######## uart_wrapper ########
==> uart_wrapper/clk_routes.png <==
Drawn at 4 px/µm.
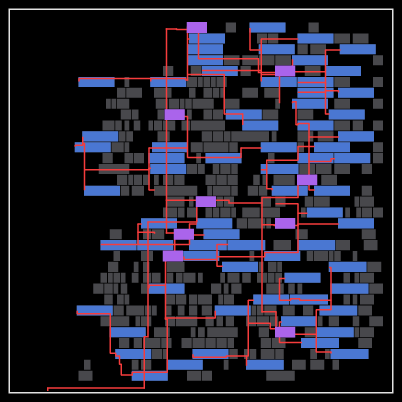

**src/rtl/uart_pkg.sv**
```systemverilog
// Shared constants and state types for the UART command wrapper.
//   BaudDivDefault : clocks per bit (115200 baud at 50 MHz)
//   FrameBits      : 8N1 frame length (start + 8 data + stop)
//   POS_ACK/NEG_ACK: response codes for the remote
package uart_pkg;

  localparam int unsigned BaudDivDefault = 434;
  localparam int unsigned FrameBits      = 10;

  localparam logic [7:0] POS_ACK = 8'hA5;
  localparam logic [7:0] NEG_ACK = 8'hEE;

  typedef enum logic {RxIdle, RxRecv} rx_state_e;
  typedef enum logic {TxIdle, TxSend} tx_state_e;
  typedef enum logic {StHigh, StLow}  cmd_state_e;

endpackage

```
**src/rtl/uart.sv**
```systemverilog
// Full-duplex 8N1 UART engine pair.
//   clk, rst_n          : clock, async active-low reset
//   RX / TX             : serial in (asynchronous) / serial out
//   rx_data, rx_rdy     : received byte, held flag set on a good stop bit
//   clr_rx_rdy          : consumer acknowledge for rx_rdy
//   trmt, tx_data       : start request and byte to send (sampled only when idle)
//   tx_done             : set at end of stop bit, cleared on an accepted trmt
module uart
  import uart_pkg::*;
#(
  parameter int unsigned BAUD_DIV = BaudDivDefault
) (
  input  logic       clk,
  input  logic       rst_n,
  input  logic       RX,
  output logic       TX,
  output logic [7:0] rx_data,
  output logic       rx_rdy,
  input  logic       clr_rx_rdy,
  input  logic       trmt,
  input  logic [7:0] tx_data,
  output logic       tx_done
);

  localparam int unsigned CntW = (BAUD_DIV > 2) ? $clog2(BAUD_DIV) : 1;
  localparam logic [CntW-1:0] BaudLast = CntW'(BAUD_DIV - 1);
  localparam logic [CntW-1:0] HalfLast = CntW'(BAUD_DIV / 2 - 1);
  localparam logic [CntW-1:0] CntOne   = CntW'(1);
  localparam logic [3:0]      LastBit  = 4'(FrameBits - 1);

  // ---------------------------------------------------------------- receiver
  // Two-flop synchronizer plus a history flop for edge detection; all preset
  // to idle-high so reset never looks like a start edge.
  logic rx_meta_q, rx_sync_q, rx_prev_q;

  always_ff @(posedge clk or negedge rst_n) begin
    if (!rst_n) begin
      rx_meta_q <= 1'b1;
      rx_sync_q <= 1'b1;
      rx_prev_q <= 1'b1;
    end else begin
      rx_meta_q <= RX;
      rx_sync_q <= rx_meta_q;
      rx_prev_q <= rx_sync_q;
    end
  end

  rx_state_e       rx_state_q, rx_state_d;
  logic [CntW-1:0] rx_baud_q, rx_baud_d;
  logic [3:0]      rx_bit_q, rx_bit_d;
  logic [7:0]      rx_shift_q, rx_shift_d;
  logic            rx_rdy_q, rx_rdy_d;

  always_comb begin
    rx_state_d = rx_state_q;
    rx_baud_d  = rx_baud_q;
    rx_bit_d   = rx_bit_q;
    rx_shift_d = rx_shift_q;
    rx_rdy_d   = rx_rdy_q;
    if (clr_rx_rdy) rx_rdy_d = 1'b0;
    unique case (rx_state_q)
      RxIdle: begin
        if (rx_prev_q && !rx_sync_q) begin
          rx_state_d = RxRecv;
          rx_baud_d  = HalfLast;   // first sample lands mid start bit
          rx_bit_d   = '0;
        end
      end
      RxRecv: begin
        if (rx_baud_q == '0) begin
          rx_baud_d = BaudLast;
          rx_bit_d  = rx_bit_q + 4'd1;
          if (rx_bit_q == '0) begin
            if (rx_sync_q) begin   // start bit gone: glitch, not a frame
              rx_state_d = RxIdle;
              rx_baud_d  = '0;
              rx_bit_d   = '0;
            end
          end else if (rx_bit_q == LastBit) begin
            rx_state_d = RxIdle;
            rx_baud_d  = '0;
            rx_bit_d   = '0;
            if (rx_sync_q) rx_rdy_d = 1'b1;  // framing error drops the byte
          end else begin
            rx_shift_d = {rx_sync_q, rx_shift_q[7:1]};
          end
        end else begin
          rx_baud_d = rx_baud_q - CntOne;
        end
      end
      default: rx_state_d = RxIdle;
    endcase
  end

  always_ff @(posedge clk or negedge rst_n) begin
    if (!rst_n) begin
      rx_state_q <= RxIdle;
      rx_baud_q  <= '0;
      rx_bit_q   <= '0;
      rx_shift_q <= '0;
      rx_rdy_q   <= 1'b0;
    end else begin
      rx_state_q <= rx_state_d;
      rx_baud_q  <= rx_baud_d;
      rx_bit_q   <= rx_bit_d;
      rx_shift_q <= rx_shift_d;
      rx_rdy_q   <= rx_rdy_d;
    end
  end

  assign rx_data = rx_shift_q;
  assign rx_rdy  = rx_rdy_q;

  // ------------------------------------------------------------- transmitter
  tx_state_e            tx_state_q, tx_state_d;
  logic [CntW-1:0]      tx_baud_q, tx_baud_d;
  logic [3:0]           tx_bit_q, tx_bit_d;
  logic [FrameBits-1:0] tx_shift_q, tx_shift_d;
  logic                 tx_done_q, tx_done_d;

  always_comb begin
    tx_state_d = tx_state_q;
    tx_baud_d  = tx_baud_q;
    tx_bit_d   = tx_bit_q;
    tx_shift_d = tx_shift_q;
    tx_done_d  = tx_done_q;
    unique case (tx_state_q)
      TxIdle: begin
        if (trmt) begin
          tx_state_d = TxSend;
          tx_shift_d = {1'b1, tx_data, 1'b0};
          tx_baud_d  = '0;
          tx_bit_d   = '0;
          tx_done_d  = 1'b0;
        end
      end
      TxSend: begin
        if (tx_baud_q == BaudLast) begin
          tx_baud_d  = '0;
          tx_shift_d = {1'b1, tx_shift_q[FrameBits-1:1]};
          if (tx_bit_q == LastBit) begin
            tx_state_d = TxIdle;
            tx_bit_d   = '0;
            tx_done_d  = 1'b1;
          end else begin
            tx_bit_d = tx_bit_q + 4'd1;
          end
        end else begin
          tx_baud_d = tx_baud_q + CntOne;
        end
      end
      default: tx_state_d = TxIdle;
    endcase
  end

  always_ff @(posedge clk or negedge rst_n) begin
    if (!rst_n) begin
      tx_state_q <= TxIdle;
      tx_baud_q  <= '0;
      tx_bit_q   <= '0;
      tx_shift_q <= '1;
      tx_done_q  <= 1'b0;
    end else begin
      tx_state_q <= tx_state_d;
      tx_baud_q  <= tx_baud_d;
      tx_bit_q   <= tx_bit_d;
      tx_shift_q <= tx_shift_d;
      tx_done_q  <= tx_done_d;
    end
  end

  // Line idles high whenever no frame is in flight, including straight out of reset.
  assign TX      = (tx_state_q == TxSend) ? tx_shift_q[0] : 1'b1;
  assign tx_done = tx_done_q;

endmodule

```
**src/rtl/uart_wrapper.sv**
```systemverilog
// Assembles two received bytes into a 16-bit command and sends response bytes.
//   clk, rst_n    : clock, async active-low reset
//   RX / TX       : serial command in / serial response out (8N1)
//   cmd, cmd_rdy  : {first byte, second byte} and its valid flag
//   clr_cmd_rdy   : consumer acknowledge (loses to a coincident set)
//   resp, trmt    : response byte and one-cycle send request
//   tx_done       : last response fully shifted out
module uart_wrapper
  import uart_pkg::*;
#(
  parameter int unsigned BAUD_DIV = BaudDivDefault
) (
  input  logic        clk,
  input  logic        rst_n,
  input  logic        RX,
  output logic        TX,
  output logic [15:0] cmd,
  output logic        cmd_rdy,
  input  logic        clr_cmd_rdy,
  input  logic [7:0]  resp,
  input  logic        trmt,
  output logic        tx_done
);

  logic [7:0] rx_data;
  logic       rx_rdy;
  logic       clr_rx_rdy;

  uart #(
    .BAUD_DIV(BAUD_DIV)
  ) u_uart (
    .clk       (clk),
    .rst_n     (rst_n),
    .RX        (RX),
    .TX        (TX),
    .rx_data   (rx_data),
    .rx_rdy    (rx_rdy),
    .clr_rx_rdy(clr_rx_rdy),
    .trmt      (trmt),
    .tx_data   (resp),
    .tx_done   (tx_done)
  );

  cmd_state_e state_q, state_d;
  logic [7:0] cmd_hi_q, cmd_hi_d;
  logic [7:0] cmd_lo_q, cmd_lo_d;
  logic       cmd_rdy_q, cmd_rdy_d;

  always_comb begin
    state_d    = state_q;
    cmd_hi_d   = cmd_hi_q;
    cmd_lo_d   = cmd_lo_q;
    cmd_rdy_d  = cmd_rdy_q;
    clr_rx_rdy = 1'b0;
    if (clr_cmd_rdy) cmd_rdy_d = 1'b0;
    // Set is evaluated after the acknowledge so a coincident set wins.
    if (rx_rdy) begin
      clr_rx_rdy = 1'b1;
      unique case (state_q)
        StHigh: begin
          cmd_hi_d  = rx_data;
          cmd_rdy_d = 1'b0;
          state_d   = StLow;
        end
        StLow: begin
          cmd_lo_d  = rx_data;
          cmd_rdy_d = 1'b1;
          state_d   = StHigh;
        end
        default: state_d = StHigh;
      endcase
    end
  end

  always_ff @(posedge clk or negedge rst_n) begin
    if (!rst_n) begin
      state_q   <= StHigh;
      cmd_hi_q  <= '0;
      cmd_lo_q  <= '0;
      cmd_rdy_q <= 1'b0;
    end else begin
      state_q   <= state_d;
      cmd_hi_q  <= cmd_hi_d;
      cmd_lo_q  <= cmd_lo_d;
      cmd_rdy_q <= cmd_rdy_d;
    end
  end

  assign cmd     = {cmd_hi_q, cmd_lo_q};
  assign cmd_rdy = cmd_rdy_q;

endmodule

```
**config.mk**
```make
export PLATFORM = sky130hd
export DESIGN_NAME = uart_wrapper
export DESIGN_NICKNAME = d
export VERILOG_FILES = /design/src/rtl/uart_pkg.sv /design/src/rtl/uart.sv /design/src/rtl/uart_wrapper.sv
export SDC_FILE = /design/constraint.sdc
export NUM_CORES = 1
export LEC_CHECK = 0
export CORE_MARGIN = 2
export CORE_UTILIZATION = 38
export DETAILED_ROUTE_END_ITERATION = 10
export PLACE_DENSITY = 0.64
export SETUP_SLACK_MARGIN = 0.1
export SKIP_LAST_GASP = 1
export SYNTH_ARGS = -nofsm -noshare
export SYNTH_HDL_FRONTEND = slang
export SYNTH_SLANG_ARGS = --single-unit
export TNS_END_PERCENT = 1
```
**constraint.sdc**
```tcl
create_clock -name clk -period 1.6 [get_ports clk]
set_input_delay 0.16 -clock clk [delete_from_list [all_inputs] [get_ports clk]]
set_output_delay 0.16 -clock clk [all_outputs]
set_load 0.05 [all_outputs]
```
######## com_op_code_decoder ########
===== src/rtl/cms_pix28_package.sv =====
// Shared definitions for the CMS pixel-28 command path: op-code map, field
// positions inside the SW command word and the op-code decoder FSM states.
package cms_pix28_package;

    // Field positions inside fw_op_code_w_reg
    localparam int unsigned op_code_index_min          = 0;
    localparam int unsigned op_code_index_max          = 4;
    localparam int unsigned op_code_index_trigger      = 5;
    localparam int unsigned op_code_index_test_sel_min = 6;
    localparam int unsigned op_code_index_test_sel_max = 7;

    // Command map; values 0x10..0x1F are illegal
    typedef enum logic [4:0] {
        OP_NOP             = 5'h00,
        OP_STATUS_CLEAR    = 5'h01,
        OP_W_RESET         = 5'h02,
        OP_W_CFG_STATIC_0  = 5'h03,
        OP_R_CFG_STATIC_0  = 5'h04,
        OP_W_CFG_STATIC_1  = 5'h05,
        OP_R_CFG_STATIC_1  = 5'h06,
        OP_W_CFG_ARRAY_0   = 5'h07,
        OP_R_CFG_ARRAY_0   = 5'h08,
        OP_W_CFG_ARRAY_1   = 5'h09,
        OP_R_CFG_ARRAY_1   = 5'h0A,
        OP_W_CFG_ARRAY_2   = 5'h0B,
        OP_R_CFG_ARRAY_2   = 5'h0C,
        OP_R_DATA_ARRAY_0  = 5'h0D,
        OP_R_DATA_ARRAY_1  = 5'h0E,
        OP_W_EXECUTE       = 5'h0F
    } op_code_t;

    typedef enum logic [2:0] {
        ST_ARM,
        ST_IDLE,
        ST_DECODE,
        ST_STROBE,
        ST_WAIT_DONE
    } op_code_dec_state_t;

    // One-hot strobe vector for a legal (4-bit) op-code
    function automatic logic [15:0] op_code_onehot(input logic [3:0] idx);
        op_code_onehot = 16'h0001 << idx;
    endfunction

endpackage


===== src/rtl/com_timeout_cnt.sv =====
// Cycle counter for WAIT_DONE supervision: load clears it, enable counts up,
// and it stops at MAX where expired_o stays high until the next load.
// Only instantiated when COM_OP_CODE_TIMEOUT_EN is defined.
module com_timeout_cnt #(
    parameter int unsigned    W   = 24,
    parameter logic [W-1:0]   MAX = '1
) (
    input  logic clk,
    input  logic rst_n,
    input  logic load_i,
    input  logic en_i,
    output logic expired_o
);

    logic [W-1:0] cnt_q;

    assign expired_o = (cnt_q == MAX);

    // Counter register: clear on load, count while enabled, hold at MAX
    always_ff @(posedge clk or negedge rst_n) begin
        if (!rst_n) begin
            cnt_q <= '0;
        end else if (load_i) begin
            cnt_q <= '0;
        end else if (en_i && !expired_o) begin
            cnt_q <= cnt_q + 1'b1;
        end
    end

endmodule


===== src/rtl/com_op_code_decoder.sv =====
// Op-code decoder: turns each toggle of the SW trigger bit into a one-cycle
// op-code strobe, gates w_execute on configuration completeness, supervises
// the selected test state machine and keeps sticky error flags.
// Optional feature macro: COM_OP_CODE_TIMEOUT_EN (WAIT_DONE timeout).
module com_op_code_decoder
    import cms_pix28_package::*;
#(
    parameter int unsigned          TIMEOUT_W   = 24,
    parameter logic [TIMEOUT_W-1:0] TIMEOUT_MAX = 24'hFF_FFFF
) (
    input  logic        fw_axi_clk,
    input  logic        fw_rst_n,
    input  logic [31:0] fw_op_code_w_reg,
    input  logic [3:0]  sm_test_o_status_done,
    output logic [15:0] op_code_strobe,
    output logic [1:0]  op_code_test_sel,
    output logic        busy,
    output logic        error_w_execute_cfg,
    output logic        error_op_code_illegal,
    output logic        error_overrun,
    output logic        error_timeout
);

    op_code_dec_state_t state_q, state_d;
    logic        trig_q;
    logic        trig_toggle;
    logic [4:0]  op_q, op_d;
    logic [1:0]  sel_q, sel_d;
    logic [1:0]  test_sel_q, test_sel_d;
    logic [15:0] strobe_q, strobe_d;
    logic        cfg_s0_q, cfg_s0_d;
    logic        cfg_s1_q, cfg_s1_d;
    logic        err_cfg_q, err_cfg_d;
    logic        err_ill_q, err_ill_d;
    logic        err_ovr_q, err_ovr_d;
    logic        unused_cmd_bits;

    assign trig_toggle     = fw_op_code_w_reg[op_code_index_trigger] ^ trig_q;
    assign unused_cmd_bits = ^fw_op_code_w_reg[31:8];

`ifdef COM_OP_CODE_TIMEOUT_EN
    logic err_tmo_q, err_tmo_d;
    logic tmo_expired;
    logic tmo_load;

    // Restart the count on every entry into WAIT_DONE
    assign tmo_load = (state_q == ST_STROBE) && (state_d == ST_WAIT_DONE);

    com_timeout_cnt #(
        .W   (TIMEOUT_W),
        .MAX (TIMEOUT_MAX)
    ) u_timeout_cnt (
        .clk       (fw_axi_clk),
        .rst_n     (fw_rst_n),
        .load_i    (tmo_load),
        .en_i      (state_q == ST_WAIT_DONE),
        .expired_o (tmo_expired)
    );

    assign error_timeout = err_tmo_q;
`else
    assign error_timeout = 1'b0;
`endif

    // Next-state and register-update logic for the command FSM
    always_comb begin
        // NOTE: every signal gets its default before the case so no path can leave one unassigned and infer a latch.
        state_d    = state_q;
        op_d       = op_q;
        sel_d      = sel_q;
        test_sel_d = test_sel_q;
        strobe_d   = '0;
        cfg_s0_d   = cfg_s0_q;
        cfg_s1_d   = cfg_s1_q;
        err_cfg_d  = err_cfg_q;
        err_ill_d  = err_ill_q;
        err_ovr_d  = err_ovr_q;
`ifdef COM_OP_CODE_TIMEOUT_EN
        err_tmo_d  = err_tmo_q;
`endif

        case (state_q)
            ST_ARM: begin
                state_d = ST_IDLE;
            end
            ST_IDLE: begin
                if (trig_toggle) begin
                    op_d    = fw_op_code_w_reg[op_code_index_max:op_code_index_min];
                    sel_d   = fw_op_code_w_reg[op_code_index_test_sel_max:op_code_index_test_sel_min];
                    state_d = ST_DECODE;
                end
            end
            ST_DECODE: begin
                if (op_q[4]) begin
                    err_ill_d = 1'b1;
                    state_d   = ST_IDLE;
                end else if (op_q == OP_NOP) begin
                    state_d = ST_IDLE;
                end else if ((op_q == OP_W_EXECUTE) && !(cfg_s0_q && cfg_s1_q)) begin
                    err_cfg_d = 1'b1;
                    state_d   = ST_IDLE;
                end else begin
                    strobe_d = op_code_onehot(op_q[3:0]);
                    if (op_q == OP_W_EXECUTE) begin
                        test_sel_d = sel_q;
                    end
                    state_d = ST_STROBE;
                end
            end
            ST_STROBE: begin
                if (op_q == OP_STATUS_CLEAR) begin
                    err_cfg_d = 1'b0;
                    err_ill_d = 1'b0;
                    err_ovr_d = 1'b0;
`ifdef COM_OP_CODE_TIMEOUT_EN
                    err_tmo_d = 1'b0;
`endif
                end
                if (op_q == OP_W_RESET) begin
                    cfg_s0_d = 1'b0;
                    cfg_s1_d = 1'b0;
                end
                if (op_q == OP_W_CFG_STATIC_0) begin
                    cfg_s0_d = 1'b1;
                end
                if (op_q == OP_W_CFG_STATIC_1) begin
                    cfg_s1_d = 1'b1;
                end
                state_d = (op_q == OP_W_EXECUTE) ? ST_WAIT_DONE : ST_IDLE;
            end
            ST_WAIT_DONE: begin
                if (sm_test_o_status_done[sel_q]) begin
                    state_d = ST_IDLE;
                end
`ifdef COM_OP_CODE_TIMEOUT_EN
                else if (tmo_expired) begin
                    err_tmo_d = 1'b1;
                    state_d   = ST_IDLE;
                end
`endif
            end
            default: begin
                state_d = ST_ARM;
            end
        endcase

        // A toggle outside IDLE is dropped; flagged after the clear so a
        // coincident status_clear cannot hide it
        if (trig_toggle && (state_q != ST_IDLE)) begin
            err_ovr_d = 1'b1;
        end
    end

    // State and datapath registers; trig_q tracks the trigger bit every cycle
    always_ff @(posedge fw_axi_clk or negedge fw_rst_n) begin
        if (!fw_rst_n) begin
            state_q    <= ST_ARM;
            trig_q     <= 1'b0;
            op_q       <= '0;
            sel_q      <= '0;
            test_sel_q <= '0;
            strobe_q   <= '0;
            cfg_s0_q   <= 1'b0;
            cfg_s1_q   <= 1'b0;
            err_cfg_q  <= 1'b0;
            err_ill_q  <= 1'b0;
            err_ovr_q  <= 1'b0;
`ifdef COM_OP_CODE_TIMEOUT_EN
            err_tmo_q  <= 1'b0;
`endif
        end else begin
            // NOTE: sequential state uses non-blocking assignments so every register samples pre-edge values.
            state_q    <= state_d;
            trig_q     <= fw_op_code_w_reg[op_code_index_trigger];
            op_q       <= op_d;
            sel_q      <= sel_d;
            test_sel_q <= test_sel_d;
            strobe_q   <= strobe_d;
            cfg_s0_q   <= cfg_s0_d;
            cfg_s1_q   <= cfg_s1_d;
            err_cfg_q  <= err_cfg_d;
            err_ill_q  <= err_ill_d;
            err_ovr_q  <= err_ovr_d;
`ifdef COM_OP_CODE_TIMEOUT_EN
            err_tmo_q  <= err_tmo_d;
`endif
        end
    end

    assign op_code_strobe        = strobe_q;
    assign op_code_test_sel      = test_sel_q;
    assign busy                  = (state_q != ST_IDLE);
    assign error_w_execute_cfg   = err_cfg_q;
    assign error_op_code_illegal = err_ill_q;
    assign error_overrun         = err_ovr_q;

endmodule


===== config.mk =====
export PLATFORM = sky130hd
export DESIGN_NAME = com_op_code_decoder
export DESIGN_NICKNAME = d
export VERILOG_FILES = /design/src/rtl/cms_pix28_package.sv /design/src/rtl/com_timeout_cnt.sv /design/src/rtl/com_op_code_decoder.sv
export SDC_FILE = /design/constraint.sdc
export NUM_CORES = 1
export LEC_CHECK = 0
export CAP_MARGIN = 20
export CORE_MARGIN = 3
export CORE_UTILIZATION = 38
export CTS_CLUSTER_DIAMETER = 50
export DETAILED_ROUTE_END_ITERATION = 6
export HOLD_SLACK_MARGIN = 0.1
export PLACE_DENSITY = 0.75
export SYNTH_ARGS = -nofsm -noshare
export SYNTH_HDL_FRONTEND = slang
export SYNTH_SLANG_ARGS = --single-unit

===== constraint.sdc =====
create_clock -name fw_axi_clk -period 1.6 [get_ports fw_axi_clk]
set_clock_uncertainty 0.2 [all_clocks]
set_input_delay 0.24 -clock fw_axi_clk [delete_from_list [all_inputs] [get_ports fw_axi_clk]]
set_output_delay 0.24 -clock fw_axi_clk [all_outputs]
set_load 0.1 [all_outputs]


==> notes/layouts.md <==
Pictures saved along the way, in no particular order.

Routing congestion.
picture 1
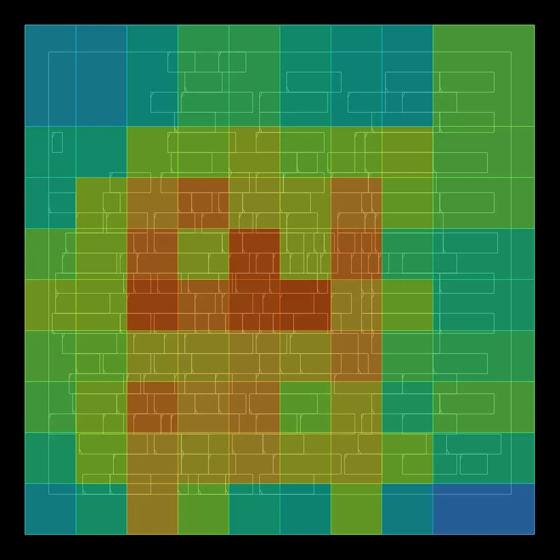
picture 2
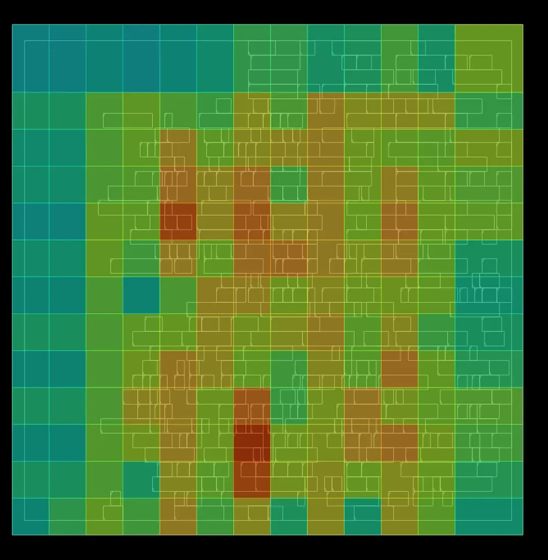
Of these, highest utilization: picture 1
- picture 1 = com_op_code_decoder
- picture 2 = uart_wrapper

==> com_op_code_decoder/cell_density.png <==
Drawn at 6 px/µm. The die is cut into 7 by 7 equal tiles; dark blue is low, red is high, 0 to 100% covered.
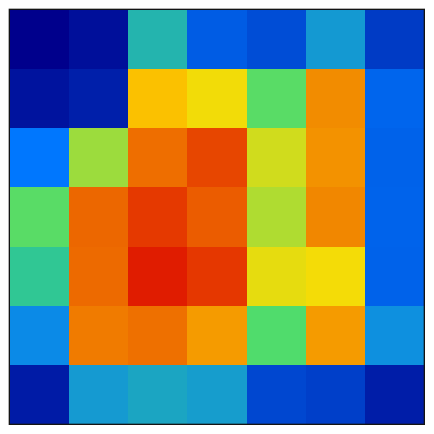
nearly empty tiles: 2.0%
emptiest ninth of the die: upper left
tiles over 75% full: 33%
densest ninth of the die: centre
fullest tile: 97%

==> reports/qor.yml, com_op_code_decoder <==
final_layout:
  fin_nets: 215
final_timing:
  fin_ws_ps: -64.8
  setup_viol: 4
  post-route-period-util_pct: 104
synthesis:
  synth_warnings: 0
  post_synth_mux_area_share_pct: 11.5
  synth.cell_area_um2: 1510
  ys_area_um2: 1510
floorplan:
  tap_cells: 48
run_status:
  status: "finished with violations"
  violations: "setup timing"
routing:
  dr_wl_met3_um: 218
clock_tree:
  ctsHoldBuffers: 0
grt:
  met1_usage_pct: 19.2
power_and_ir_drop:
  p_sw_mw: 1.64
flow_run:
  cap_violations: 0
setup_path:
  worstPathRequired_ps: 1570
com_op_code_decoder: per-stage QoR:
stage / hold slack (ps) / worst slack (ps) / total power, mW
final: 124 / -64.8 / 3.98
after CTS: 127 / -43.5 / 3.90
after global routing: 134 / -111 / 4.18
after global placement: 315 / -222 / 3.11
after detailed placement: 332 / -276 / 3.15
after floorplan: -256 / 23.7 / 2.47
==> uart_wrapper/cell_density.png <==
Drawn at 4 px/µm. The die is cut into 10 by 10 equal tiles; dark blue is low, red is high, 0 to 100% covered.
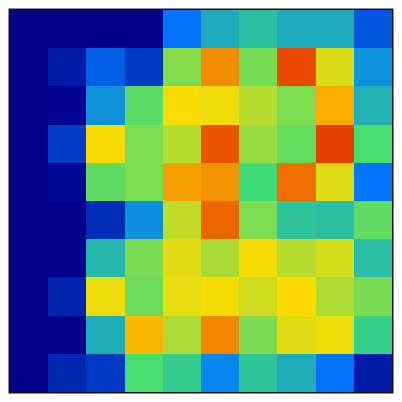
emptiest ninth of the die: upper left
nearly empty tiles: 17%
densest ninth of the die: centre
tiles over 75% full: 12%
mean over tiles: 44%
fullest tile: 93%

Notes on uart_wrapper/clk_routes.png above:
[red] clock wires | length: 922 µm
[blue] flip-flops | count: 68
[purple] clock drivers | count: 9
routed clock nets: 10

==> reports/qor.yml, uart_wrapper <==
run_status:
  status: "finished with violations"
  violations: "setup timing"
setup_path:
  timing.rr.end: "u_uart.rx_data[1]$_DFFE_PN0P_"
  r2r-start: "u_uart.rx_baud_q[0]$_DFFE_PN0P_"
  cp-start-kind: "flip-flop"
  cp_max_fo: 5
  cp_num_buf_inv: 2
  crit_start: "u_uart.rx_baud_q[0]$_DFFE_PN0P_"
power_and_ir_drop:
  vdd_drop_max_mv: 0.493
  maxPowerGroup: "registers"
  p_clk_share_pct: 35.4
  cellLeakagePower_nw: 1.94
  p_per_area_nw_per_um2: 958
  comb_cell_power_mw: 0.616
  p_sw_mw: 1.08
final_timing:
  tns_ps: -252
  post-route-period-util_pct: 102
  setup_viol: 10
  fin_ws_ps: -38.9
synthesis:
  syn_avg_cell_area_um2: 11.2
  ys_area_um2: 3180
  top_logic_kind: "simple AND/OR/NAND/NOR gates"
  synthArstFlopShare_pct: 100
  synth.cell_area_um2: 3180
routing:
  drt_iter0_markers: 102
  totalWireLength_um: 6590
  wl_per_cell_um: 14.0
clock_tree:
  cts_resized: 0
final_layout:
  comb_area_um2: 1440
  fin_nets: 382
grt:
  grt_busiest_layer: "met2"
floorplan:
  core_area_um2: 8180
  initial_utilization_pct: 38.9
placement:
  place_ws_ps: -53.0
==> uart_wrapper: cell usage in the layout (no fill, tap or decap), types with 4 or more instances in the layout <==
cell type,instances
nor2_1,8
dfrtp_1,56
o22ai_1,4
clkbuf_8,9
mux2_2,23
clkdlybuf4s50_1,11
o21ai_0,24
nand2_1,33
nand3_1,11
dfstp_2,12
nand2b_1,5
inv_1,14
ha_1,7
mux2i_1,8
buf_4,57
a21oi_1,12
nor3_1,5
a31oi_1,4
==> uart_wrapper: per-layer routing <==
metal,wire (µm),part of all wire [%]
met3,238,3.6
met2,3150,48
met5,0,0
met4,120,1.8
met1,3080,47

######## sub_unit ########
==> sub_unit/io_fan.png <==
Drawn at 4 px/µm.
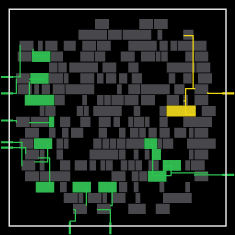

**src/rtl/sub_pkg.sv**
```systemverilog
// Shared definitions for the registered subtractor slice.
//   WIDTH_DEF : default operand/result width
//   mode_t    : result shaping mode (wrap, unsigned saturate, signed saturate, reserved)
//   flags_t   : status flags produced alongside the difference
package sub_pkg;

  localparam int WIDTH_DEF = 8;

  typedef enum logic [1:0] {
    MODE_WRAP = 2'b00,
    MODE_USAT = 2'b01,
    MODE_SSAT = 2'b10,
    MODE_RSVD = 2'b11
  } mode_t;

  typedef struct packed {
    logic borrow;
    logic zero;
    logic neg;
    logic ovf;
  } flags_t;

endpackage

```
**src/rtl/sub_core.sv**
```systemverilog
// Combinational subtract core: z = a - b with optional saturation and flags.
// Ports:
//   a, b  : minuend / subtrahend, WIDTH bits
//   mode  : 00 wrap, 01 unsigned saturate, 10 signed saturate, 11 wrap
//   z     : final (possibly saturated) difference
//   flags : borrow/ovf from the raw difference, zero/neg from final z
module sub_core
  import sub_pkg::*;
#(
  parameter int WIDTH  = WIDTH_DEF,
  parameter bit SAT_EN = 1'b1
) (
  input  logic [WIDTH-1:0] a,
  input  logic [WIDTH-1:0] b,
  input  logic [1:0]       mode,
  output logic [WIDTH-1:0] z,
  output flags_t           flags
);

  localparam logic [WIDTH-1:0] SMAX = {1'b0, {(WIDTH-1){1'b1}}};
  localparam logic [WIDTH-1:0] SMIN = {1'b1, {(WIDTH-1){1'b0}}};

  logic [WIDTH:0] diff;
  logic           raw_borrow;
  logic           raw_ovf;
  mode_t          eff_mode;

  // The extra top bit of the widened difference is the unsigned borrow.
  // Signed overflow happens only when the operand signs differ and the
  // result sign disagrees with the minuend.
  always_comb begin
    diff       = {1'b0, a} - {1'b0, b};
    raw_borrow = diff[WIDTH];
    raw_ovf    = (a[WIDTH-1] != b[WIDTH-1]) && (diff[WIDTH-1] != a[WIDTH-1]);
    eff_mode   = SAT_EN ? mode_t'(mode) : MODE_WRAP;

    z = diff[WIDTH-1:0];
    case (eff_mode)
      MODE_USAT: if (raw_borrow) z = '0;
      MODE_SSAT: if (raw_ovf) z = a[WIDTH-1] ? SMIN : SMAX;
      default:   z = diff[WIDTH-1:0];
    endcase

    flags.borrow = raw_borrow;
    flags.ovf    = raw_ovf;
    flags.zero   = (z == '0);
    flags.neg    = z[WIDTH-1];
  end

endmodule

```
**src/rtl/sub_unit.sv**
```systemverilog
// Registered subtractor ALU slice: one-cycle latency, one op per cycle.
// Ports:
//   clk, rst   : clock and synchronous active-high reset
//   A, B       : operands; in_valid qualifies them
//   mode       : result mode (see sub_core)
//   Z          : registered result, holds when no new operation is accepted
//   out_valid  : high the cycle after an accepted in_valid
//   borrow, zero, neg, ovf : registered status flags, held together with Z
module sub_unit
  import sub_pkg::*;
#(
  parameter int WIDTH  = WIDTH_DEF,
  parameter bit SAT_EN = 1'b1
) (
  input  logic             clk,
  input  logic             rst,
  input  logic [WIDTH-1:0] A,
  input  logic [WIDTH-1:0] B,
  input  logic             in_valid,
  input  logic [1:0]       mode,
  output logic [WIDTH-1:0] Z,
  output logic             out_valid,
  output logic             borrow,
  output logic             zero,
  output logic             neg,
  output logic             ovf
);

  logic [WIDTH-1:0] core_z;
  flags_t           core_flags;

  sub_core #(
    .WIDTH  (WIDTH),
    .SAT_EN (SAT_EN)
  ) u_core (
    .a     (A),
    .b     (B),
    .mode  (mode),
    .z     (core_z),
    .flags (core_flags)
  );

  // Result and flags only load on accepted operations so they hold while
  // idle; the valid strobe simply follows in_valid by one cycle.
  always_ff @(posedge clk) begin
    if (rst) begin
      Z         <= '0;
      out_valid <= 1'b0;
      borrow    <= 1'b0;
      zero      <= 1'b0;
      neg       <= 1'b0;
      ovf       <= 1'b0;
    end else begin
      out_valid <= in_valid;
      if (in_valid) begin
        Z      <= core_z;
        borrow <= core_flags.borrow;
        zero   <= core_flags.zero;
        neg    <= core_flags.neg;
        ovf    <= core_flags.ovf;
      end
    end
  end

endmodule

```
**config.mk**
```make
export PLATFORM = sky130hd
export DESIGN_NAME = sub_unit
export DESIGN_NICKNAME = d
export VERILOG_FILES = /design/src/rtl/sub_pkg.sv /design/src/rtl/sub_core.sv /design/src/rtl/sub_unit.sv
export SDC_FILE = /design/constraint.sdc
export NUM_CORES = 1
export LEC_CHECK = 0
export CORE_UTILIZATION = 40
export DETAILED_ROUTE_END_ITERATION = 6
export GPL_TIMING_DRIVEN = 0
export PLACE_DENSITY = 0.71
export SYNTH_ARGS = -nofsm -noshare
export SYNTH_HDL_FRONTEND = slang
export SYNTH_SLANG_ARGS = --single-unit
```
**constraint.sdc**
```tcl
create_clock -name clk -period 9.23 [get_ports clk]
set_input_delay 1.3845 -clock clk [delete_from_list [all_inputs] [get_ports clk]]
set_output_delay 1.3845 -clock clk [all_outputs]
set_load 0.02 [all_outputs]
```
######## period_meter ########
===== config.mk =====
export PLATFORM = sky130hd
export DESIGN_NAME = period_meter
export DESIGN_NICKNAME = d
export VERILOG_FILES = /design/src/rtl/period_meter_pkg.sv /design/src/rtl/period_meter_sync_edge.sv /design/src/rtl/period_meter.sv
export SDC_FILE = /design/constraint.sdc
export NUM_CORES = 1
export LEC_CHECK = 0
export ABC_CLOCK_PERIOD_IN_PS = 2500
export CORE_MARGIN = 1
export CORE_UTILIZATION = 55
export CTS_BUF_LIST = sky130_fd_sc_hd__clkbuf_4 sky130_fd_sc_hd__clkbuf_8
export DETAILED_ROUTE_END_ITERATION = 7
export MAX_ROUTING_LAYER = met4
export PLACE_DENSITY = 0.86
export SLEW_MARGIN = 40
export SYNTH_ARGS = -nofsm -noshare
export SYNTH_HDL_FRONTEND = slang
export SYNTH_SLANG_ARGS = --single-unit
export TNS_END_PERCENT = 20

===== constraint.sdc =====
create_clock -name i_clk -period 2.5 [get_ports i_clk]
set_clock_uncertainty 0.15 [all_clocks]
set_input_delay 0.625 -clock i_clk [delete_from_list [all_inputs] [get_ports i_clk]]
set_output_delay 0.625 -clock i_clk [all_outputs]
set_load 0.02 [all_outputs]

===== src/rtl/period_meter_pkg.sv =====
// Shared types and defaults for the period meter and its input conditioning.
package period_meter_pkg;

   localparam int CNT_WIDTH_DEF = 16;

   typedef enum logic [1:0] {
      ST_ARM   = 2'd0,
      ST_RUN   = 2'd1,
      ST_STALL = 2'd2
   } state_e;

endpackage


===== src/rtl/period_meter_sync_edge.sv =====
// Multi-flop synchronizer for an asynchronous input, with rise/fall detection
// on the synchronized level.
module sync_edge #(
   parameter int STAGES = 2
) (
   input  logic i_clk,
   input  logic i_rst,
   input  logic i_d,
   output logic o_s,
   output logic o_rise,
   output logic o_fall
);

   logic [STAGES-1:0] sync_q, sync_d;
   logic              prev_q, prev_d;

   always_comb begin
      sync_d = {sync_q[STAGES-2:0], i_d};
      prev_d = sync_q[STAGES-1];
   end

   always_ff @(posedge i_clk) begin
      if (i_rst) begin
         sync_q <= '0;
         prev_q <= 1'b0;
      end else begin
         sync_q <= sync_d;
         prev_q <= prev_d;
      end
   end

   assign o_s    = sync_q[STAGES-1];
   assign o_rise = o_s & ~prev_q;
   assign o_fall = ~o_s & prev_q;

endmodule


===== src/rtl/period_meter.sv =====
// Measures period (rise to rise) and high time of a slow asynchronous input in
// i_clk cycles; one-cycle o_valid per measurement, sticky o_timeout on stall.
module period_meter
   import period_meter_pkg::*;
#(
   parameter int CNT_WIDTH   = CNT_WIDTH_DEF,
   parameter int SYNC_STAGES = 2
) (
   input  logic                 i_clk,
   input  logic                 i_rst,
   input  logic                 i_sig,
   output logic [CNT_WIDTH-1:0] o_period,
   output logic [CNT_WIDTH-1:0] o_high,
   output logic                 o_valid,
   output logic                 o_timeout
);

   localparam logic [CNT_WIDTH-1:0] CNT_MAX = '1;
   localparam logic [CNT_WIDTH-1:0] CNT_ONE = CNT_WIDTH'(1);

   logic s, rise, fall_unused;

   sync_edge #(.STAGES(SYNC_STAGES)) u_sync (
      .i_clk  (i_clk),
      .i_rst  (i_rst),
      .i_d    (i_sig),
      .o_s    (s),
      .o_rise (rise),
      .o_fall (fall_unused)
   );

   state_e               state_q, state_d;
   logic [CNT_WIDTH-1:0] cnt_q, cnt_d, hcnt_q, hcnt_d;
   logic [CNT_WIDTH-1:0] period_q, period_d, high_q, high_d;
   logic                 valid_q, valid_d, timeout_q, timeout_d;

   always_comb begin
      state_d   = state_q;
      cnt_d     = cnt_q;
      hcnt_d    = hcnt_q;
      period_d  = period_q;
      high_d    = high_q;
      valid_d   = 1'b0;
      timeout_d = timeout_q;
      case (state_q)
         ST_ARM: begin
            cnt_d  = '0;
            hcnt_d = '0;
            if (rise) begin
               cnt_d   = CNT_ONE;
               hcnt_d  = CNT_ONE;
               state_d = ST_RUN;
            end
         end
         ST_RUN: begin
            // A rise wins over saturation, so a period of exactly MAX is valid.
            if (rise) begin
               period_d  = cnt_q;
               high_d    = hcnt_q;
               valid_d   = 1'b1;
               timeout_d = 1'b0;
               cnt_d     = CNT_ONE;
               hcnt_d    = CNT_ONE;
            end else if (cnt_q != CNT_MAX) begin
               cnt_d = cnt_q + CNT_ONE;
               if (s && hcnt_q != CNT_MAX) hcnt_d = hcnt_q + CNT_ONE;
            end else begin
               state_d   = ST_STALL;
               timeout_d = 1'b1;
            end
         end
         ST_STALL: begin
            if (rise) begin
               cnt_d   = CNT_ONE;
               hcnt_d  = CNT_ONE;
               state_d = ST_RUN;
            end
         end
         default: state_d = ST_ARM;
      endcase
   end

   always_ff @(posedge i_clk) begin
      if (i_rst) begin
         state_q   <= ST_ARM;
         cnt_q     <= '0;
         hcnt_q    <= '0;
         period_q  <= '0;
         high_q    <= '0;
         valid_q   <= 1'b0;
         timeout_q <= 1'b0;
      end else begin
         state_q   <= state_d;
         cnt_q     <= cnt_d;
         hcnt_q    <= hcnt_d;
         period_q  <= period_d;
         high_q    <= high_d;
         valid_q   <= valid_d;
         timeout_q <= timeout_d;
      end
   end

   assign o_period  = period_q;
   assign o_high    = high_q;
   assign o_valid   = valid_q;
   assign o_timeout = timeout_q;

endmodule


######## fetch_controller ########
### config.mk
export PLATFORM = sky130hd
export DESIGN_NAME = fetch_controller
export DESIGN_NICKNAME = d
export VERILOG_FILES = /design/src/rtl/fetch_pkg.sv /design/src/rtl/ifid_register.sv /design/src/rtl/fetch_controller.sv
export SDC_FILE = /design/constraint.sdc
export NUM_CORES = 1
export LEC_CHECK = 0
export ABC_AREA = 1
export ABC_CLOCK_PERIOD_IN_PS = 3700
export CAP_MARGIN = 20
export CORE_MARGIN = 2
export CORE_UTILIZATION = 47
export CTS_CLUSTER_DIAMETER = 30
export DETAILED_ROUTE_END_ITERATION = 16
export MAX_ROUTING_LAYER = met4
export PLACE_DENSITY = 0.93
export SYNTH_ARGS = -nofsm -noshare
export SYNTH_HDL_FRONTEND = slang
export SYNTH_HIERARCHICAL = 1
export SYNTH_SLANG_ARGS = --single-unit
export TNS_END_PERCENT = 100
### constraint.sdc
create_clock -name clock -period 3.7 [get_ports clock]
set_clock_uncertainty 0.15 [all_clocks]
set_input_delay 1.11 -clock clock [delete_from_list [all_inputs] [get_ports clock]]
set_output_delay 1.11 -clock clock [all_outputs]
set_load 0.01 [all_outputs]
### src/rtl/fetch_pkg.sv
// Shared constants for the instruction-fetch slice: FSM encoding, PC step and default NOP.
package fetch_pkg;

    typedef logic [1:0] fetch_state_t;

    localparam logic [1:0] S_REQ  = 2'd0;
    localparam logic [1:0] S_WAIT = 2'd1;
    localparam logic [1:0] S_DROP = 2'd2;
    localparam logic [1:0] S_HOLD = 2'd3;

    localparam logic [31:0] PC_STEP     = 32'd4;
    localparam logic [31:0] NOP_DEFAULT = 32'h00000013;

    function automatic logic [31:0] align_word(input logic [31:0] addr);
        return {addr[31:2], 2'b00};
    endfunction

endpackage

### src/rtl/ifid_register.sv
// IF/ID pipeline register: flush beats load, hold freezes the contents.
module ifid_register
    import fetch_pkg::*;
#(
    parameter logic [31:0] NOP_INSTR = NOP_DEFAULT
) (
    input  logic        clock,
    input  logic        reset,
    input  logic        hold,
    input  logic        flush,
    input  logic        load,
    input  logic [31:0] load_pc,
    input  logic [31:0] load_instr,
    output logic        valid,
    output logic [31:0] pc,
    output logic [31:0] instr
);

    // instr is forced to NOP whenever valid drops, so downstream never sees a stale word.
    always_ff @(posedge clock) begin
        if (reset) begin
            valid <= 1'b0;
            pc    <= '0;
            instr <= NOP_INSTR;
        end else if (flush) begin
            valid <= 1'b0;
            instr <= NOP_INSTR;
        end else if (load && !hold) begin
            valid <= 1'b1;
            pc    <= load_pc;
            instr <= load_instr;
        end
    end

endmodule

### src/rtl/fetch_controller.sv
// Instruction fetch controller: one outstanding imem request, stall hold buffer, redirect kill.
// imem handshake: a request transfers when imem_req && imem_ready; imem_req never depends on
// imem_ready, and it may be withdrawn before acceptance by stall or redirect.
module fetch_controller
    import fetch_pkg::*;
#(
    parameter logic [31:0] NOP_INSTR = NOP_DEFAULT
) (
    input  logic        clock,
    input  logic        reset,
    input  logic [31:0] pc_cur,
    output logic        pc_load,
    output logic [31:0] pc_next,
    input  logic        stall,
    input  logic        redirect_valid,
    input  logic [31:0] redirect_target,
    output logic        imem_req,
    output logic [31:0] imem_addr,
    input  logic        imem_ready,
    input  logic        imem_rvalid,
    input  logic [31:0] imem_rdata,
    output logic        ifid_valid,
    output logic [31:0] ifid_pc,
    output logic [31:0] ifid_instr,
    output logic [1:0]  fsm_state
);

    fetch_state_t state, state_nxt;
    logic [31:0]  cap_instr;
    logic         capture;
    logic         deliver_now;
    logic         deliver_held;
    logic         ifid_load;
    logic [31:0]  load_instr;

    always_comb begin
        state_nxt    = state;
        capture      = 1'b0;
        deliver_now  = 1'b0;
        deliver_held = 1'b0;
        case (state)
            S_REQ: begin
                if (imem_req && imem_ready) state_nxt = S_WAIT;
            end
            S_WAIT: begin
                if (imem_rvalid) begin
                    if (redirect_valid) begin
                        state_nxt = S_REQ;
                    end else if (stall) begin
                        capture   = 1'b1;
                        state_nxt = S_HOLD;
                    end else begin
                        deliver_now = 1'b1;
                        state_nxt   = S_REQ;
                    end
                end else if (redirect_valid) begin
                    state_nxt = S_DROP;
                end
            end
            S_DROP: begin
                if (imem_rvalid) state_nxt = S_REQ;
            end
            S_HOLD: begin
                if (redirect_valid) begin
                    state_nxt = S_REQ;
                end else if (!stall) begin
                    deliver_held = 1'b1;
                    state_nxt    = S_REQ;
                end
            end
            default: state_nxt = S_REQ;
        endcase
    end

    always_ff @(posedge clock) begin
        if (reset) begin
            state     <= S_REQ;
            cap_instr <= '0;
        end else begin
            state <= state_nxt;
            if (capture) cap_instr <= imem_rdata;
        end
    end

    // A redirect cycle must not issue: pc_cur is still the old, killed address.
    assign imem_req   = !reset && (state == S_REQ) && !stall && !redirect_valid;
    assign imem_addr  = pc_cur;
    assign ifid_load  = deliver_now || deliver_held;
    assign load_instr = deliver_held ? cap_instr : imem_rdata;
    assign pc_load    = !reset && (redirect_valid || ifid_load);
    assign pc_next    = redirect_valid ? align_word(redirect_target) : pc_cur + PC_STEP;
    assign fsm_state  = state;

    ifid_register #(.NOP_INSTR(NOP_INSTR)) u_ifid (
        .clock      (clock),
        .reset      (reset),
        .hold       (stall),
        .flush      (redirect_valid),
        .load       (ifid_load),
        .load_pc    (pc_cur),
        .load_instr (load_instr),
        .valid      (ifid_valid),
        .pc         (ifid_pc),
        .instr      (ifid_instr)
    );

endmodule

######## a4_window_acc ########
### src/rtl/a4_window_acc.sv
// a4_window_acc: sums non-overlapping windows of N signed 6-bit samples and
// tracks the window min/max, presenting one result per window on a
// valid/ready output port.
// Optional feature: define A4_WINDOW_ACC_SATURATE_EN to clamp out_sum to the
// 6-bit signed range and flag the clamp on out_sat.
module a4_window_acc #(
  parameter int N     = 4,
  parameter int SUM_W = 6 + $clog2(N)
) (
  input  logic                    clk,
  input  logic                    rst_n,
  input  logic                    clear,
  input  logic                    in_valid,
  output logic                    in_ready,
  input  logic signed [5:0]       in_z,
  output logic                    out_valid,
  input  logic                    out_ready,
  output logic signed [SUM_W-1:0] out_sum,
  output logic signed [5:0]       out_min,
  output logic signed [5:0]       out_max,
  output logic                    out_sat
);

  localparam int CW = $clog2(N + 1);

  typedef enum logic [1:0] {IDLE, ACC, HOLD} state_t;

  state_t                  state, state_nx;
  logic signed [SUM_W-1:0] acc, acc_base, sum_nx, res_sum;
  logic signed [SUM_W-1:0] z_ext;
  logic signed [5:0]       mn, mx, min_nx, max_nx;
  logic [CW-1:0]           cnt, cnt_nx;
  logic                    accept, done, res_sat;

`ifdef A4_WINDOW_ACC_SATURATE_EN
  localparam logic signed [SUM_W-1:0] SMAX = SUM_W'(31);
  localparam logic signed [SUM_W-1:0] SMIN = SUM_W'(-32);
`endif

  // Handshake decode and next window values; IDLE starts from an empty window.
  always_comb begin
    in_ready  = (state != HOLD);
    out_valid = (state == HOLD);
    accept    = in_valid && in_ready && !clear;
    z_ext     = {{(SUM_W-6){in_z[5]}}, in_z};
    acc_base  = (state == ACC) ? acc : '0;
    sum_nx    = acc_base + z_ext;
    min_nx    = in_z;
    max_nx    = in_z;
    if (state == ACC) begin
      if (mn < in_z) min_nx = mn;
      if (mx > in_z) max_nx = mx;
    end
    cnt_nx    = (state == ACC) ? cnt + CW'(1) : CW'(1);
    done      = accept && (cnt_nx == CW'(N));
  end

  // Result formatting: full precision, or clamped to 6-bit signed when enabled.
  always_comb begin
    res_sum = sum_nx;
    res_sat = 1'b0;
`ifdef A4_WINDOW_ACC_SATURATE_EN
    if (sum_nx > SMAX) begin
      res_sum = SMAX;
      res_sat = 1'b1;
    end else if (sum_nx < SMIN) begin
      res_sum = SMIN;
      res_sat = 1'b1;
    end
`endif
  end

  // Next-state logic; clear overrides both accept and output handshake.
  always_comb begin
    state_nx = state;
    if (clear) begin
      state_nx = IDLE;
    end else begin
      case (state)
        IDLE, ACC: if (accept) state_nx = done ? HOLD : ACC;
        HOLD:      if (out_ready) state_nx = IDLE;
        default:   state_nx = IDLE;
      endcase
    end
  end

  // State register.
  always_ff @(posedge clk or negedge rst_n) begin
    if (!rst_n) state <= IDLE;
    else        state <= state_nx;
  end

  // Running window accumulator, min/max and sample count.
  always_ff @(posedge clk or negedge rst_n) begin
    if (!rst_n) begin
      acc <= '0;
      mn  <= '0;
      mx  <= '0;
      cnt <= '0;
    end else if (clear || (state == HOLD && out_ready)) begin
      acc <= '0;
      cnt <= '0;
    end else if (accept) begin
      acc <= sum_nx;
      mn  <= min_nx;
      mx  <= max_nx;
      cnt <= cnt_nx;
    end
  end

  // Result registers load once per window and hold until the next window.
  always_ff @(posedge clk or negedge rst_n) begin
    if (!rst_n) begin
      out_sum <= '0;
      out_min <= '0;
      out_max <= '0;
      out_sat <= 1'b0;
    end else if (done) begin
      out_sum <= res_sum;
      out_min <= min_nx;
      out_max <= max_nx;
      out_sat <= res_sat;
    end
  end

endmodule
### config.mk
export PLATFORM = sky130hd
export DESIGN_NAME = a4_window_acc
export DESIGN_NICKNAME = d
export VERILOG_FILES = /design/src/rtl/a4_window_acc.sv
export SDC_FILE = /design/constraint.sdc
export NUM_CORES = 1
export LEC_CHECK = 0
export CORE_ASPECT_RATIO = 0.7
export CORE_UTILIZATION = 55
export CTS_BUF_LIST = sky130_fd_sc_hd__clkbuf_8 sky130_fd_sc_hd__clkbuf_16
export DETAILED_ROUTE_END_ITERATION = 7
export PLACE_DENSITY_LB_ADDON = 0.2
export REMOVE_ABC_BUFFERS = 1
export SETUP_SLACK_MARGIN = 0.1
export SLEW_MARGIN = 30
export SYNTH_ARGS = -nofsm -noshare
export SYNTH_HDL_FRONTEND = slang
export SYNTH_SLANG_ARGS = --single-unit
### constraint.sdc
create_clock -name clk -period 2.9 [get_ports clk]
set_input_delay 0.29 -clock clk [delete_from_list [all_inputs] [get_ports clk]]
set_output_delay 0.29 -clock clk [all_outputs]
set_load 0.01 [all_outputs]
######## if_fetch_queue ########
**src/rtl/if_fetch_queue.sv**
```systemverilog
// Instruction fetch unit with a DEPTH-entry queue of {pc, inst} pairs and redirect/drain handling.
// Optional macro IF_FETCH_BYPASS_EN: forward a response straight to the output when the queue is empty.
module if_fetch_queue #(
   parameter int          DEPTH    = 4,
   parameter logic [31:0] RESET_PC = 32'h0000_0000
) (
   input  logic        clk,
   input  logic        rst,
   input  logic        en,
   input  logic        redirect_valid,
   input  logic [31:0] redirect_pc,
   output logic        req_en,
   output logic [31:0] req_pc,
   input  logic        rsp_done,
   input  logic [31:0] rsp_inst,
   input  logic        next_rdy,
   output logic        out_valid,
   output logic [31:0] out_pc,
   output logic [31:0] out_inst,
   output logic        rdy
);

   localparam int PW = $clog2(DEPTH);
   localparam int CW = PW + 1;
   localparam logic [CW-1:0] DEPTH_C = CW'(DEPTH);

   typedef enum logic [1:0] {IDLE, REQ, DRAIN} state_t;

   state_t        state;
   state_t        state_next;
   logic [31:0]   fpc;
   logic [31:0]   stale_pc;
   logic [CW-1:0] count;
   logic [CW-1:0] count_next;
   logic [PW-1:0] wr_ptr;
   logic [PW-1:0] rd_ptr;
   logic [31:0]   pc_mem   [DEPTH];
   logic [31:0]   inst_mem [DEPTH];
   logic          q_valid;
   logic          accept;
   logic          push;
   logic          pop;

   // A response is accepted only for a live request; redirect and reset discard it.
   assign q_valid = (count != '0);
   assign accept  = (state == REQ) && rsp_done && !redirect_valid && !rst;
   assign pop     = q_valid && next_rdy && !redirect_valid && !rst;
   assign rdy     = (count < DEPTH_C);
   assign req_en  = (state != IDLE) && !rst;
   assign req_pc  = (state == DRAIN) ? stale_pc : fpc;

`ifdef IF_FETCH_BYPASS_EN
   logic bypass;
   // An empty queue forwards the response; it is stored only if downstream stalls.
   assign bypass    = accept && !q_valid;
   assign push      = accept && !(bypass && next_rdy);
   assign out_valid = q_valid || bypass;
   assign out_pc    = q_valid ? pc_mem[rd_ptr]   : fpc;
   assign out_inst  = q_valid ? inst_mem[rd_ptr] : rsp_inst;
`else
   assign push      = accept;
   assign out_valid = q_valid;
   assign out_pc    = pc_mem[rd_ptr];
   assign out_inst  = inst_mem[rd_ptr];
`endif

   always_comb begin
      count_next = count;
      case ({push, pop})
         2'b10:   count_next = count + CW'(1);
         2'b01:   count_next = count - CW'(1);
         default: count_next = count;
      endcase
   end

   always_comb begin
      state_next = state;
      case (state)
         IDLE: begin
            if (en && rdy && !redirect_valid) state_next = REQ;
         end
         REQ: begin
            if (redirect_valid)
               state_next = rsp_done ? IDLE : DRAIN;
            else if (rsp_done && (!en || count_next == DEPTH_C))
               state_next = IDLE;
         end
         DRAIN: begin
            if (rsp_done) state_next = REQ;
         end
         default: state_next = IDLE;
      endcase
   end

   // Redirect flushes the queue outright; stale_pc keeps the in-flight address visible while draining.
   always_ff @(posedge clk) begin
      if (rst) begin
         state    <= IDLE;
         fpc      <= RESET_PC;
         stale_pc <= RESET_PC;
         count    <= '0;
         wr_ptr   <= '0;
         rd_ptr   <= '0;
      end else begin
         state <= state_next;
         if (redirect_valid) begin
            count  <= '0;
            wr_ptr <= '0;
            rd_ptr <= '0;
            fpc    <= redirect_pc;
            if (state == REQ && !rsp_done) stale_pc <= fpc;
         end else begin
            count <= count_next;
            if (accept) fpc    <= fpc + 32'd4;
            if (push)   wr_ptr <= wr_ptr + PW'(1);
            if (pop)    rd_ptr <= rd_ptr + PW'(1);
         end
      end
   end

   always_ff @(posedge clk) begin
      if (push) begin
         pc_mem[wr_ptr]   <= fpc;
         inst_mem[wr_ptr] <= rsp_inst;
      end
   end

endmodule

```
**config.mk**
```make
export PLATFORM = sky130hd
export DESIGN_NAME = if_fetch_queue
export DESIGN_NICKNAME = d
export VERILOG_FILES = /design/src/rtl/if_fetch_queue.sv
export SDC_FILE = /design/constraint.sdc
export NUM_CORES = 1
export LEC_CHECK = 0
export CELL_PAD_IN_SITES_DETAIL_PLACEMENT = 0
export CELL_PAD_IN_SITES_GLOBAL_PLACEMENT = 2
export CORE_MARGIN = 3
export CORE_UTILIZATION = 30
export DETAILED_ROUTE_END_ITERATION = 10
export GPL_TIMING_DRIVEN = 0
export MAX_ROUTING_LAYER = met4
export PLACE_DENSITY_LB_ADDON = 0.1
export SYNTH_ARGS = -nofsm -noshare
export SYNTH_HDL_FRONTEND = slang
export SYNTH_SLANG_ARGS = --single-unit
```
**constraint.sdc**
```tcl
create_clock -name clk -period 9.2 [get_ports clk]
set_clock_uncertainty 0.1 [all_clocks]
set_input_delay 1.84 -clock clk [delete_from_list [all_inputs] [get_ports clk]]
set_output_delay 1.84 -clock clk [all_outputs]
set_load 0.05 [all_outputs]
```
==> sub_unit/congestion.png <==
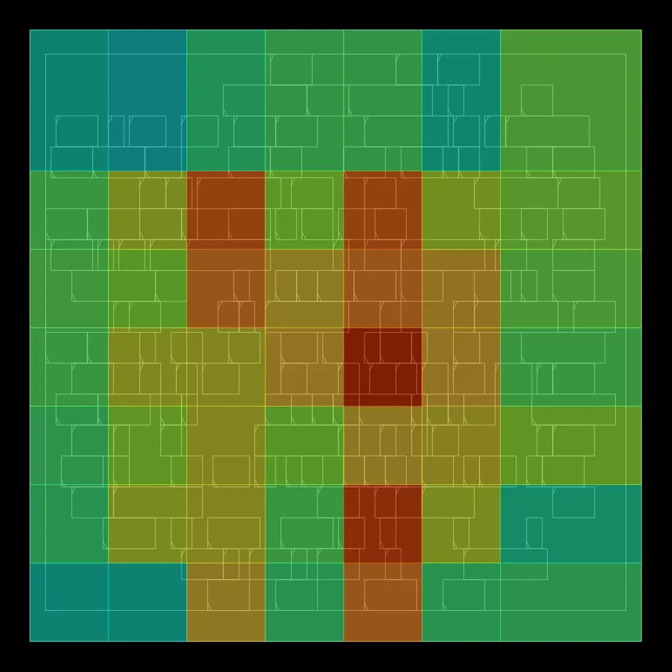
GRT met3 Usage: 4.80%
post-layout util: 58.6%
met2 Track Usage GR: 36.4%
met1 usage: 20.9%

Notes on sub_unit/io_fan.png above:
| colour | port | direction | edge | end cells | buffers | wire |
|---|---|---|---|---|---|---|
| yellow | neg | output | right | 1 | 1 | 31.2 µm |
| green | A | input | 5 left, 2 bottom, 1 right | 14 | 8 | 122 µm |

==> reports/qor.yml, sub_unit <==
run_status:
  status: "complete, no violations"
routing:
  top_layer: "met4"
  via_count: 1071
  drc_errors: 0
  drt_iter0_markers: 14
synthesis:
  synthDistinctLibCells: 39
  ys_area_um2: 1070
  top_logic_kind: "AND-OR/OR-AND gates"
  most_common_cell: "inv_1"
  synth-adder-area-share_pct: 15.4
  synth_top_area_share_pct: 22.4
  synthCells: 132
  synth.cell_area_um2: 1070
  synth_warnings: 0
setup_path:
  path_common_cell: "o31ai_1"
  cp-end-kind: "flip-flop"
  cp_num_buf_inv: 3
  timing.rr.end: "Z[7]$_SDFFE_PP0P_"
  critPathKind: "input port to flip-flop"
clock_tree:
  cts_root_buf: "clkbuf_4"
  clock-sinks: 12
final_timing:
  slew_headroom_pct: 72.0
  fin_ws_ps: 4670
  clock_skew_ps: 0
  rsz0062_at_grt: "no"
final_layout:
  comb_area_um2: 757
  fill_cells: 254
  bufAreaShareNonClock_pct: 23.9
  design_area_um2: 1460
hold_path:
  min_path_type: "flip-flop to flip-flop"
  min_from: "Z[2]$_SDFFE_PP0P_"
power_and_ir_drop:
  vdd_drop_max_mv: 0.0846
  p_sw_mw: 0.0602
  comb_cell_power_mw: 0.0792
  maxPowerGroup: "combinational logic"
  power.share.switching_pct: 35.5
  p_per_area_nw_per_um2: 116
  power_frac_seq_pct: 34.5
  powerSeq_mw: 0.0584
placement:
  place.port_buffers: 33
  place_ws_ps: 4430
grt:
  grt_pass1_wl_um: 4140
  grt_overflow: 0
flow_run:
  cap_violations: 0
floorplan:
  rows: 18
==> sub_unit: cells in the final DEF, fill, tap and decap left out, types with 4 or more instances in the layout <==
| cell | instances |
|---|---|
| clkdlybuf4s50_1 | 33 |
| inv_1 | 15 |
| dfxtp_1 | 12 |
| o21ai_0 | 10 |
| ha_1 | 10 |
| nor2_1 | 8 |
| a21oi_1 | 8 |
| nand2b_1 | 7 |
| nor2b_1 | 6 |
| nand2_1 | 6 |
| a32o_1 | 5 |
| nor3_1 | 4 |
==> sub_unit: sequential cells by signal (all words and copies together), names as in the netlist <==
register   count
borrow         1
ovf            1
out_valid      1
Z              8
zero           1
==> period_meter/clk_routes.png <==
Drawn at 4 px/µm.
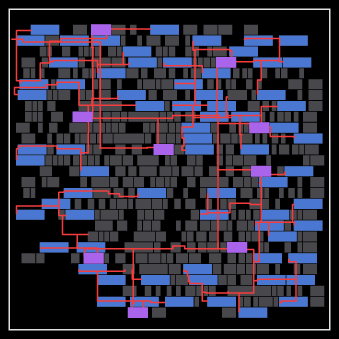
[blue] flip-flops | count: 71
[purple] clock drivers | count: 9
[red] clock wires | length: 863 µm
flops lie: spread over the die
routed clock nets: 10

==> period_meter/congestion.png <==
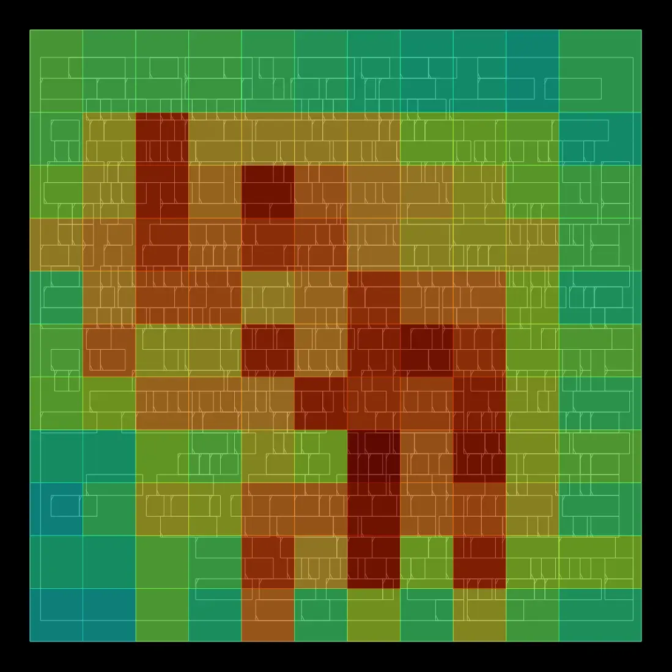
Top Usage Layer GRT: met2
Total GRT Usage: 29.0%

==> reports/qor.yml, period_meter <==
run_status:
  status: "complete, no violations"
routing:
  totalWireLength_um: 8320
  dr_wl_met3_um: 585
  drc_errors: 0
  drtPass1Iterations: 6
  wl_per_cell_um: 15.9
  ant_nets: 0
synthesis:
  yosysTopAreaCell: "dfxtp_1"
  ff_type: "dfxtp_1"
final_layout:
  signal_buffers: 53
  bufAreaShareNonClock_pct: 12.3
  seq_share_pct: 35.4
  seqCellArea_um2: 1420
  comb_area_um2: 1730
floorplan:
  io_pins: 37
flow_run:
  tool_warnings: 29
setup_path:
  r2r_slack_ps: 190
  r2r_cells: 6
  cp-start-kind: "flip-flop"
  cpLargestDelayFamily: "simple AND/OR/NAND/NOR gates"
  cp_num_buf_inv: 0
  cp-end-kind: "flip-flop"
grt:
  grt_pass1_wl_um: 13900
final_timing:
  hold_ws_ps: 295
  rsz0062_at_grt: "no"
placement:
  hpwl_um: 5500
-- period_meter: state kept, by name, indices dropped and copies added, names as in the netlist --
register       count
o_period          16
hcnt_q            16
o_timeout          1
u_sync.prev_q      1
o_high            16
state_q            2
cnt_q             16
u_sync.sync_q      2
o_valid            1
-- period_meter: stage by stage --
stage / util (%) / std cells / area, µm² / setup slack (ps)
floorplan: - / 412 / 3320 / 381
global placement: 66.4 / 506 / 3770 / 283
detailed placement: 66.4 / 506 / 3770 / 157
CTS: 70.7 / 522 / 4010 / 116
global route: 70.7 / 522 / 4010 / 55.7
finish: 70.7 / 522 / 4010 / 185
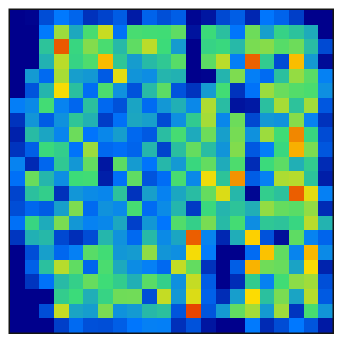
(if_fetch_queue/cell_density.png)
Drawn at 1.5 px/µm. The die is cut into 22 by 22 equal tiles; dark blue is low, red is high, 0 to 100% covered.
emptiest ninth of the die: lower left
mean over tiles: 35%
fullest tile: 92%
densest ninth of the die: middle right
tiles over 75% full: 2.9%
fp_density: 30.8%
post-layout util: 39.7%
core area: 42500 µm²

==> if_fetch_queue/io_fan.png <==
Drawn at 1 px/µm.
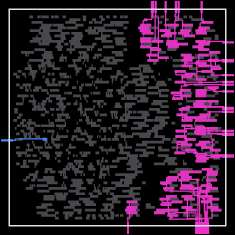
| colour | port | direction | edge | end cells | buffers | wire |
|---|---|---|---|---|---|---|
| blue | next_rdy | input | left | 2 | 1 | 34.0 µm |
| magenta | rsp_inst | input | 15 right, 10 bottom, 7 top | 128 | 32 | 1960 µm |

==> reports/qor.yml, if_fetch_queue <==
final_timing:
  fmax_mhz: 160
  post-route-period-util_pct: 67.8
  setup_viol: 0
  hold_ws_ps: 350
  slew_viol_final: 0
  fin_ws_ps: 2970
synthesis:
  synth_top_area_share_pct: 58.6
  ff_type: "edfxtp_1"
  top_cells_by_count: "256 x edfxtp_1, 93 x nand2_1, 75 x dfxtp_1"
  ys_cells: 815
power_and_ir_drop:
  p_per_area_nw_per_um2: 197
  p_sw_mw: 0.733
routing:
  drtPass1Iterations: 4
  ant_nets: 0
  via_count: 7779
floorplan:
  io_pins: 169
  rows: 75
run_status:
  status: "complete, no violations"
clock_tree:
  cts_max_path_buffers: 3
final_layout:
  nClkBuffers: 60
grt:
  met1_usage_pct: 20.8
  grt_pass1_wl_um: 53700
hold_path:
  hold_end: "stale_pc[18]$_SDFFE_PP0P_"
setup_path:
  timing.rr.end: "fpc[30]$_SDFFE_PP0N_"
[if_fetch_queue: per-layer routing]
metal	vias to the layer above	part of all wire, %
met1	3914	46
met4	0	2.0
li1	3639	-
met3	52	4.0
met2	174	48
met5	-	0
[if_fetch_queue: cells by family (layout without fill, tap and decap cells)]
kind of cell               after synthesis  count (layout)  synth area share (%)
AOI/OAI and AO/OA                      104             104                  5.02
muxes                                   96              96                  13.7
DFF                                    331             331                  70.1
buffers and inverters                   67             312                  2.13
xor gates and xnor gates                11              11                 0.735
adders and majority gates                7               7                 0.725
other                                    0               1                     0
and+or+nand+nor                        199             199                  7.57
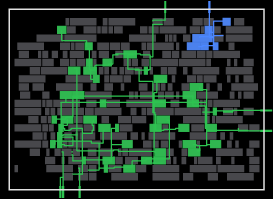
(a4_window_acc/io_fan.png)
Drawn at 3 px/µm.
| colour | port | direction | edge | end cells | buffers | wire |
|---|---|---|---|---|---|---|
| green | in_z | input | 3 bottom, 2 right, 1 top | 42 | 10 | 626 µm |
| blue | clear | input | top | 6 | 1 | 37.7 µm |
I/O pin count: 34
IO buf count: 32

==> reports/qor.yml, a4_window_acc <==
final_layout:
  comb_cells: 186
  seq_share_pct: 35.4
  final_common_cell: "dfrtp_1"
  area_delta_synth_final_pct: 21.6
  final_util_pct: 71.3
setup_path:
  r2r_slack_ps: 290
  crit_start: "state[1]$_DFFE_PN0P_"
  cp-start-kind: "flip-flop"
routing:
  top_layer: "met4"
  wirelength_met1_um: 3000
  wl_per_cell_um: 16.9
  dr_wl_met2_um: 2430
  drc_errors: 4
run_status:
  violations: "DRC"
  status: "finished with violations"
synthesis:
  synthDistinctLibCells: 52
  synthSimpleGateAreaFrac_pct: 16.4
  synth_top_area_share_pct: 43.1
  ys_top_cells_by_area: "dfrtp_1 43%, ha_1 9.1%, mux2_2 4.3%, nand2_1 3.9%, o21ai_0 3.6%"
  yosysTopAreaCell: "dfrtp_1"
  synthCells: 249
  post_synth_mux_area_share_pct: 9.14
  most_common_cell: "dfrtp_1"
  synth.cell_area_um2: 2610
  synth_warnings: 0
  top_cells_by_count: "45 x dfrtp_1, 27 x nand2_1, 19 x ha_1, 19 x o21ai_0"
power_and_ir_drop:
  p_clk_share_pct: 34.4
  pg_clk_mw: 0.567
  intPower_mw: 1.19
floorplan:
  chip_area_um2: 5040
  die_h_um: 59.7
  dieWidth_um: 84.4
final_timing:
  slew_headroom_pct: 62.2
  hold_viol: 0
placement:
  placed_area_um2: 3030
hold_path:
  min_path_type: "flip-flop to flip-flop"
  min_path_cells: 2
clock_tree:
  cts_buffers: 5
## a4_window_acc: sequential cells by signal, indices dropped and copies added, names as in the netlist
| register | cells |
|---|---|
| acc | 8 |
| cnt | 3 |
| mn | 6 |
| mx | 6 |
| out_max | 6 |
| out_min | 6 |
| out_sum | 8 |
| state | 2 |
## a4_window_acc: kinds of logic after synthesis
logic type,after synthesis
xor gates and xnor gates,5
buffers and inverters,18
DFF,45
other,1
AOI/OAI and AO/OA,62
and+or+nand+nor,76
muxes,22
adders and majority gates,20
==> fetch_controller/congestion.png <==
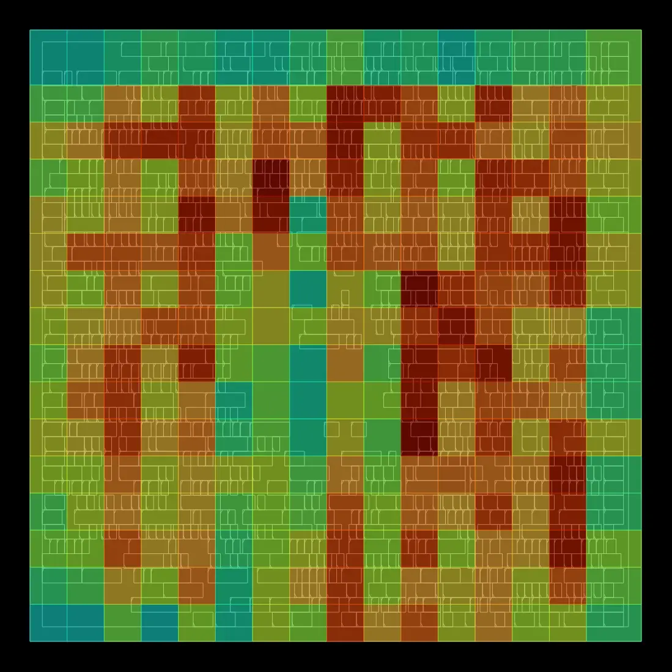
met2 Track Usage GR: 54.1%
detailed-route wire length per cell: 14.4 µm
GRT met3 Usage: 7.01%
post-layout util: 72.7%

==> reports/qor.yml, fetch_controller <==
grt:
  grt_max_degree: 65
synthesis:
  yosysTopAreaCell: "dfxtp_1"
  syn_avg_cell_area_um2: 5.98
  ff_type: "dfxtp_1"
  synthDistinctLibCells: 27
routing:
  drc_errors: 0
final_timing:
  setup_viol: 0
  post-route-period-util_pct: 98.4
power_and_ir_drop:
  power.share.switching_pct: 26.5
  combPwrFrac_pct: 19.3
clock_tree:
  clkSlewWorstSetupHoldPaths_ps: 70
  cts_resized: 159
  cts_buffers: 9
setup_path:
  cpLargestDelayFamily: "simple AND/OR/NAND/NOR gates"
  cp_max_fo: 4
floorplan:
  io_pins: 235
  initial_utilization_pct: 47.7
  tap_cells: 147
placement:
  placed_area_um2: 8210
run_status:
  status: "complete, no violations"
final_layout:
  signal_buffers: 305
==> fetch_controller: final timing paths <==
path / end / start / slack, ps
hold reg to reg: u_ifid/instr[3]$_SDFFE_PP0P_ / u_ifid/instr[3]$_SDFFE_PP0P_ / 320
hold / removal: u_ifid/instr[3]$_SDFFE_PP0P_ / u_ifid/instr[3]$_SDFFE_PP0P_ / 320
setup reg to reg: u_ifid/instr[31]$_SDFFE_PP0P_ / fsm_state[1]$_SDFFE_PP0P_ / 1600
setup / recovery: pc_next[23] / pc_cur[19] / 60

==> gallery <==
Metal 4.
(a)
Drawn at 1.5 px/µm. Supply wires on this layer in grey.
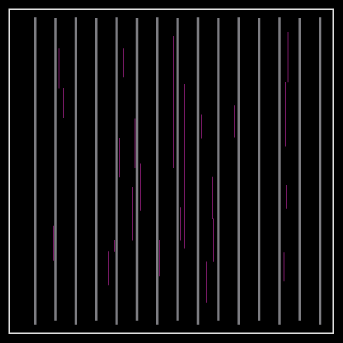
(b)
Drawn at 3 px/µm. Supply wires on this layer in grey.
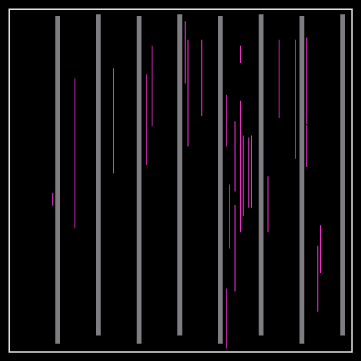
(c)
Drawn at 4 px/µm. Supply wires on this layer in grey.
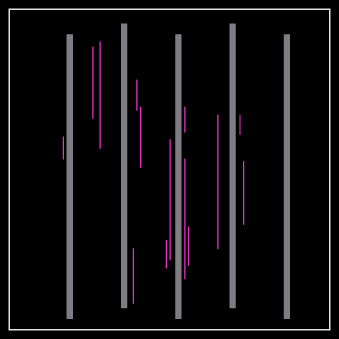
(c) -> period_meter
(b) -> fetch_controller
(a) -> if_fetch_queue


######## registers_bank_mp ########
==> registers_bank_mp/congestion.png <==
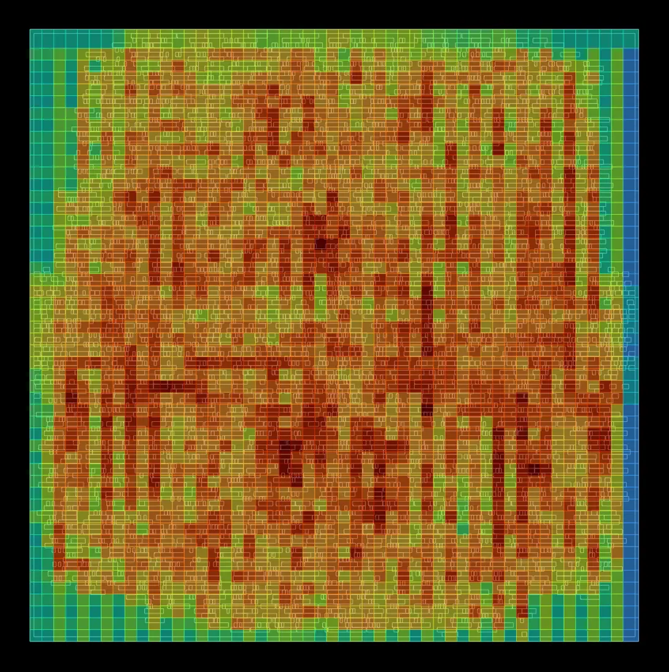

[config.mk]
export PLATFORM = sky130hd
export DESIGN_NAME = registers_bank_mp
export DESIGN_NICKNAME = d
export VERILOG_FILES = /design/src/rtl/registers_bank_pkg.sv /design/src/rtl/registers_bank_read_port.sv /design/src/rtl/registers_bank_mp.sv
export SDC_FILE = /design/constraint.sdc
export NUM_CORES = 2
export LEC_CHECK = 0
export CORE_AREA = 2 2 352 354
export DETAILED_ROUTE_END_ITERATION = 8
export DIE_AREA = 0 0 354 356
export PLACE_DENSITY_LB_ADDON = 0.1
export SYNTH_ARGS = -nofsm -noshare
export SYNTH_HDL_FRONTEND = slang
export SYNTH_SLANG_ARGS = --single-unit
[constraint.sdc]
create_clock -name clock -period 4.9 [get_ports clock]
set_clock_uncertainty 0.2 [all_clocks]
set_input_delay 0.49 -clock clock [delete_from_list [all_inputs] [get_ports clock]]
set_output_delay 0.49 -clock clock [all_outputs]
set_load 0.02 [all_outputs]
[src/rtl/registers_bank_pkg.sv]
// Shared types and constants for the multi-port register bank.
// Holds the FSM state type, default widths and the slice helper.
package registers_bank_pkg;

    typedef enum logic {
        RB_CLEAR = 1'b0,
        RB_RUN   = 1'b1
    } rb_state_t;

    localparam int RB_DATA_WIDTH = 32;
    localparam int RB_ADDR_WIDTH = 5;

    // Low bit of element idx inside a flattened vector of width-bit elements.
    function automatic int rb_lsb(input int idx, input int width);
        return idx * width;
    endfunction

endpackage

[src/rtl/registers_bank_read_port.sv]
// One synchronous read port of the register bank.
// Resolves zero register and write bypass, then registers the result.
module registers_bank_read_port
    import registers_bank_pkg::*;
#(
    parameter int DATA_WIDTH = RB_DATA_WIDTH,
    parameter int ADDR_WIDTH = RB_ADDR_WIDTH,
    parameter int ZERO_REG   = 1
) (
    input  logic                  clock,
    input  logic                  reset,
    input  logic                  run,
    input  logic                  enable,
    input  logic [ADDR_WIDTH-1:0] address,
    input  logic                  write_ok,
    input  logic [ADDR_WIDTH-1:0] write_address,
    input  logic [DATA_WIDTH-1:0] in_data,
    input  logic [DATA_WIDTH-1:0] mem [2**ADDR_WIDTH],
    output logic [DATA_WIDTH-1:0] out_data,
    output logic                  out_valid
);

    logic [DATA_WIDTH-1:0] read_value;

    // Select the value a read of this address would capture this cycle.
    always_comb begin
        read_value = mem[address];
        if (ZERO_REG != 0 && address == '0) begin
            read_value = '0;
        end else if (write_ok && write_address == address) begin
            read_value = in_data;
        end
    end

    // Capture data on an accepted read; data holds otherwise.
    always_ff @(posedge clock) begin
        if (reset) begin
            out_data  <= '0;
            out_valid <= 1'b0;
        end else if (run && enable) begin
            out_data  <= read_value;
            out_valid <= 1'b1;
        end else begin
            out_valid <= 1'b0;
        end
    end

endmodule

[src/rtl/registers_bank_mp.sv]
// Multi-port register bank: N read ports, one write port.
// Self-clears one entry per cycle after reset before accepting accesses.
module registers_bank_mp
    import registers_bank_pkg::*;
#(
    parameter int DATA_WIDTH = RB_DATA_WIDTH,
    parameter int ADDR_WIDTH = RB_ADDR_WIDTH,
    parameter int READ_PORTS = 2,
    parameter int ZERO_REG   = 1
) (
    input  logic                             clock,
    input  logic                             reset,
    input  logic                             enable_write,
    input  logic [ADDR_WIDTH-1:0]            write_address,
    input  logic [DATA_WIDTH-1:0]            in_data,
    input  logic [READ_PORTS-1:0]            enable_read,
    input  logic [READ_PORTS*ADDR_WIDTH-1:0] read_address,
    output logic [READ_PORTS*DATA_WIDTH-1:0] out_data,
    output logic [READ_PORTS-1:0]            out_valid,
    output logic                             ready
);

    localparam int DEPTH = 2 ** ADDR_WIDTH;

    rb_state_t             state;
    logic [ADDR_WIDTH:0]   clear_ptr;
    logic [ADDR_WIDTH:0]   clear_next;
    logic [DATA_WIDTH-1:0] mem [DEPTH];
    logic                  run;
    logic                  write_ok;

    assign run        = (state == RB_RUN);
    assign ready      = run;
    assign clear_next = clear_ptr + 1'b1;
    assign write_ok   = run && enable_write
                        && !(ZERO_REG != 0 && write_address == '0);

    // Walk clear_ptr through the array; carry into the top bit ends CLEAR.
    always_ff @(posedge clock) begin
        if (reset) begin
            state     <= RB_CLEAR;
            clear_ptr <= '0;
        end else if (state == RB_CLEAR) begin
            clear_ptr <= clear_next;
            if (clear_next[ADDR_WIDTH]) begin
                state <= RB_RUN;
            end
        end
    end

    // Array update: zero fill while clearing, accepted writes while running.
    always_ff @(posedge clock) begin
        if (!reset) begin
            if (!run) begin
                mem[clear_ptr[ADDR_WIDTH-1:0]] <= '0;
            end else if (write_ok) begin
                mem[write_address] <= in_data;
            end
        end
    end

    for (genvar p = 0; p < READ_PORTS; p++) begin : g_port
        registers_bank_read_port #(
            .DATA_WIDTH(DATA_WIDTH),
            .ADDR_WIDTH(ADDR_WIDTH),
            .ZERO_REG  (ZERO_REG)
        ) u_port (
            .clock        (clock),
            .reset        (reset),
            .run          (run),
            .enable       (enable_read[p]),
            .address      (read_address[rb_lsb(p, ADDR_WIDTH) +: ADDR_WIDTH]),
            .write_ok     (write_ok),
            .write_address(write_address),
            .in_data      (in_data),
            .mem          (mem),
            .out_data     (out_data[rb_lsb(p, DATA_WIDTH) +: DATA_WIDTH]),
            .out_valid    (out_valid[p])
        );
    end

endmodule

######## round_robin_arbiter_variable_time_slice ########
===== src/rtl/round_robin_arbiter_variable_time_slice.sv =====
// Four-requester round-robin arbiter in which each requester owns the grant
// for up to its own time slice. GNT is registered and one-hot, or zero when idle.
module round_robin_arbiter_variable_time_slice #(
    parameter int SLICE_0 = 1,
    parameter int SLICE_1 = 2,
    parameter int SLICE_2 = 3,
    parameter int SLICE_3 = 4,
    parameter int CNT_W   = 4
) (
    input  logic       clk,
    input  logic       rst_n,
    input  logic [3:0] REQ,
    output logic [3:0] GNT
);

    logic [3:0]       gnt_q, gnt_d;
    logic [CNT_W-1:0] cnt_q, cnt_d;
    logic [1:0]       ptr_q, ptr_d;

    logic [1:0]       owner_idx;
    logic [2:0]       win_from_ptr;
    logic [2:0]       win_from_next;

    // Returns {found, index} for the first request at or after start, wrapping mod 4.
    function automatic logic [2:0] rr_search(input logic [3:0] req, input logic [1:0] start);
        logic [2:0] res;
        logic [1:0] idx;
        res = 3'b000;
        for (int i = 3; i >= 0; i--) begin
            idx = start + 2'(i);
            if (req[idx]) res = {1'b1, idx};
        end
        return res;
    endfunction

    function automatic logic [CNT_W-1:0] slice_last(input logic [1:0] idx);
        logic [CNT_W-1:0] lim;
        case (idx)
            2'd0:    lim = CNT_W'(SLICE_0 - 1);
            2'd1:    lim = CNT_W'(SLICE_1 - 1);
            2'd2:    lim = CNT_W'(SLICE_2 - 1);
            default: lim = CNT_W'(SLICE_3 - 1);
        endcase
        return lim;
    endfunction

    always_comb begin
        owner_idx = 2'd0;
        case (gnt_q)
            4'b0010: owner_idx = 2'd1;
            4'b0100: owner_idx = 2'd2;
            4'b1000: owner_idx = 2'd3;
            default: owner_idx = 2'd0;
        endcase
    end

    // The owner is scanned last when searching from owner+1, so a sole requester re-arms.
    assign win_from_ptr  = rr_search(REQ, ptr_q);
    assign win_from_next = rr_search(REQ, owner_idx + 2'd1);

    always_comb begin
        gnt_d = gnt_q;
        cnt_d = cnt_q;
        ptr_d = ptr_q;
        if (gnt_q == 4'b0000) begin
            if (win_from_ptr[2]) begin
                gnt_d = 4'b0001 << win_from_ptr[1:0];
                cnt_d = '0;
                ptr_d = win_from_ptr[1:0] + 2'd1;
            end
        end else if (!REQ[owner_idx] || (cnt_q == slice_last(owner_idx))) begin
            cnt_d = '0;
            if (win_from_next[2]) begin
                gnt_d = 4'b0001 << win_from_next[1:0];
                ptr_d = win_from_next[1:0] + 2'd1;
            end else begin
                gnt_d = 4'b0000;
            end
        end else begin
            cnt_d = cnt_q + CNT_W'(1);
        end
    end

    always_ff @(posedge clk or negedge rst_n) begin
        if (!rst_n) begin
            gnt_q <= 4'b0000;
            cnt_q <= '0;
            ptr_q <= 2'd0;
        end else begin
            gnt_q <= gnt_d;
            cnt_q <= cnt_d;
            ptr_q <= ptr_d;
        end
    end

    assign GNT = gnt_q;

endmodule


===== config.mk =====
export PLATFORM = sky130hd
export DESIGN_NAME = round_robin_arbiter_variable_time_slice
export DESIGN_NICKNAME = d
export VERILOG_FILES = /design/src/rtl/round_robin_arbiter_variable_time_slice.sv
export SDC_FILE = /design/constraint.sdc
export NUM_CORES = 1
export LEC_CHECK = 0
export CAP_MARGIN = 20
export CORE_ASPECT_RATIO = 1.1
export CORE_MARGIN = 2
export CORE_UTILIZATION = 55
export CTS_BUF_LIST = sky130_fd_sc_hd__clkbuf_4 sky130_fd_sc_hd__clkbuf_8
export CTS_CLUSTER_SIZE = 24
export DETAILED_ROUTE_END_ITERATION = 10
export PLACE_DENSITY = 0.88
export REMOVE_ABC_BUFFERS = 1
export SKIP_CTS_REPAIR_TIMING = 1
export SKIP_LAST_GASP = 1
export SLEW_MARGIN = 0
export SYNTH_ARGS = -nofsm -noshare
export SYNTH_HDL_FRONTEND = slang
export SYNTH_SLANG_ARGS = --single-unit
export TNS_END_PERCENT = 100

===== constraint.sdc =====
create_clock -name clk -period 4.4 [get_ports clk]
set_clock_uncertainty 0.15 [all_clocks]
set_input_delay 1.1 -clock clk [delete_from_list [all_inputs] [get_ports clk]]
set_output_delay 1.1 -clock clk [all_outputs]
set_load 0.1 [all_outputs]

==> round_robin_arbiter_variable_time_slice/layer_met3.png <==
Drawn at 10 px/µm.
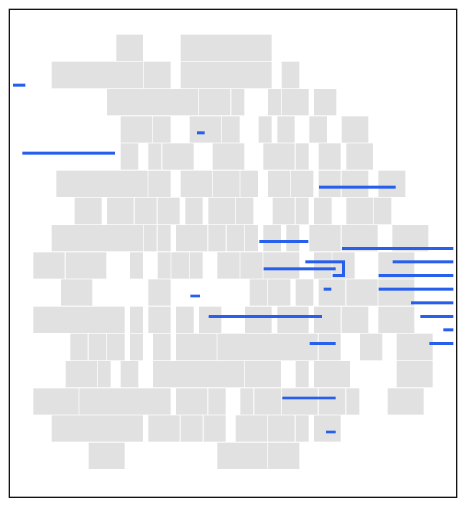
wire length on this layer: 95.8 µm
share of all routed wire: 4.1%
nets with wire on the layer: 16
longest straight run: 11.0 µm
WL final: 2340 µm
Vias: 1016
GRT met3 Usage: 1.49%

==> round_robin_arbiter_variable_time_slice/congestion.png <==
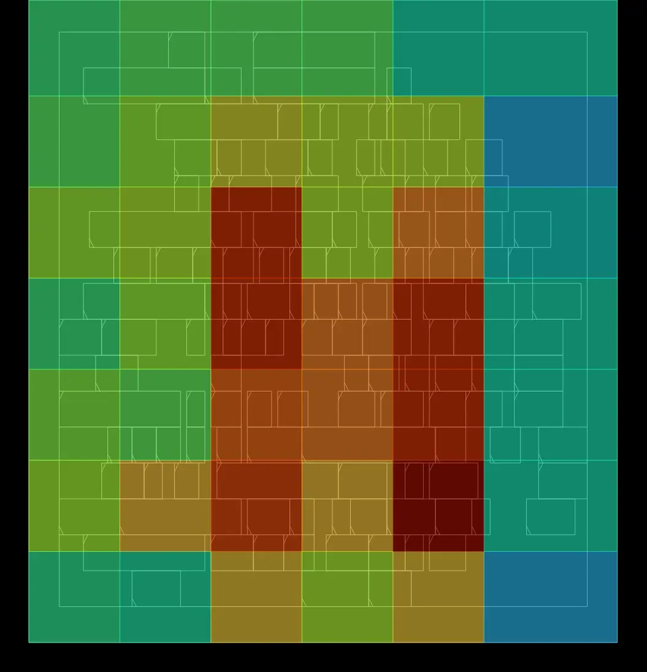
Top Usage Layer GRT: met2
Total GRT Usage: 23.9%
post-layout util: 63.9%
met1 usage: 30.6%

==> reports/qor.yml, round_robin_arbiter_variable_time_slice <==
run_status:
  status: "complete, no violations"
final_layout:
  lay_top_cells: "11 x a21oi_1, 10 x dfrtp_1, 9 x nor2_1, 9 x clkdlybuf4s50_1, 8 x nand3b_1"
  dominant_cells: "combinational gates"
  area_delta_synth_final_pct: 11.5
  final-clk-cell-share_pct: 2.02
  comb_share_pct: 63.0
  ff_count: 10
  comb_cells: 103
  drive_above_1_share_pct: 7.63
  fill_cells: 145
synthesis:
  ys_area_um2: 997
  synth.cell_area_um2: 997
  synth_top_area_share_pct: 25.1
  synth_flops: 10
  ys_sh_xor_pct: 4.39
  synthSimpleGateAreaFrac_pct: 29.5
  synthCells: 124
  most_common_cell: "a21oi_1"
setup_path:
  critPathSlowestCell: "clkdlybuf4s50_1"
  critPathKind: "flip-flop to output pin"
  cp-start-kind: "flip-flop"
  crit_end: "GNT[3]"
  crit_start: "GNT[3]$_DFFE_PN0P_"
  cpLargestDelayFamily: "buffers and inverters"
final_timing:
  period_needed_ps: 3420
  fmax_mhz: 293
  setup_viol: 0
  tns_ps: 0
  post-route-period-util_pct: 77.6
power_and_ir_drop:
  power_frac_seq_pct: 19.8
  vdd_drop_max_mv: 0.440
  p_sw_mw: 0.525
  intPower_mw: 0.447
hold_path:
  min_path_cells: 1
floorplan:
  io_pins: 10
  die_h_um: 48.7
grt:
  antenna_found_initial: 0
  grt_overflow: 0
routing:
  drt_iter0_markers: 34
  drt-vias-per-instance: 6.82
clock_tree:
  cts_tree: "done"
placement:
  placed_area_um2: 1090
  dp_cells: 146
-- round_robin_arbiter_variable_time_slice: routing by layer --
| layer | share of wire [%] | GRT usage (%) | vias to the layer above | routed length (µm) |
|---|---|---|---|---|
| li1 | - | - | 493 | - |
| met1 | 45 | 30.6 | 489 | 1050 |
| met2 | 50 | 39.4 | 28 | 1160 |
| met3 | 4.1 | 1.49 | 6 | 95 |
| met4 | 1.6 | 11.6 | 0 | 37 |
| met5 | 0 | 0 | - | 0 |
-- round_robin_arbiter_variable_time_slice: flip-flops by register name, summed over array words and instances (netlist names) --
name and flops:
GNT 4, ptr_q 2, cnt_q 4
==> registers_bank_mp/clk_routes.png <==
Drawn at 1 px/µm.
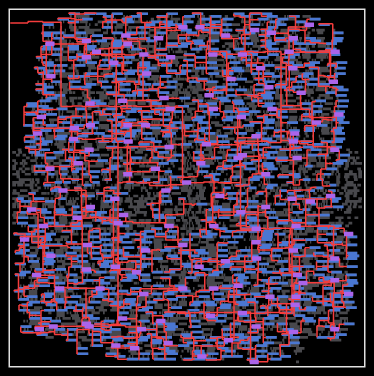
[blue] flip-flops | count: 1097
[purple] clock drivers | count: 130
[red] clock wires | length: 15600 µm
routed clock nets: 131

==> registers_bank_mp/layer_met4.png <==
Drawn at 1 px/µm. Supply wires on this layer in grey.
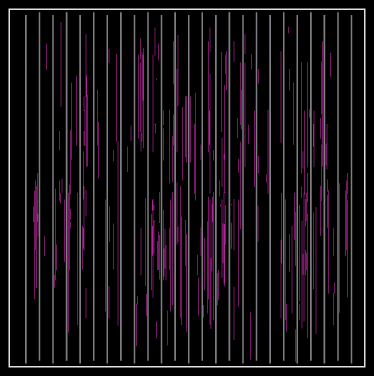
share of all routed wire: 4.9%
longest straight run: 184 µm
wire length on this layer: 11100 µm
Vias: 46300
WL final: 227000 µm

About registers_bank_mp/congestion.png:
GRT met3 Usage: 9.30%
Top Usage Layer GRT: met2
detailed-route wire length per cell: 34.5 µm
met2 Track Usage GR: 52.1%

==> reports/qor.yml, registers_bank_mp <==
run_status:
  status: "complete, no violations"
placement:
  place.port_buffers: 118
  gp_congestion: 0.937
clock_tree:
  cts_root_buf: "clkbuf_16"
  ctsHoldBuffers: 0
  clock-sinks: 1097
power_and_ir_drop:
  powerSeq_mw: 12.8
  vdd_drop_max_mv: 0.395
synthesis:
  synth_warnings: 0
  syn_avg_cell_area_um2: 12.3
  synth.cell_area_um2: 60600
routing:
  top_layer: "met5"
  wirelength_met1_um: 87400
  drc_errors: 0
final_timing:
  hold_viol: 0
  post-route-period-util_pct: 67.6
  fmax_mhz: 302
  tightest_slew_ps: 1350
setup_path:
  cp-end-kind: "flip-flop"
grt:
  antenna_found_initial: 9
final_layout:
  area_delta_synth_final_pct: 13.0
  lay_top_cells: "1145 x nand2_1, 1024 x o21ai_0, 1024 x edfxtp_1"
  largest_register_ffs: 1024
  final_common_cell: "nand2_1"
hold_path:
  min_from: "enable_read[1]"
floorplan:
  initial_utilization_pct: 49.4
registers_bank_mp: cells by family after synthesis:
group           Yosys count  synth area share [%]
compound gates         1419                  13.2
xor+xnor                 15                 0.217
flops                  1097                  53.2
buf+inv                 550                  3.81
mux                     575                  21.4
fa+ha+maj                 4                0.0826
simple gates           1267                  8.16
registers_bank_mp: layout make-up:
class | instances | area share, %
timing repair buffer | 311 | 4.27
clock inverter | 57 | 0.795
multi-input combinational | 3280 | 39.4
sequential | 1097 | 47.1
antenna | 6 | 0.0219
clock buffer | 172 | 5.26
inverter | 28 | 0.154
tap | 1637 | 2.99

## Gallery

Placement density heat map.
image #1
Drawn at 1 px/µm. The die is cut into 35 by 36 equal tiles; dark blue is low, red is high, 0 to 100% covered.
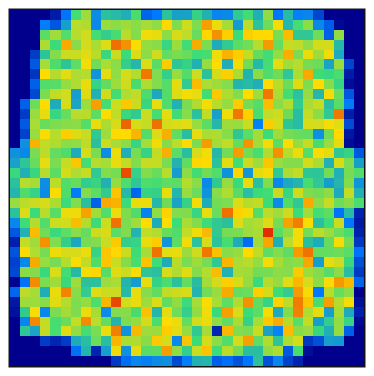
image #2
Drawn at 8 px/µm. The die is cut into 9 by 10 equal tiles; dark blue is low, red is high, 0 to 100% covered.
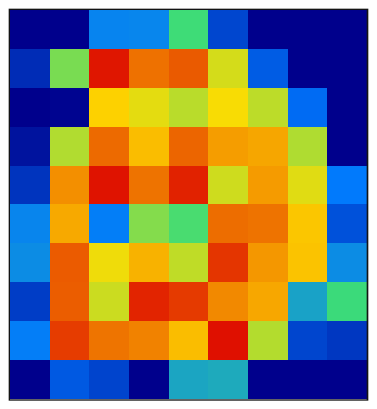
| from | picture |
|---|---|
| round_robin_arbiter_variable_time_slice | image #2 |
| registers_bank_mp | image #1 |
- largest die: image #1


######## overlap_acc_stream_flat ########
<file path="src/rtl/kara_pkg.sv">
// Shared GF(2) helpers for the Karatsuba stages: width functions and the
// carry-less place/XOR primitive.
package kara_pkg;

  localparam int GF2_MAX_W = 64;

  typedef logic [GF2_MAX_W-1:0] gf2_word_t;

  function automatic int seg_w(input int h);
    return 2 * h - 1;
  endfunction

  function automatic int prod_w(input int h, input int k);
    return (k + 1) * h - 1;
  endfunction

  // acc ^ (d << sh) over GF(2); callers truncate to their own product width
  function automatic gf2_word_t gf2_place_xor(input gf2_word_t acc, input gf2_word_t d,
                                              input int unsigned sh);
    return acc ^ (d << sh);
  endfunction

endpackage

</file>
<file path="src/rtl/overlap_acc_stream_if.sv">
// Segment-in / product-out stream bundle for overlap_acc_stream.
interface overlap_acc_stream_if
  import kara_pkg::*;
#(
  parameter int H = 2,
  parameter int K = 3
);
  localparam int W  = seg_w(H);
  localparam int OW = prod_w(H, K);

  logic          s_valid;
  logic          s_ready;
  logic [W-1:0]  s_data;
  logic          m_valid;
  logic          m_ready;
  logic [OW-1:0] m_data;

  modport master (
    output s_valid, s_data, m_ready,
    input  s_ready, m_valid, m_data
  );

  modport slave (
    input  s_valid, s_data, m_ready,
    output s_ready, m_valid, m_data
  );

endinterface

</file>
<file path="src/rtl/kara_overlap_place.sv">
// Combinational overlap step: o_sum = i_acc ^ place(i_data, i_cnt), where the
// offset i_cnt*H is chosen through a K-way mux of pre-shifted copies.
module kara_overlap_place
  import kara_pkg::*;
#(
  parameter int H = 2,
  parameter int K = 3,
  localparam int W  = seg_w(H),
  localparam int OW = prod_w(H, K),
  localparam int CW = $clog2(K)
) (
  input  logic [OW-1:0] i_acc,
  input  logic [W-1:0]  i_data,
  input  logic [CW-1:0] i_cnt,
  output logic [OW-1:0] o_sum
);

  gf2_word_t     w_data_ext;
  logic [OW-1:0] w_placed [K];
  logic [OW-1:0] w_sel;

  assign w_data_ext = gf2_word_t'(i_data);

  for (genvar gi = 0; gi < K; gi++) begin : g_place
    assign w_placed[gi] = OW'(gf2_place_xor('0, w_data_ext, gi * H));
  end

  // one-hot OR of the offset copies, then the carry-less add into acc
  always_comb begin
    w_sel = '0;
    for (int i = 0; i < K; i++) begin
      w_sel = w_sel | ((i_cnt == CW'(i)) ? w_placed[i] : '0);
    end
    o_sum = i_acc ^ w_sel;
  end

endmodule

</file>
<file path="src/rtl/overlap_acc_stream.sv">
// Streaming GF(2) overlap accumulator: XOR-assembles K segments at offsets i*H
// into one product, with a single output register that drains under backpressure.
module overlap_acc_stream
  import kara_pkg::*;
#(
  parameter int H = 2,
  parameter int K = 3
) (
  input logic                  clk,
  input logic                  rst,
  input logic                  flush,
  overlap_acc_stream_if.slave  bus
);

  localparam int W  = seg_w(H);
  localparam int OW = prod_w(H, K);
  localparam int CW = $clog2(K);

  logic [CW-1:0] r_cnt;
  logic [OW-1:0] r_acc;
  logic [OW-1:0] r_m_data;
  logic          r_m_valid;

  logic          w_last;
  logic          w_s_ready;
  logic          w_accept;
  logic [OW-1:0] w_acc_in;
  logic [OW-1:0] w_sum;

  assign w_last    = (r_cnt == CW'(K - 1));
  // only the closing segment can stall, and only while the output is stuck
  assign w_s_ready = !rst && !flush && !(w_last && r_m_valid && !bus.m_ready);
  assign w_accept  = bus.s_valid && w_s_ready;
  assign w_acc_in  = (r_cnt == '0) ? '0 : r_acc;

  kara_overlap_place #(
    .H (H),
    .K (K)
  ) u_place (
    .i_acc  (w_acc_in),
    .i_data (bus.s_data),
    .i_cnt  (r_cnt),
    .o_sum  (w_sum)
  );

  // frame state: segment index and running XOR
  always_ff @(posedge clk) begin
    if (rst) begin
      r_cnt <= '0;
      r_acc <= '0;
    end else if (flush) begin
      r_cnt <= '0;
      r_acc <= '0;
    end else if (w_accept) begin
      if (w_last) begin
        r_cnt <= '0;
        r_acc <= '0;
      end else begin
        r_cnt <= r_cnt + CW'(1);
        r_acc <= w_sum;
      end
    end else begin
      r_cnt <= r_cnt;
      r_acc <= r_acc;
    end
  end

  // output register: a load in the same cycle as a drain keeps m_valid high
  always_ff @(posedge clk) begin
    if (rst) begin
      r_m_valid <= 1'b0;
      r_m_data  <= '0;
    end else if (w_accept && w_last) begin
      r_m_valid <= 1'b1;
      r_m_data  <= w_sum;
    end else if (r_m_valid && bus.m_ready) begin
      r_m_valid <= 1'b0;
      r_m_data  <= r_m_data;
    end else begin
      r_m_valid <= r_m_valid;
      r_m_data  <= r_m_data;
    end
  end

  assign bus.s_ready = w_s_ready;
  assign bus.m_valid = r_m_valid;
  assign bus.m_data  = r_m_data;

endmodule

</file>
<file path="src/flat_wrapper.sv">
// flat-port wrapper written by rule: the top's interface ports become plain ports
module overlap_acc_stream_flat import kara_pkg::*;
#(
  parameter int H = 2,
  parameter int K = 3
)
  (clk, rst, flush, bus_s_valid, bus_s_data, bus_m_ready, bus_s_ready, bus_m_valid, bus_m_data);
  overlap_acc_stream_if #(.H(H), .K(K)) bus_i ();
  input logic clk;
  input logic rst;
  input logic flush;
  input wire logic [$bits(bus_i.s_valid)-1:0] bus_s_valid;
  input wire logic [$bits(bus_i.s_data)-1:0] bus_s_data;
  input wire logic [$bits(bus_i.m_ready)-1:0] bus_m_ready;
  output wire logic [$bits(bus_i.s_ready)-1:0] bus_s_ready;
  output wire logic [$bits(bus_i.m_valid)-1:0] bus_m_valid;
  output wire logic [$bits(bus_i.m_data)-1:0] bus_m_data;
  assign bus_i.s_valid = bus_s_valid;
  assign bus_i.s_data = bus_s_data;
  assign bus_i.m_ready = bus_m_ready;
  assign bus_s_ready = bus_i.s_ready;
  assign bus_m_valid = bus_i.m_valid;
  assign bus_m_data = bus_i.m_data;
  overlap_acc_stream #(.H(H), .K(K)) u_core (.clk(clk), .rst(rst), .flush(flush), .bus(bus_i));
endmodule
</file>
<file path="config.mk">
export PLATFORM = sky130hd
export DESIGN_NAME = overlap_acc_stream_flat
export DESIGN_NICKNAME = d
export VERILOG_FILES = /design/src/rtl/kara_pkg.sv /design/src/rtl/overlap_acc_stream_if.sv /design/src/rtl/kara_overlap_place.sv /design/src/rtl/overlap_acc_stream.sv /design/src/flat_wrapper.sv
export SDC_FILE = /design/constraint.sdc
export NUM_CORES = 1
export LEC_CHECK = 0
export ABC_AREA = 0
export CAP_MARGIN = 20
export CORE_UTILIZATION = 48
export CTS_CLUSTER_DIAMETER = 40
export DETAILED_ROUTE_END_ITERATION = 12
export PLACE_DENSITY_LB_ADDON = 0.3
export RECOVER_POWER = 50
export SYNTH_ARGS = -nofsm -noshare
export SYNTH_HDL_FRONTEND = slang
export SYNTH_HIERARCHICAL = 1
export SYNTH_SLANG_ARGS = --single-unit
</file>
<file path="constraint.sdc">
create_clock -name clk -period 2.18 [get_ports clk]
set_input_delay 0.436 -clock clk [delete_from_list [all_inputs] [get_ports clk]]
set_output_delay 0.436 -clock clk [all_outputs]
set_load 0.005 [all_outputs]
</file>
######## fft8_stream_cplx ########
### src/rtl/fft8_stream_cplx.sv
// fft8_stream_cplx: 8-point radix-2 DIT FFT/IFFT on complex frames, three register
// stages sharing one advance signal, optional per-stage halving, clamped outputs.
module fft8_stream_cplx #(
  parameter int IN_W  = 8,
  parameter int TW_W  = 16,
  parameter int OUT_W = 16,
  parameter int SCALE = 0
) (
  input  logic               clk,
  input  logic               reset_n,
  input  logic               s_valid,
  output logic               s_ready,
  input  logic               s_inverse,
  input  logic [8*IN_W-1:0]  s_re,
  input  logic [8*IN_W-1:0]  s_im,
  output logic               m_valid,
  input  logic               m_ready,
  output logic               m_inverse,
  output logic               m_ovf,
  output logic [8*OUT_W-1:0] m_re,
  output logic [8*OUT_W-1:0] m_im
);
  localparam int W1 = IN_W + 1;
  localparam int W2 = IN_W + 2;
  localparam int W3 = IN_W + 4;
  localparam int PW = W2 + TW_W + 1;
  localparam int SW = (OUT_W > W3) ? OUT_W : W3;
  localparam int C  = $rtoi($floor(2.0 ** (TW_W - 1) / $sqrt(2.0) + 0.5));
  localparam logic signed [PW-1:0] CP  = PW'(C);
  localparam logic signed [PW-1:0] RND = {{(PW-TW_W+1){1'b0}}, 1'b1, {(TW_W-2){1'b0}}};
  localparam logic signed [SW-1:0] SAT_MAX = {{(SW-OUT_W+1){1'b0}}, {(OUT_W-1){1'b1}}};
  localparam logic signed [SW-1:0] SAT_MIN = {{(SW-OUT_W+1){1'b1}}, {(OUT_W-1){1'b0}}};

  logic                     adv;
  logic                     v1_q, v2_q, v3_q, inv1_q, inv2_q, inv3_q, ovf_q, ovf_d;
  logic signed [IN_W-1:0]   x_re[8], x_im[8];
  logic signed [W1-1:0]     s1_re_d[8], s1_im_d[8], s1_re_q[8], s1_im_q[8];
  logic signed [W2-1:0]     s2_re_d[8], s2_im_d[8], s2_re_q[8], s2_im_q[8];
  logic [8*OUT_W-1:0]       re_d, im_d, re_q, im_q;

  function automatic logic signed [W1-1:0] half1(input logic signed [W1-1:0] v);
    return (SCALE != 0) ? (v >>> 1) : v;
  endfunction

  function automatic logic signed [W2-1:0] half2(input logic signed [W2-1:0] v);
    return (SCALE != 0) ? (v >>> 1) : v;
  endfunction

  function automatic logic signed [W3-1:0] half3(input logic signed [W3-1:0] v);
    return (SCALE != 0) ? (v >>> 1) : v;
  endfunction

  // Returns {clamped, value}; with OUT_W >= W3 the bounds are never reached.
  function automatic logic [OUT_W:0] clamp(input logic signed [W3-1:0] v);
    logic signed [SW-1:0] w;
    w = SW'(v);
    if (w > SAT_MAX) return {1'b1, SAT_MAX[OUT_W-1:0]};
    if (w < SAT_MIN) return {1'b1, SAT_MIN[OUT_W-1:0]};
    return {1'b0, w[OUT_W-1:0]};
  endfunction

  assign adv       = ~v3_q | m_ready;
  assign s_ready   = adv;
  assign m_valid   = v3_q;
  assign m_inverse = inv3_q;
  assign m_ovf     = ovf_q;
  assign m_re      = re_q;
  assign m_im      = im_q;

  always_comb begin
    for (int unsigned n = 0; n < 8; n++) begin
      x_re[n] = s_re[n*IN_W +: IN_W];
      x_im[n] = s_im[n*IN_W +: IN_W];
    end
  end

  // S1 layout: [0..3] = A_k, [4..7] = B_k
  always_comb begin
    for (int unsigned k = 0; k < 4; k++) begin
      s1_re_d[k]   = half1(W1'(x_re[k]) + W1'(x_re[k+4]));
      s1_im_d[k]   = half1(W1'(x_im[k]) + W1'(x_im[k+4]));
      s1_re_d[k+4] = half1(W1'(x_re[k]) - W1'(x_re[k+4]));
      s1_im_d[k+4] = half1(W1'(x_im[k]) - W1'(x_im[k+4]));
    end
  end

  // S2 layout: [0..3] = E_k, [4..7] = O_k; r*B2 is a swap/negate (-j fwd, +j inv)
  always_comb begin
    logic signed [W2-1:0] a0r, a0i, a2r, a2i, b0r, b0i, rbr, rbi;
    {a0r, a0i, a2r, a2i, b0r, b0i, rbr, rbi} = '0;
    for (int unsigned h = 0; h < 2; h++) begin
      a0r = W2'(s1_re_q[h]);     a0i = W2'(s1_im_q[h]);
      a2r = W2'(s1_re_q[h+2]);   a2i = W2'(s1_im_q[h+2]);
      b0r = W2'(s1_re_q[h+4]);   b0i = W2'(s1_im_q[h+4]);
      rbr = inv1_q ? -W2'(s1_im_q[h+6]) :  W2'(s1_im_q[h+6]);
      rbi = inv1_q ?  W2'(s1_re_q[h+6]) : -W2'(s1_re_q[h+6]);
      s2_re_d[4*h]   = half2(a0r + a2r);  s2_im_d[4*h]   = half2(a0i + a2i);
      s2_re_d[4*h+2] = half2(a0r - a2r);  s2_im_d[4*h+2] = half2(a0i - a2i);
      s2_re_d[4*h+1] = half2(b0r + rbr);  s2_im_d[4*h+1] = half2(b0i + rbi);
      s2_re_d[4*h+3] = half2(b0r - rbr);  s2_im_d[4*h+3] = half2(b0i - rbi);
    end
  end

  always_comb begin
    logic signed [W2-1:0] o_r, o_i;
    logic signed [W3-1:0] e_r, e_i, t_r, t_i;
    logic signed [PW-1:0] pa, pb, p_r, p_i;
    logic [OUT_W:0]       c;
    {o_r, o_i, e_r, e_i, t_r, t_i, pa, pb, p_r, p_i, c} = '0;
    re_d  = '0;
    im_d  = '0;
    ovf_d = 1'b0;
    for (int unsigned k = 0; k < 4; k++) begin
      o_r = s2_re_q[k+4];
      o_i = s2_im_q[k+4];
      e_r = W3'(s2_re_q[k]);
      e_i = W3'(s2_im_q[k]);
      pa  = PW'(o_r) * CP;
      pb  = PW'(o_i) * CP;
      if (k == 1) begin
        p_r = inv2_q ? (pa - pb) : (pa + pb);
        p_i = inv2_q ? (pa + pb) : (pb - pa);
      end else begin
        p_r = inv2_q ? (-pa - pb) : (pb - pa);
        p_i = inv2_q ? (pa - pb)  : (-pa - pb);
      end
      case (k)
        0: begin
          t_r = W3'(o_r);
          t_i = W3'(o_i);
        end
        2: begin
          t_r = inv2_q ? -W3'(o_i) :  W3'(o_i);
          t_i = inv2_q ?  W3'(o_r) : -W3'(o_r);
        end
        default: begin
          t_r = W3'((p_r + RND) >>> (TW_W - 1));
          t_i = W3'((p_i + RND) >>> (TW_W - 1));
        end
      endcase
      c = clamp(half3(e_r + t_r));
      re_d[k*OUT_W +: OUT_W] = c[OUT_W-1:0];
      ovf_d = ovf_d | c[OUT_W];
      c = clamp(half3(e_i + t_i));
      im_d[k*OUT_W +: OUT_W] = c[OUT_W-1:0];
      ovf_d = ovf_d | c[OUT_W];
      c = clamp(half3(e_r - t_r));
      re_d[(k+4)*OUT_W +: OUT_W] = c[OUT_W-1:0];
      ovf_d = ovf_d | c[OUT_W];
      c = clamp(half3(e_i - t_i));
      im_d[(k+4)*OUT_W +: OUT_W] = c[OUT_W-1:0];
      ovf_d = ovf_d | c[OUT_W];
    end
  end

  always_ff @(posedge clk or negedge reset_n) begin
    if (!reset_n) begin
      v1_q    <= 1'b0;
      v2_q    <= 1'b0;
      v3_q    <= 1'b0;
      inv1_q  <= 1'b0;
      inv2_q  <= 1'b0;
      inv3_q  <= 1'b0;
      ovf_q   <= 1'b0;
      s1_re_q <= '{default: '0};
      s1_im_q <= '{default: '0};
      s2_re_q <= '{default: '0};
      s2_im_q <= '{default: '0};
      re_q    <= '0;
      im_q    <= '0;
    end else if (adv) begin
      v1_q    <= s_valid;
      v2_q    <= v1_q;
      v3_q    <= v2_q;
      inv1_q  <= s_inverse;
      inv2_q  <= inv1_q;
      inv3_q  <= inv2_q;
      ovf_q   <= ovf_d;
      s1_re_q <= s1_re_d;
      s1_im_q <= s1_im_d;
      s2_re_q <= s2_re_d;
      s2_im_q <= s2_im_d;
      re_q    <= re_d;
      im_q    <= im_d;
    end
  end
endmodule

### config.mk
export PLATFORM = sky130hd
export DESIGN_NAME = fft8_stream_cplx
export DESIGN_NICKNAME = d
export VERILOG_FILES = /design/src/rtl/fft8_stream_cplx.sv
export SDC_FILE = /design/constraint.sdc
export NUM_CORES = 2
export LEC_CHECK = 0
export ABC_AREA = 1
export CAP_MARGIN = 10
export CORE_MARGIN = 8
export CORE_UTILIZATION = 50
export CTS_CLUSTER_SIZE = 20
export DETAILED_ROUTE_END_ITERATION = 6
export GPL_TIMING_DRIVEN = 0
export PLACE_DENSITY = 0.67
export SETUP_SLACK_MARGIN = 0.3
export SLEW_MARGIN = 20
export SYNTH_ARGS = -nofsm -noshare
export SYNTH_HDL_FRONTEND = slang
export SYNTH_SLANG_ARGS = --single-unit
### constraint.sdc
create_clock -name clk -period 9.45 [get_ports clk]
set_input_delay 1.89 -clock clk [delete_from_list [all_inputs] [get_ports clk]]
set_output_delay 1.89 -clock clk [all_outputs]
set_load 0.02 [all_outputs]
######## uart_rx_fsm ########
`src/rtl/uart_rx_fsm.sv`:
```
// UART receive control FSM: walks start/data/parity/stop using an oversampling edge counter and a bit counter.
// data_valid pulses 1+Prescale*(DATA_W+2+parity) cycles after start detect; no backpressure, frames run at line rate.
module uart_rx_fsm #(
  parameter int DATA_W     = 8,
  parameter int PRESCALE_W = 6,
  parameter int BIT_CNT_W  = 4
) (
  input  logic                  CLK,
  input  logic                  RST,
  input  logic                  RX_IN,
  input  logic                  PAR_EN,
  input  logic [PRESCALE_W-1:0] Prescale,
  input  logic                  strt_glitch,
  input  logic                  par_err,
  input  logic                  stp_err,
  output logic [PRESCALE_W-1:0] edge_cnt,
  output logic [BIT_CNT_W-1:0]  bit_cnt,
  output logic                  dat_samp_en,
  output logic                  deser_en,
  output logic                  strt_chk_en,
  output logic                  par_chk_en,
  output logic                  stp_chk_en,
  output logic                  data_valid
);

  typedef enum logic [2:0] {
    IDLE   = 3'd0,
    START  = 3'd1,
    DATA   = 3'd2,
    PARITY = 3'd3,
    STOP   = 3'd4,
    VALID  = 3'd5
  } state_t;

  state_t                state;
  state_t                next_state;
  logic                  par_en_q;
  logic [PRESCALE_W-1:0] last_edge;
  logic [PRESCALE_W-1:0] samp_edge;
  logic                  at_last;
  logic                  last_data_bit;
  logic                  cur_active;
  logic                  next_active;

  assign last_edge     = Prescale - PRESCALE_W'(1);
  assign samp_edge     = (Prescale >> 1) + PRESCALE_W'(2);
  // >= rather than == so an out-of-range edge count still closes the bit instead of running on
  assign at_last       = (edge_cnt >= last_edge);
  assign last_data_bit = (bit_cnt >= BIT_CNT_W'(DATA_W));
  assign cur_active    = (state inside {START, DATA, PARITY, STOP});
  assign next_active   = (next_state inside {START, DATA, PARITY, STOP});

  always_ff @(posedge CLK or negedge RST) begin
    if (!RST) begin
      state <= IDLE;
    end else begin
      state <= next_state;
    end
  end

  always_comb begin
    next_state = state;
    case (state)
      IDLE:    if (!RX_IN) next_state = START;
      START:   if (at_last) next_state = strt_glitch ? IDLE : DATA;
      DATA:    if (at_last && last_data_bit) next_state = par_en_q ? PARITY : STOP;
      PARITY:  if (at_last) next_state = par_err ? IDLE : STOP;
      STOP:    if (at_last) next_state = stp_err ? IDLE : VALID;
      VALID:   next_state = RX_IN ? IDLE : START;
      default: next_state = IDLE;
    endcase
  end

  // Counters only run while staying inside a frame; entering START always begins at edge 0 of bit 0
  always_ff @(posedge CLK or negedge RST) begin
    if (!RST) begin
      edge_cnt <= '0;
      bit_cnt  <= '0;
      par_en_q <= 1'b0;
    end else begin
      if (cur_active && next_active) begin
        if (at_last) begin
          edge_cnt <= '0;
          bit_cnt  <= bit_cnt + BIT_CNT_W'(1);
        end else begin
          edge_cnt <= edge_cnt + PRESCALE_W'(1);
        end
      end else begin
        edge_cnt <= '0;
        bit_cnt  <= '0;
      end
      if (!cur_active && next_state == START) begin
        par_en_q <= PAR_EN;
      end
    end
  end

  always_comb begin
    dat_samp_en = 1'b0;
    deser_en    = 1'b0;
    strt_chk_en = 1'b0;
    par_chk_en  = 1'b0;
    stp_chk_en  = 1'b0;
    data_valid  = 1'b0;
    case (state)
      START: begin
        dat_samp_en = 1'b1;
        strt_chk_en = (edge_cnt >= samp_edge);
      end
      DATA: begin
        dat_samp_en = 1'b1;
        deser_en    = (edge_cnt == samp_edge);
      end
      PARITY: begin
        dat_samp_en = 1'b1;
        par_chk_en  = (edge_cnt >= samp_edge);
      end
      STOP: begin
        dat_samp_en = 1'b1;
        stp_chk_en  = (edge_cnt >= samp_edge);
      end
      VALID:   data_valid = 1'b1;
      default: ;
    endcase
  end

endmodule
```
`config.mk`:
```
export PLATFORM = sky130hd
export DESIGN_NAME = uart_rx_fsm
export DESIGN_NICKNAME = d
export VERILOG_FILES = /design/src/rtl/uart_rx_fsm.sv
export SDC_FILE = /design/constraint.sdc
export NUM_CORES = 1
export LEC_CHECK = 0
export CAP_MARGIN = 20
export CORE_MARGIN = 5
export CORE_UTILIZATION = 35
export CTS_CLUSTER_SIZE = 16
export DETAILED_ROUTE_END_ITERATION = 16
export SLEW_MARGIN = 10
export SYNTH_ARGS = -nofsm -noshare
export SYNTH_HDL_FRONTEND = slang
export SYNTH_SLANG_ARGS = --single-unit
```
`constraint.sdc`:
```
create_clock -name CLK -period 2.3 [get_ports CLK]
set_input_delay 0.46 -clock CLK [delete_from_list [all_inputs] [get_ports CLK]]
set_output_delay 0.46 -clock CLK [all_outputs]
set_load 0.005 [all_outputs]
```
==> overlap_acc_stream_flat/clk_routes.png <==
Drawn at 8 px/µm.
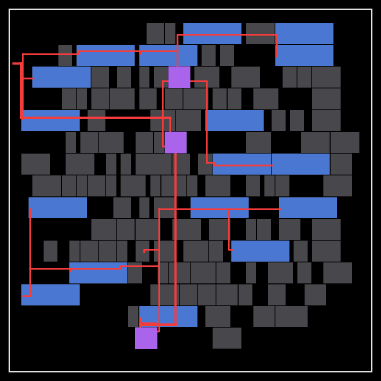
[blue] flip-flops | count: 17
[red] clock wires | length: 211 µm
[purple] clock drivers | count: 3
routed clock nets: 4

==> reports/qor.yml, overlap_acc_stream_flat <==
routing:
  wirelength_met1_um: 928
  totalWireLength_um: 1810
  drt-vias-per-instance: 5.25
  wl_per_cell_um: 12.0
setup_path:
  r2r-start: "u_core/r_cnt[0]$_SDFFE_PP0P_"
  cpLargestDelayFamily: "buffers and inverters"
final_timing:
  tightest_slew_ps: 538
  period_needed_ps: 1980
  slew_viol_final: 0
  tns_ps: 0
synthesis:
  top_cells_by_count: "17 x dfxtp_1, 13 x o21ai_0, 12 x nand2_1"
  enable_flop_cells: 0
  ys_cells: 105
  yosysSeqAreaShare_pct: 38.1
  top_logic_kind: "simple AND/OR/NAND/NOR gates"
  synth_top_area_share_pct: 38.1
  synthDistinctLibCells: 26
run_status:
  status: "complete, no violations"
placement:
  place.port_buffers: 16
  placed_area_um2: 1100
  dp_cells: 147
final_layout:
  antenna_cells: 0
  drive_above_1_share_pct: 13.5
  final_util_pct: 64.1
grt:
  grtUsageMet2_pct: 30.7
  grt_overflow: 0
hold_path:
  min_from: "u_core/r_acc[1]$_SDFFE_PP0P_"
  min_path_type: "flip-flop to flip-flop"
flow_run:
  tool_warnings: 26
-- overlap_acc_stream_flat: registers in the layout, indices dropped and copies added, names as in the netlist --
signal and cells:
u_core/r_acc 7, u_core/bus.m_valid 1, u_core/r_cnt 2, u_core/bus.m_data 7
-- overlap_acc_stream_flat: cell type report --
class / instances / area (µm²) / area share [%]
inverters: 1 / 3.75 / 0.339
multi-input cells: 82 / 504 / 45.5
clock inverters: 1 / 5.00 / 0.452
well taps: 25 / 31.3 / 2.82
flip-flops and latches: 17 / 340 / 30.7
clock buffers: 3 / 22.5 / 2.03
repair buffers: 22 / 200 / 18.1
==> fft8_stream_cplx/clk_routes.png <==
Drawn at 1 px/µm.
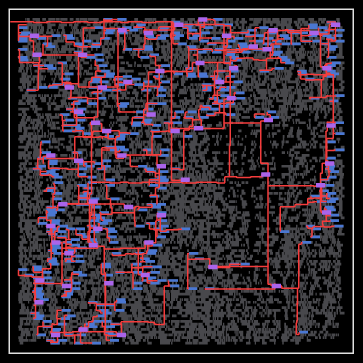
[purple] clock drivers | count: 59
[blue] flip-flops | count: 491
[red] clock wires | length: 8080 µm
flops lie: spread over the die
routed clock nets: 60

==> fft8_stream_cplx/io_fan.png <==
Drawn at 1 px/µm.
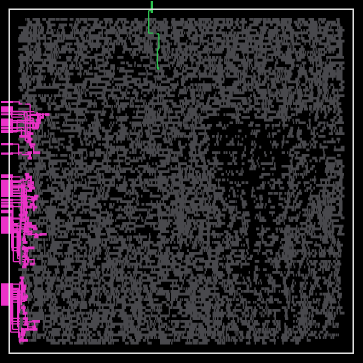
| colour | port | direction | edge | end cells | buffers | wire |
|---|---|---|---|---|---|---|
| green | s_valid | input | top | 1 | 1 | 69.2 µm |
| magenta | s_im | input | left | 104 | 64 | 2490 µm |

==> reports/qor.yml, fft8_stream_cplx <==
run_status:
  status: "complete, no violations"
final_layout:
  comb_area_um2: 36400
  fin_nets: 8801
  fin_cells: 9100
  seq_share_pct: 19.6
  fill_cells: 10000
  antenna_cells: 10
final_timing:
  tightest_slew_ps: 1220
  hold_viol: 0
  period_needed_ps: 8840
  rsz0062_at_grt: "no"
hold_path:
  min_path_type: "flip-flop to flip-flop"
synthesis:
  synthSimpleGateAreaFrac_pct: 18.0
  synth_warnings: 0
  synth_top_area_share_pct: 23.0
  synth.cell_area_um2: 53300
  ff_type: "dfrtp_1"
  synth-adder-area-share_pct: 26.2
  synthCells: 7118
  enable_flop_cells: 0
  ys_sh_xor_pct: 6.26
setup_path:
  r2r-start: "s2_im_q[9]$_DFFE_PN0P_"
  cp-end-kind: "flip-flop"
  worstSetupPathDepth: 46
  cpLargestDelayFamily: "adder cells"
  cp_num_buf_inv: 11
  critPathSlowestCell: "fa_1"
  path_common_cell: "inv_1"
clock_tree:
  cts_resized: 52
  postCtsSetupBuffers: 16
routing:
  wirelength_met1_um: 93200
  wl_per_cell_um: 23.6
flow_run:
  cap_violations: 0
grt:
  antenna_found_initial: 13
  met1_usage_pct: 47.7
  grt_pass1_vias: 48396
floorplan:
  chip_area_um2: 117000
placement:
  place.port_buffers: 391
## fft8_stream_cplx: per-stage QoR
step	setup TNS, ps	worst slack [ps]
floorplan	0	1170
global placement	-7916260	-16280
detailed placement	-4130	-432
CTS	0	303
global route	0	81.2
finish	0	609
## fft8_stream_cplx: flip-flops by register name, indices dropped and copies added, names as in the netlist
signal,cells
v1_q,1
m_im,98
inv2_q,1
m_re,99
inv1_q,1
m_valid,1
s1_im_q,68
s2_re_q,76
s1_re_q,68
m_inverse,1
s2_im_q,76
v2_q,1
==> uart_rx_fsm/io_fan.png <==
Drawn at 4 px/µm.
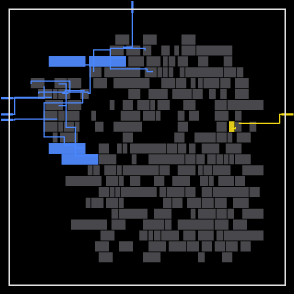
| colour | port | direction | edge | end cells | buffers | wire |
|---|---|---|---|---|---|---|
| yellow | strt_chk_en | output | right | 1 | 1 | 14.4 µm |
| blue | bit_cnt | output | 3 left, 1 top | 4 | 4 | 191 µm |

==> reports/qor.yml, uart_rx_fsm <==
final_timing:
  hold_viol: 0
  fin_ws_ps: -57.2
  fmax_mhz: 424
  slew_viol_final: 0
  setup_viol: 3
  period_needed_ps: 2360
setup_path:
  crit_start: "Prescale[2]"
  slowest_delay_ps: 280
  worstPathRequired_ps: 1840
  cp-start-kind: "input port"
run_status:
  status: "finished with violations"
  violations: "setup timing"
routing:
  drtPass1Iterations: 4
  top_layer: "met4"
synthesis:
  yosysTopAreaCell: "dfrtp_1"
  synth_warnings: 0
  synth_top_area_share_pct: 29.1
  top_cells_by_count: "18 x ha_1, 15 x nor2_1, 14 x dfrtp_1"
  most_common_cell: "ha_1"
  ys_top_cells_by_area: "dfrtp_1 29%, ha_1 19%, xnor2_1 5.8%, nor2_1 4.7%, xor2_1 4.4%"
flow_run:
  cap_violations: 0
clock_tree:
  cts_resized: 66
  htreeDepth: 1
final_layout:
  area_delta_synth_final_pct: 56.8
  fill_cells: 304
placement:
  dp_cells: 225
  hpwl_um: 2370
grt:
  antenna_found_initial: 0
  met1_usage_pct: 19.6
hold_path:
  min_path_type: "flip-flop to flip-flop"
==> uart_rx_fsm: worst paths after layout <==
kind	endpoint	slack, ps
worst min register to register	par_en_q$_DFFE_PN0P_	530
worst min-delay path	par_en_q$_DFFE_PN0P_	530
max in group asynchronous	state[1]$_DFF_PN0_	1280
min in group asynchronous	state[0]$_DFF_PN0_	570
worst max register to register	bit_cnt[2]$_DFFE_PN0P_	170
worst max-delay path	par_chk_en	-60

######## parking_lot_ctrl ########
File: config.mk
export PLATFORM = sky130hd
export DESIGN_NAME = parking_lot_ctrl
export DESIGN_NICKNAME = d
export VERILOG_FILES = /design/src/rtl/parking_lot_ctrl.sv
export SDC_FILE = /design/constraint.sdc
export NUM_CORES = 1
export LEC_CHECK = 0
export ABC_AREA = 1
export CAP_MARGIN = 20
export CORE_MARGIN = 2
export CORE_UTILIZATION = 25
export DETAILED_ROUTE_END_ITERATION = 10
export GPL_TIMING_DRIVEN = 0
export SLEW_MARGIN = 20
export SYNTH_ARGS = -nofsm -noshare
export SYNTH_HDL_FRONTEND = slang
export SYNTH_SLANG_ARGS = --single-unit
export TNS_END_PERCENT = 5
File: constraint.sdc
create_clock -name clk -period 1.85 [get_ports clk]
set_clock_uncertainty 0.1 [all_clocks]
set_input_delay 0.4625 -clock clk [delete_from_list [all_inputs] [get_ports clk]]
set_output_delay 0.4625 -clock clk [all_outputs]
set_load 0.1 [all_outputs]
File: src/rtl/parking_lot_ctrl.sv
// Gate-sensor sequencer for lot occupancy: decodes the blocking order of outer (a)
// and inner (b) beams into enter/exit events and keeps a saturating car count.
module parking_lot_ctrl #(
    parameter int unsigned CAPACITY = 25
) (
    input  logic       clk,
    input  logic       reset,
    input  logic       a,
    input  logic       b,
    output logic [4:0] num,
    output logic       enter,
    output logic       exit,
    output logic       full,
    output logic       empty
);

    typedef enum logic [2:0] {
        IDLE = 3'd0,
        EN1  = 3'd1,
        EN2  = 3'd2,
        EN3  = 3'd3,
        EX1  = 3'd4,
        EX2  = 3'd5,
        EX3  = 3'd6
    } state_t;

    localparam logic [4:0] CAP = 5'(CAPACITY);

    state_t     state_q, state_d;
    logic [4:0] num_q, num_d;
    logic       enter_q, enter_d;
    logic       exit_q, exit_d;
    logic [1:0] ab;

    assign ab = {a, b};

    always_comb begin
        state_d = IDLE;
        num_d   = num_q;
        enter_d = 1'b0;
        exit_d  = 1'b0;
        case (state_q)
            IDLE: begin
                case (ab)
                    2'b10:   state_d = EN1;
                    2'b01:   state_d = EX1;
                    default: state_d = IDLE;
                endcase
            end
            EN1: begin
                case (ab)
                    2'b10:   state_d = EN1;
                    2'b11:   state_d = EN2;
                    default: state_d = IDLE;
                endcase
            end
            EN2: begin
                case (ab)
                    2'b11:   state_d = EN2;
                    2'b01:   state_d = EN3;
                    2'b10:   state_d = EN1;
                    default: state_d = IDLE;
                endcase
            end
            EN3: begin
                case (ab)
                    2'b01:   state_d = EN3;
                    2'b11:   state_d = EN2;
                    2'b00: begin
                        state_d = IDLE;
                        enter_d = 1'b1;
                        // Pulse still fires at capacity so an alarm can catch count drift
                        if (num_q < CAP) num_d = num_q + 5'd1;
                    end
                    default: state_d = IDLE;
                endcase
            end
            EX1: begin
                case (ab)
                    2'b01:   state_d = EX1;
                    2'b11:   state_d = EX2;
                    default: state_d = IDLE;
                endcase
            end
            EX2: begin
                case (ab)
                    2'b11:   state_d = EX2;
                    2'b10:   state_d = EX3;
                    2'b01:   state_d = EX1;
                    default: state_d = IDLE;
                endcase
            end
            EX3: begin
                case (ab)
                    2'b10:   state_d = EX3;
                    2'b11:   state_d = EX2;
                    2'b00: begin
                        state_d = IDLE;
                        exit_d  = 1'b1;
                        if (num_q != 5'd0) num_d = num_q - 5'd1;
                    end
                    default: state_d = IDLE;
                endcase
            end
            default: state_d = IDLE;
        endcase
    end

    always_ff @(posedge clk) begin
        if (reset) begin
            state_q <= IDLE;
            num_q   <= 5'd0;
            enter_q <= 1'b0;
            exit_q  <= 1'b0;
        end else begin
            state_q <= state_d;
            num_q   <= num_d;
            enter_q <= enter_d;
            exit_q  <= exit_d;
        end
    end

    assign num   = num_q;
    assign enter = enter_q;
    assign exit  = exit_q;
    assign full  = (num_q == CAP);
    assign empty = (num_q == 5'd0);

endmodule

==> parking_lot_ctrl/cell_density.png <==
Drawn at 6 px/µm. The die is cut into 6 by 6 equal tiles; dark blue is low, red is high, 0 to 100% covered.
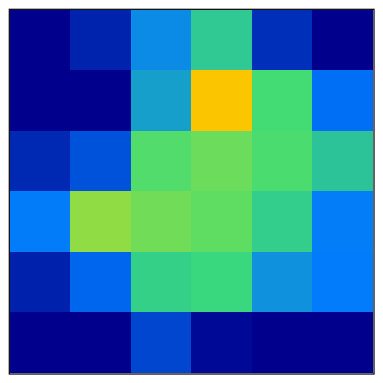
densest ninth of the die: centre
tiles over 75% full: 2.8%
nearly empty tiles: 25%
mean over tiles: 27%
emptiest ninth of the die: upper left
fullest tile: 78%
core area: 3050 µm²
fp_density: 26.2%
post-layout util: 34.4%

==> reports/qor.yml <==
run_status:
  status: "complete, no violations"
final_layout:
  dominant_cells: "combinational gates"
  drive_above_1_share_pct: 30.2
  fin_nets: 140
  lay_top_cells: "18 x nand2_1, 15 x inv_1, 9 x nand3_1, 9 x ha_1, 7 x nor2_1"
  final_common_cell: "nand2_1"
placement:
  place_ws_ps: -678
grt:
  antenna_found_initial: 0
  grt_busiest_layer: "met2"
  grt_max_degree: 10
  grtUsageMet2_pct: 18.0
setup_path:
  critical_path_arrival_ps: 1250
  cp-start-kind: "flip-flop"
  worstSetupPathDepth: 1
power_and_ir_drop:
  cellLeakagePower_nw: 0.483
  p_per_area_nw_per_um2: 462
  p_sw_mw: 0.130
synthesis:
  synthCells: 111
  synthSimpleGateAreaFrac_pct: 30.5
  post_synth_mux_area_share_pct: 0
  syn_avg_cell_area_um2: 7.20
  synth_warnings: 0
  synth_top_area_share_pct: 25.0
  synth-adder-area-share_pct: 14.1
  yosysTopAreaCell: "dfxtp_1"
  ys_sh_xor_pct: 2.19
final_timing:
  tightest_slew_ps: 545
  rsz0062_at_grt: "yes"
  period_needed_ps: 1810
  post-route-period-util_pct: 97.8
floorplan:
  chip_area_um2: 3670
  die_h_um: 60.6
routing:
  wirelength_met1_um: 924
  totalWireLength_um: 1840
  drt-vias-per-instance: 4.48
clock_tree:
  cts_resized: 39
  postCtsSetupBuffers: 0
==> parking_lot_ctrl/layer_met3.png <==
Drawn at 8 px/µm.
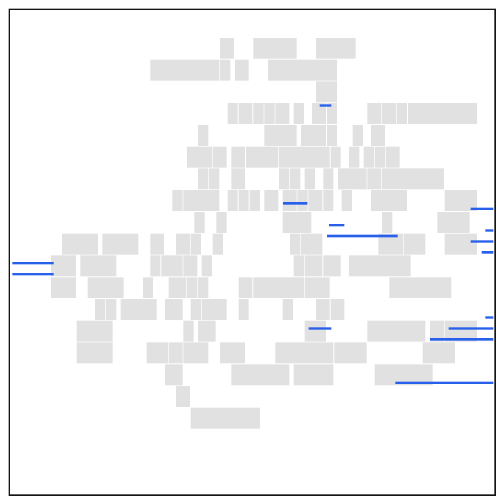
nets with wire on the layer: 12
wire length on this layer: 58.6 µm
share of all routed wire: 3.2%
main direction: horizontal
GRT met3 Usage: 1.49%
Vias: 762

## synth_stat cells, drive strengths merged
master and number:
inv 20, nand2 19, nand3 13, dfxtp 10
ha 9, nor2 8, a21oi 7, nand4 5
o21ai 5, buf 2, clkinv 2, nor3 2
o211ai 2, xor2 2, a31oi 1, a41oi 1
clkbuf 1, nor4 1, o2111ai 1
## flip-flops by register name, summed over array words and instances, names as in the netlist
register,count
num,5
enter,1
state_q,3
exit,1


==> layout pictures side by side <==
Metal 3.
panel A
Drawn at 6 px/µm.
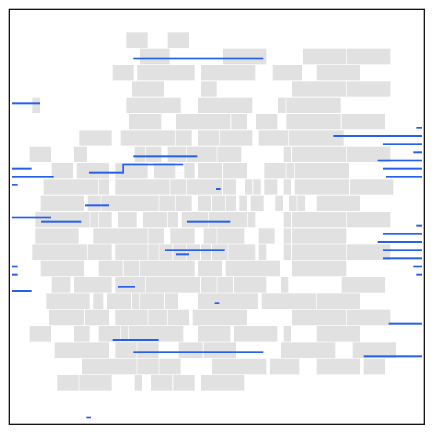
panel B
Drawn at 6 px/µm.
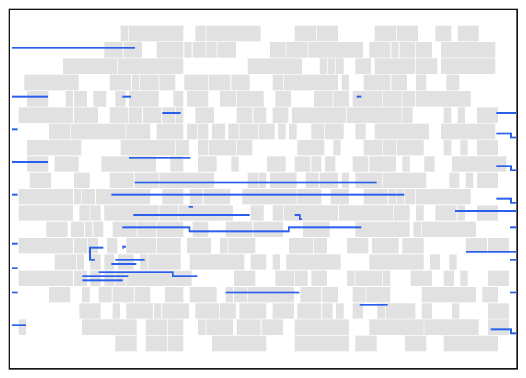
panel C
Drawn at 6 px/µm.
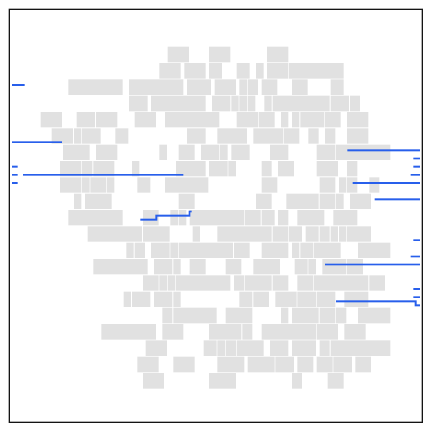
panel D
Drawn at 10 px/µm.
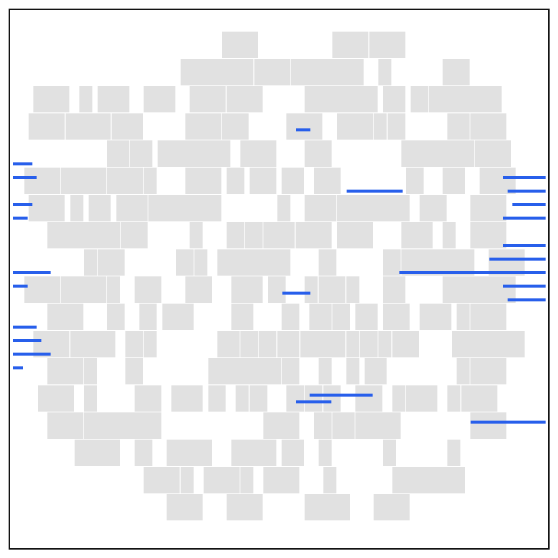
panel E
Drawn at 10 px/µm.
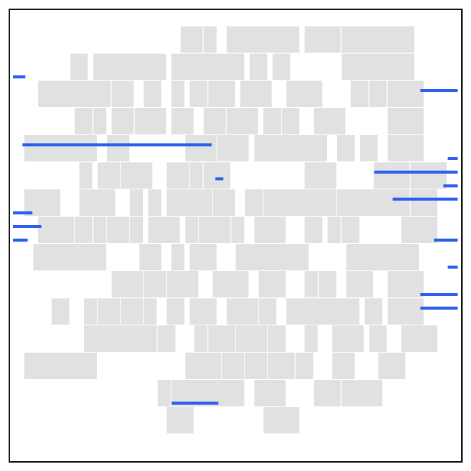
Of these, smallest die: panel E
panel A: com_op_code_decoder
panel B: a4_window_acc
panel C: uart_rx_fsm
panel E: overlap_acc_stream_flat
panel D: sub_unit


==> layout pictures side by side <==
Placement density heat map.
shot_01.png
Drawn at 1 px/µm. The die is cut into 34 by 34 equal tiles; dark blue is low, red is high, 0 to 100% covered.
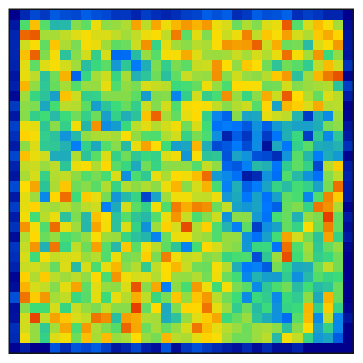
shot_02.png
Drawn at 3 px/µm. The die is cut into 11 by 11 equal tiles; dark blue is low, red is high, 0 to 100% covered.
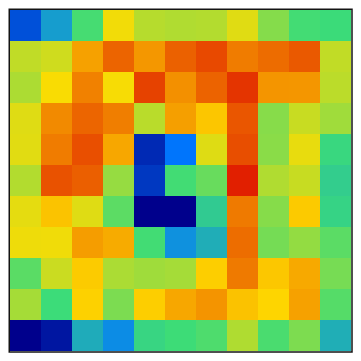
shot_03.png
Drawn at 6 px/µm. The die is cut into 7 by 7 equal tiles; dark blue is low, red is high, 0 to 100% covered.
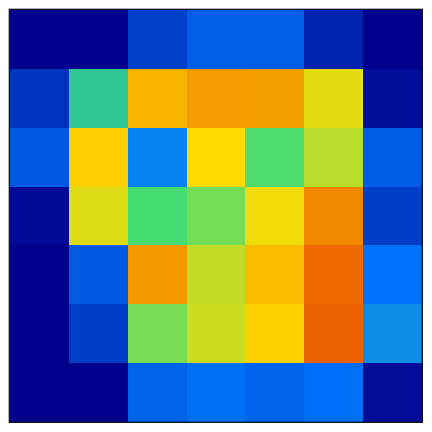
shot_04.png
Drawn at 6 px/µm. The die is cut into 11 by 11 equal tiles; dark blue is low, red is high, 0 to 100% covered.
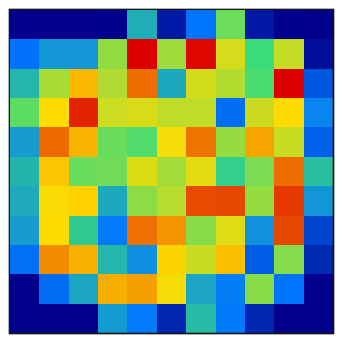
shot_05.png
Drawn at 4 px/µm. The die is cut into 8 by 8 equal tiles; dark blue is low, red is high, 0 to 100% covered.
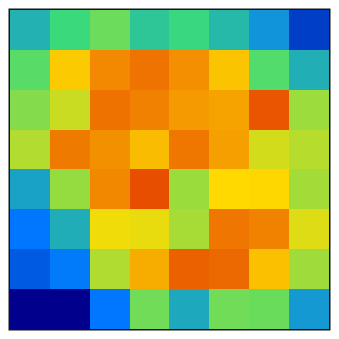
shot_06.png
Drawn at 8 px/µm. The die is cut into 9 by 9 equal tiles; dark blue is low, red is high, 0 to 100% covered.
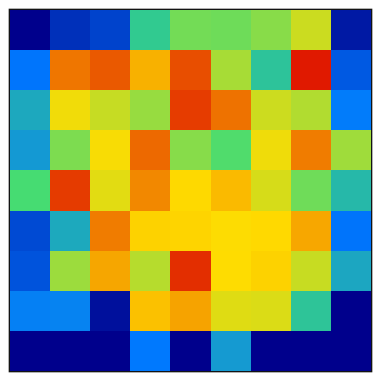
| picture | from |
|---|---|
| shot_06.png | overlap_acc_stream_flat |
| shot_04.png | sub_unit |
| shot_02.png | fetch_controller |
| shot_05.png | period_meter |
| shot_01.png | fft8_stream_cplx |
| shot_03.png | uart_rx_fsm |

Key to shot_03.png:
nearly empty tiles: 14%
densest ninth of the die: centre
fullest tile: 89%
mean over tiles: 39%
emptiest ninth of the die: lower left

Power figures rest on the tool's default switching activity, not on a simulated workload.
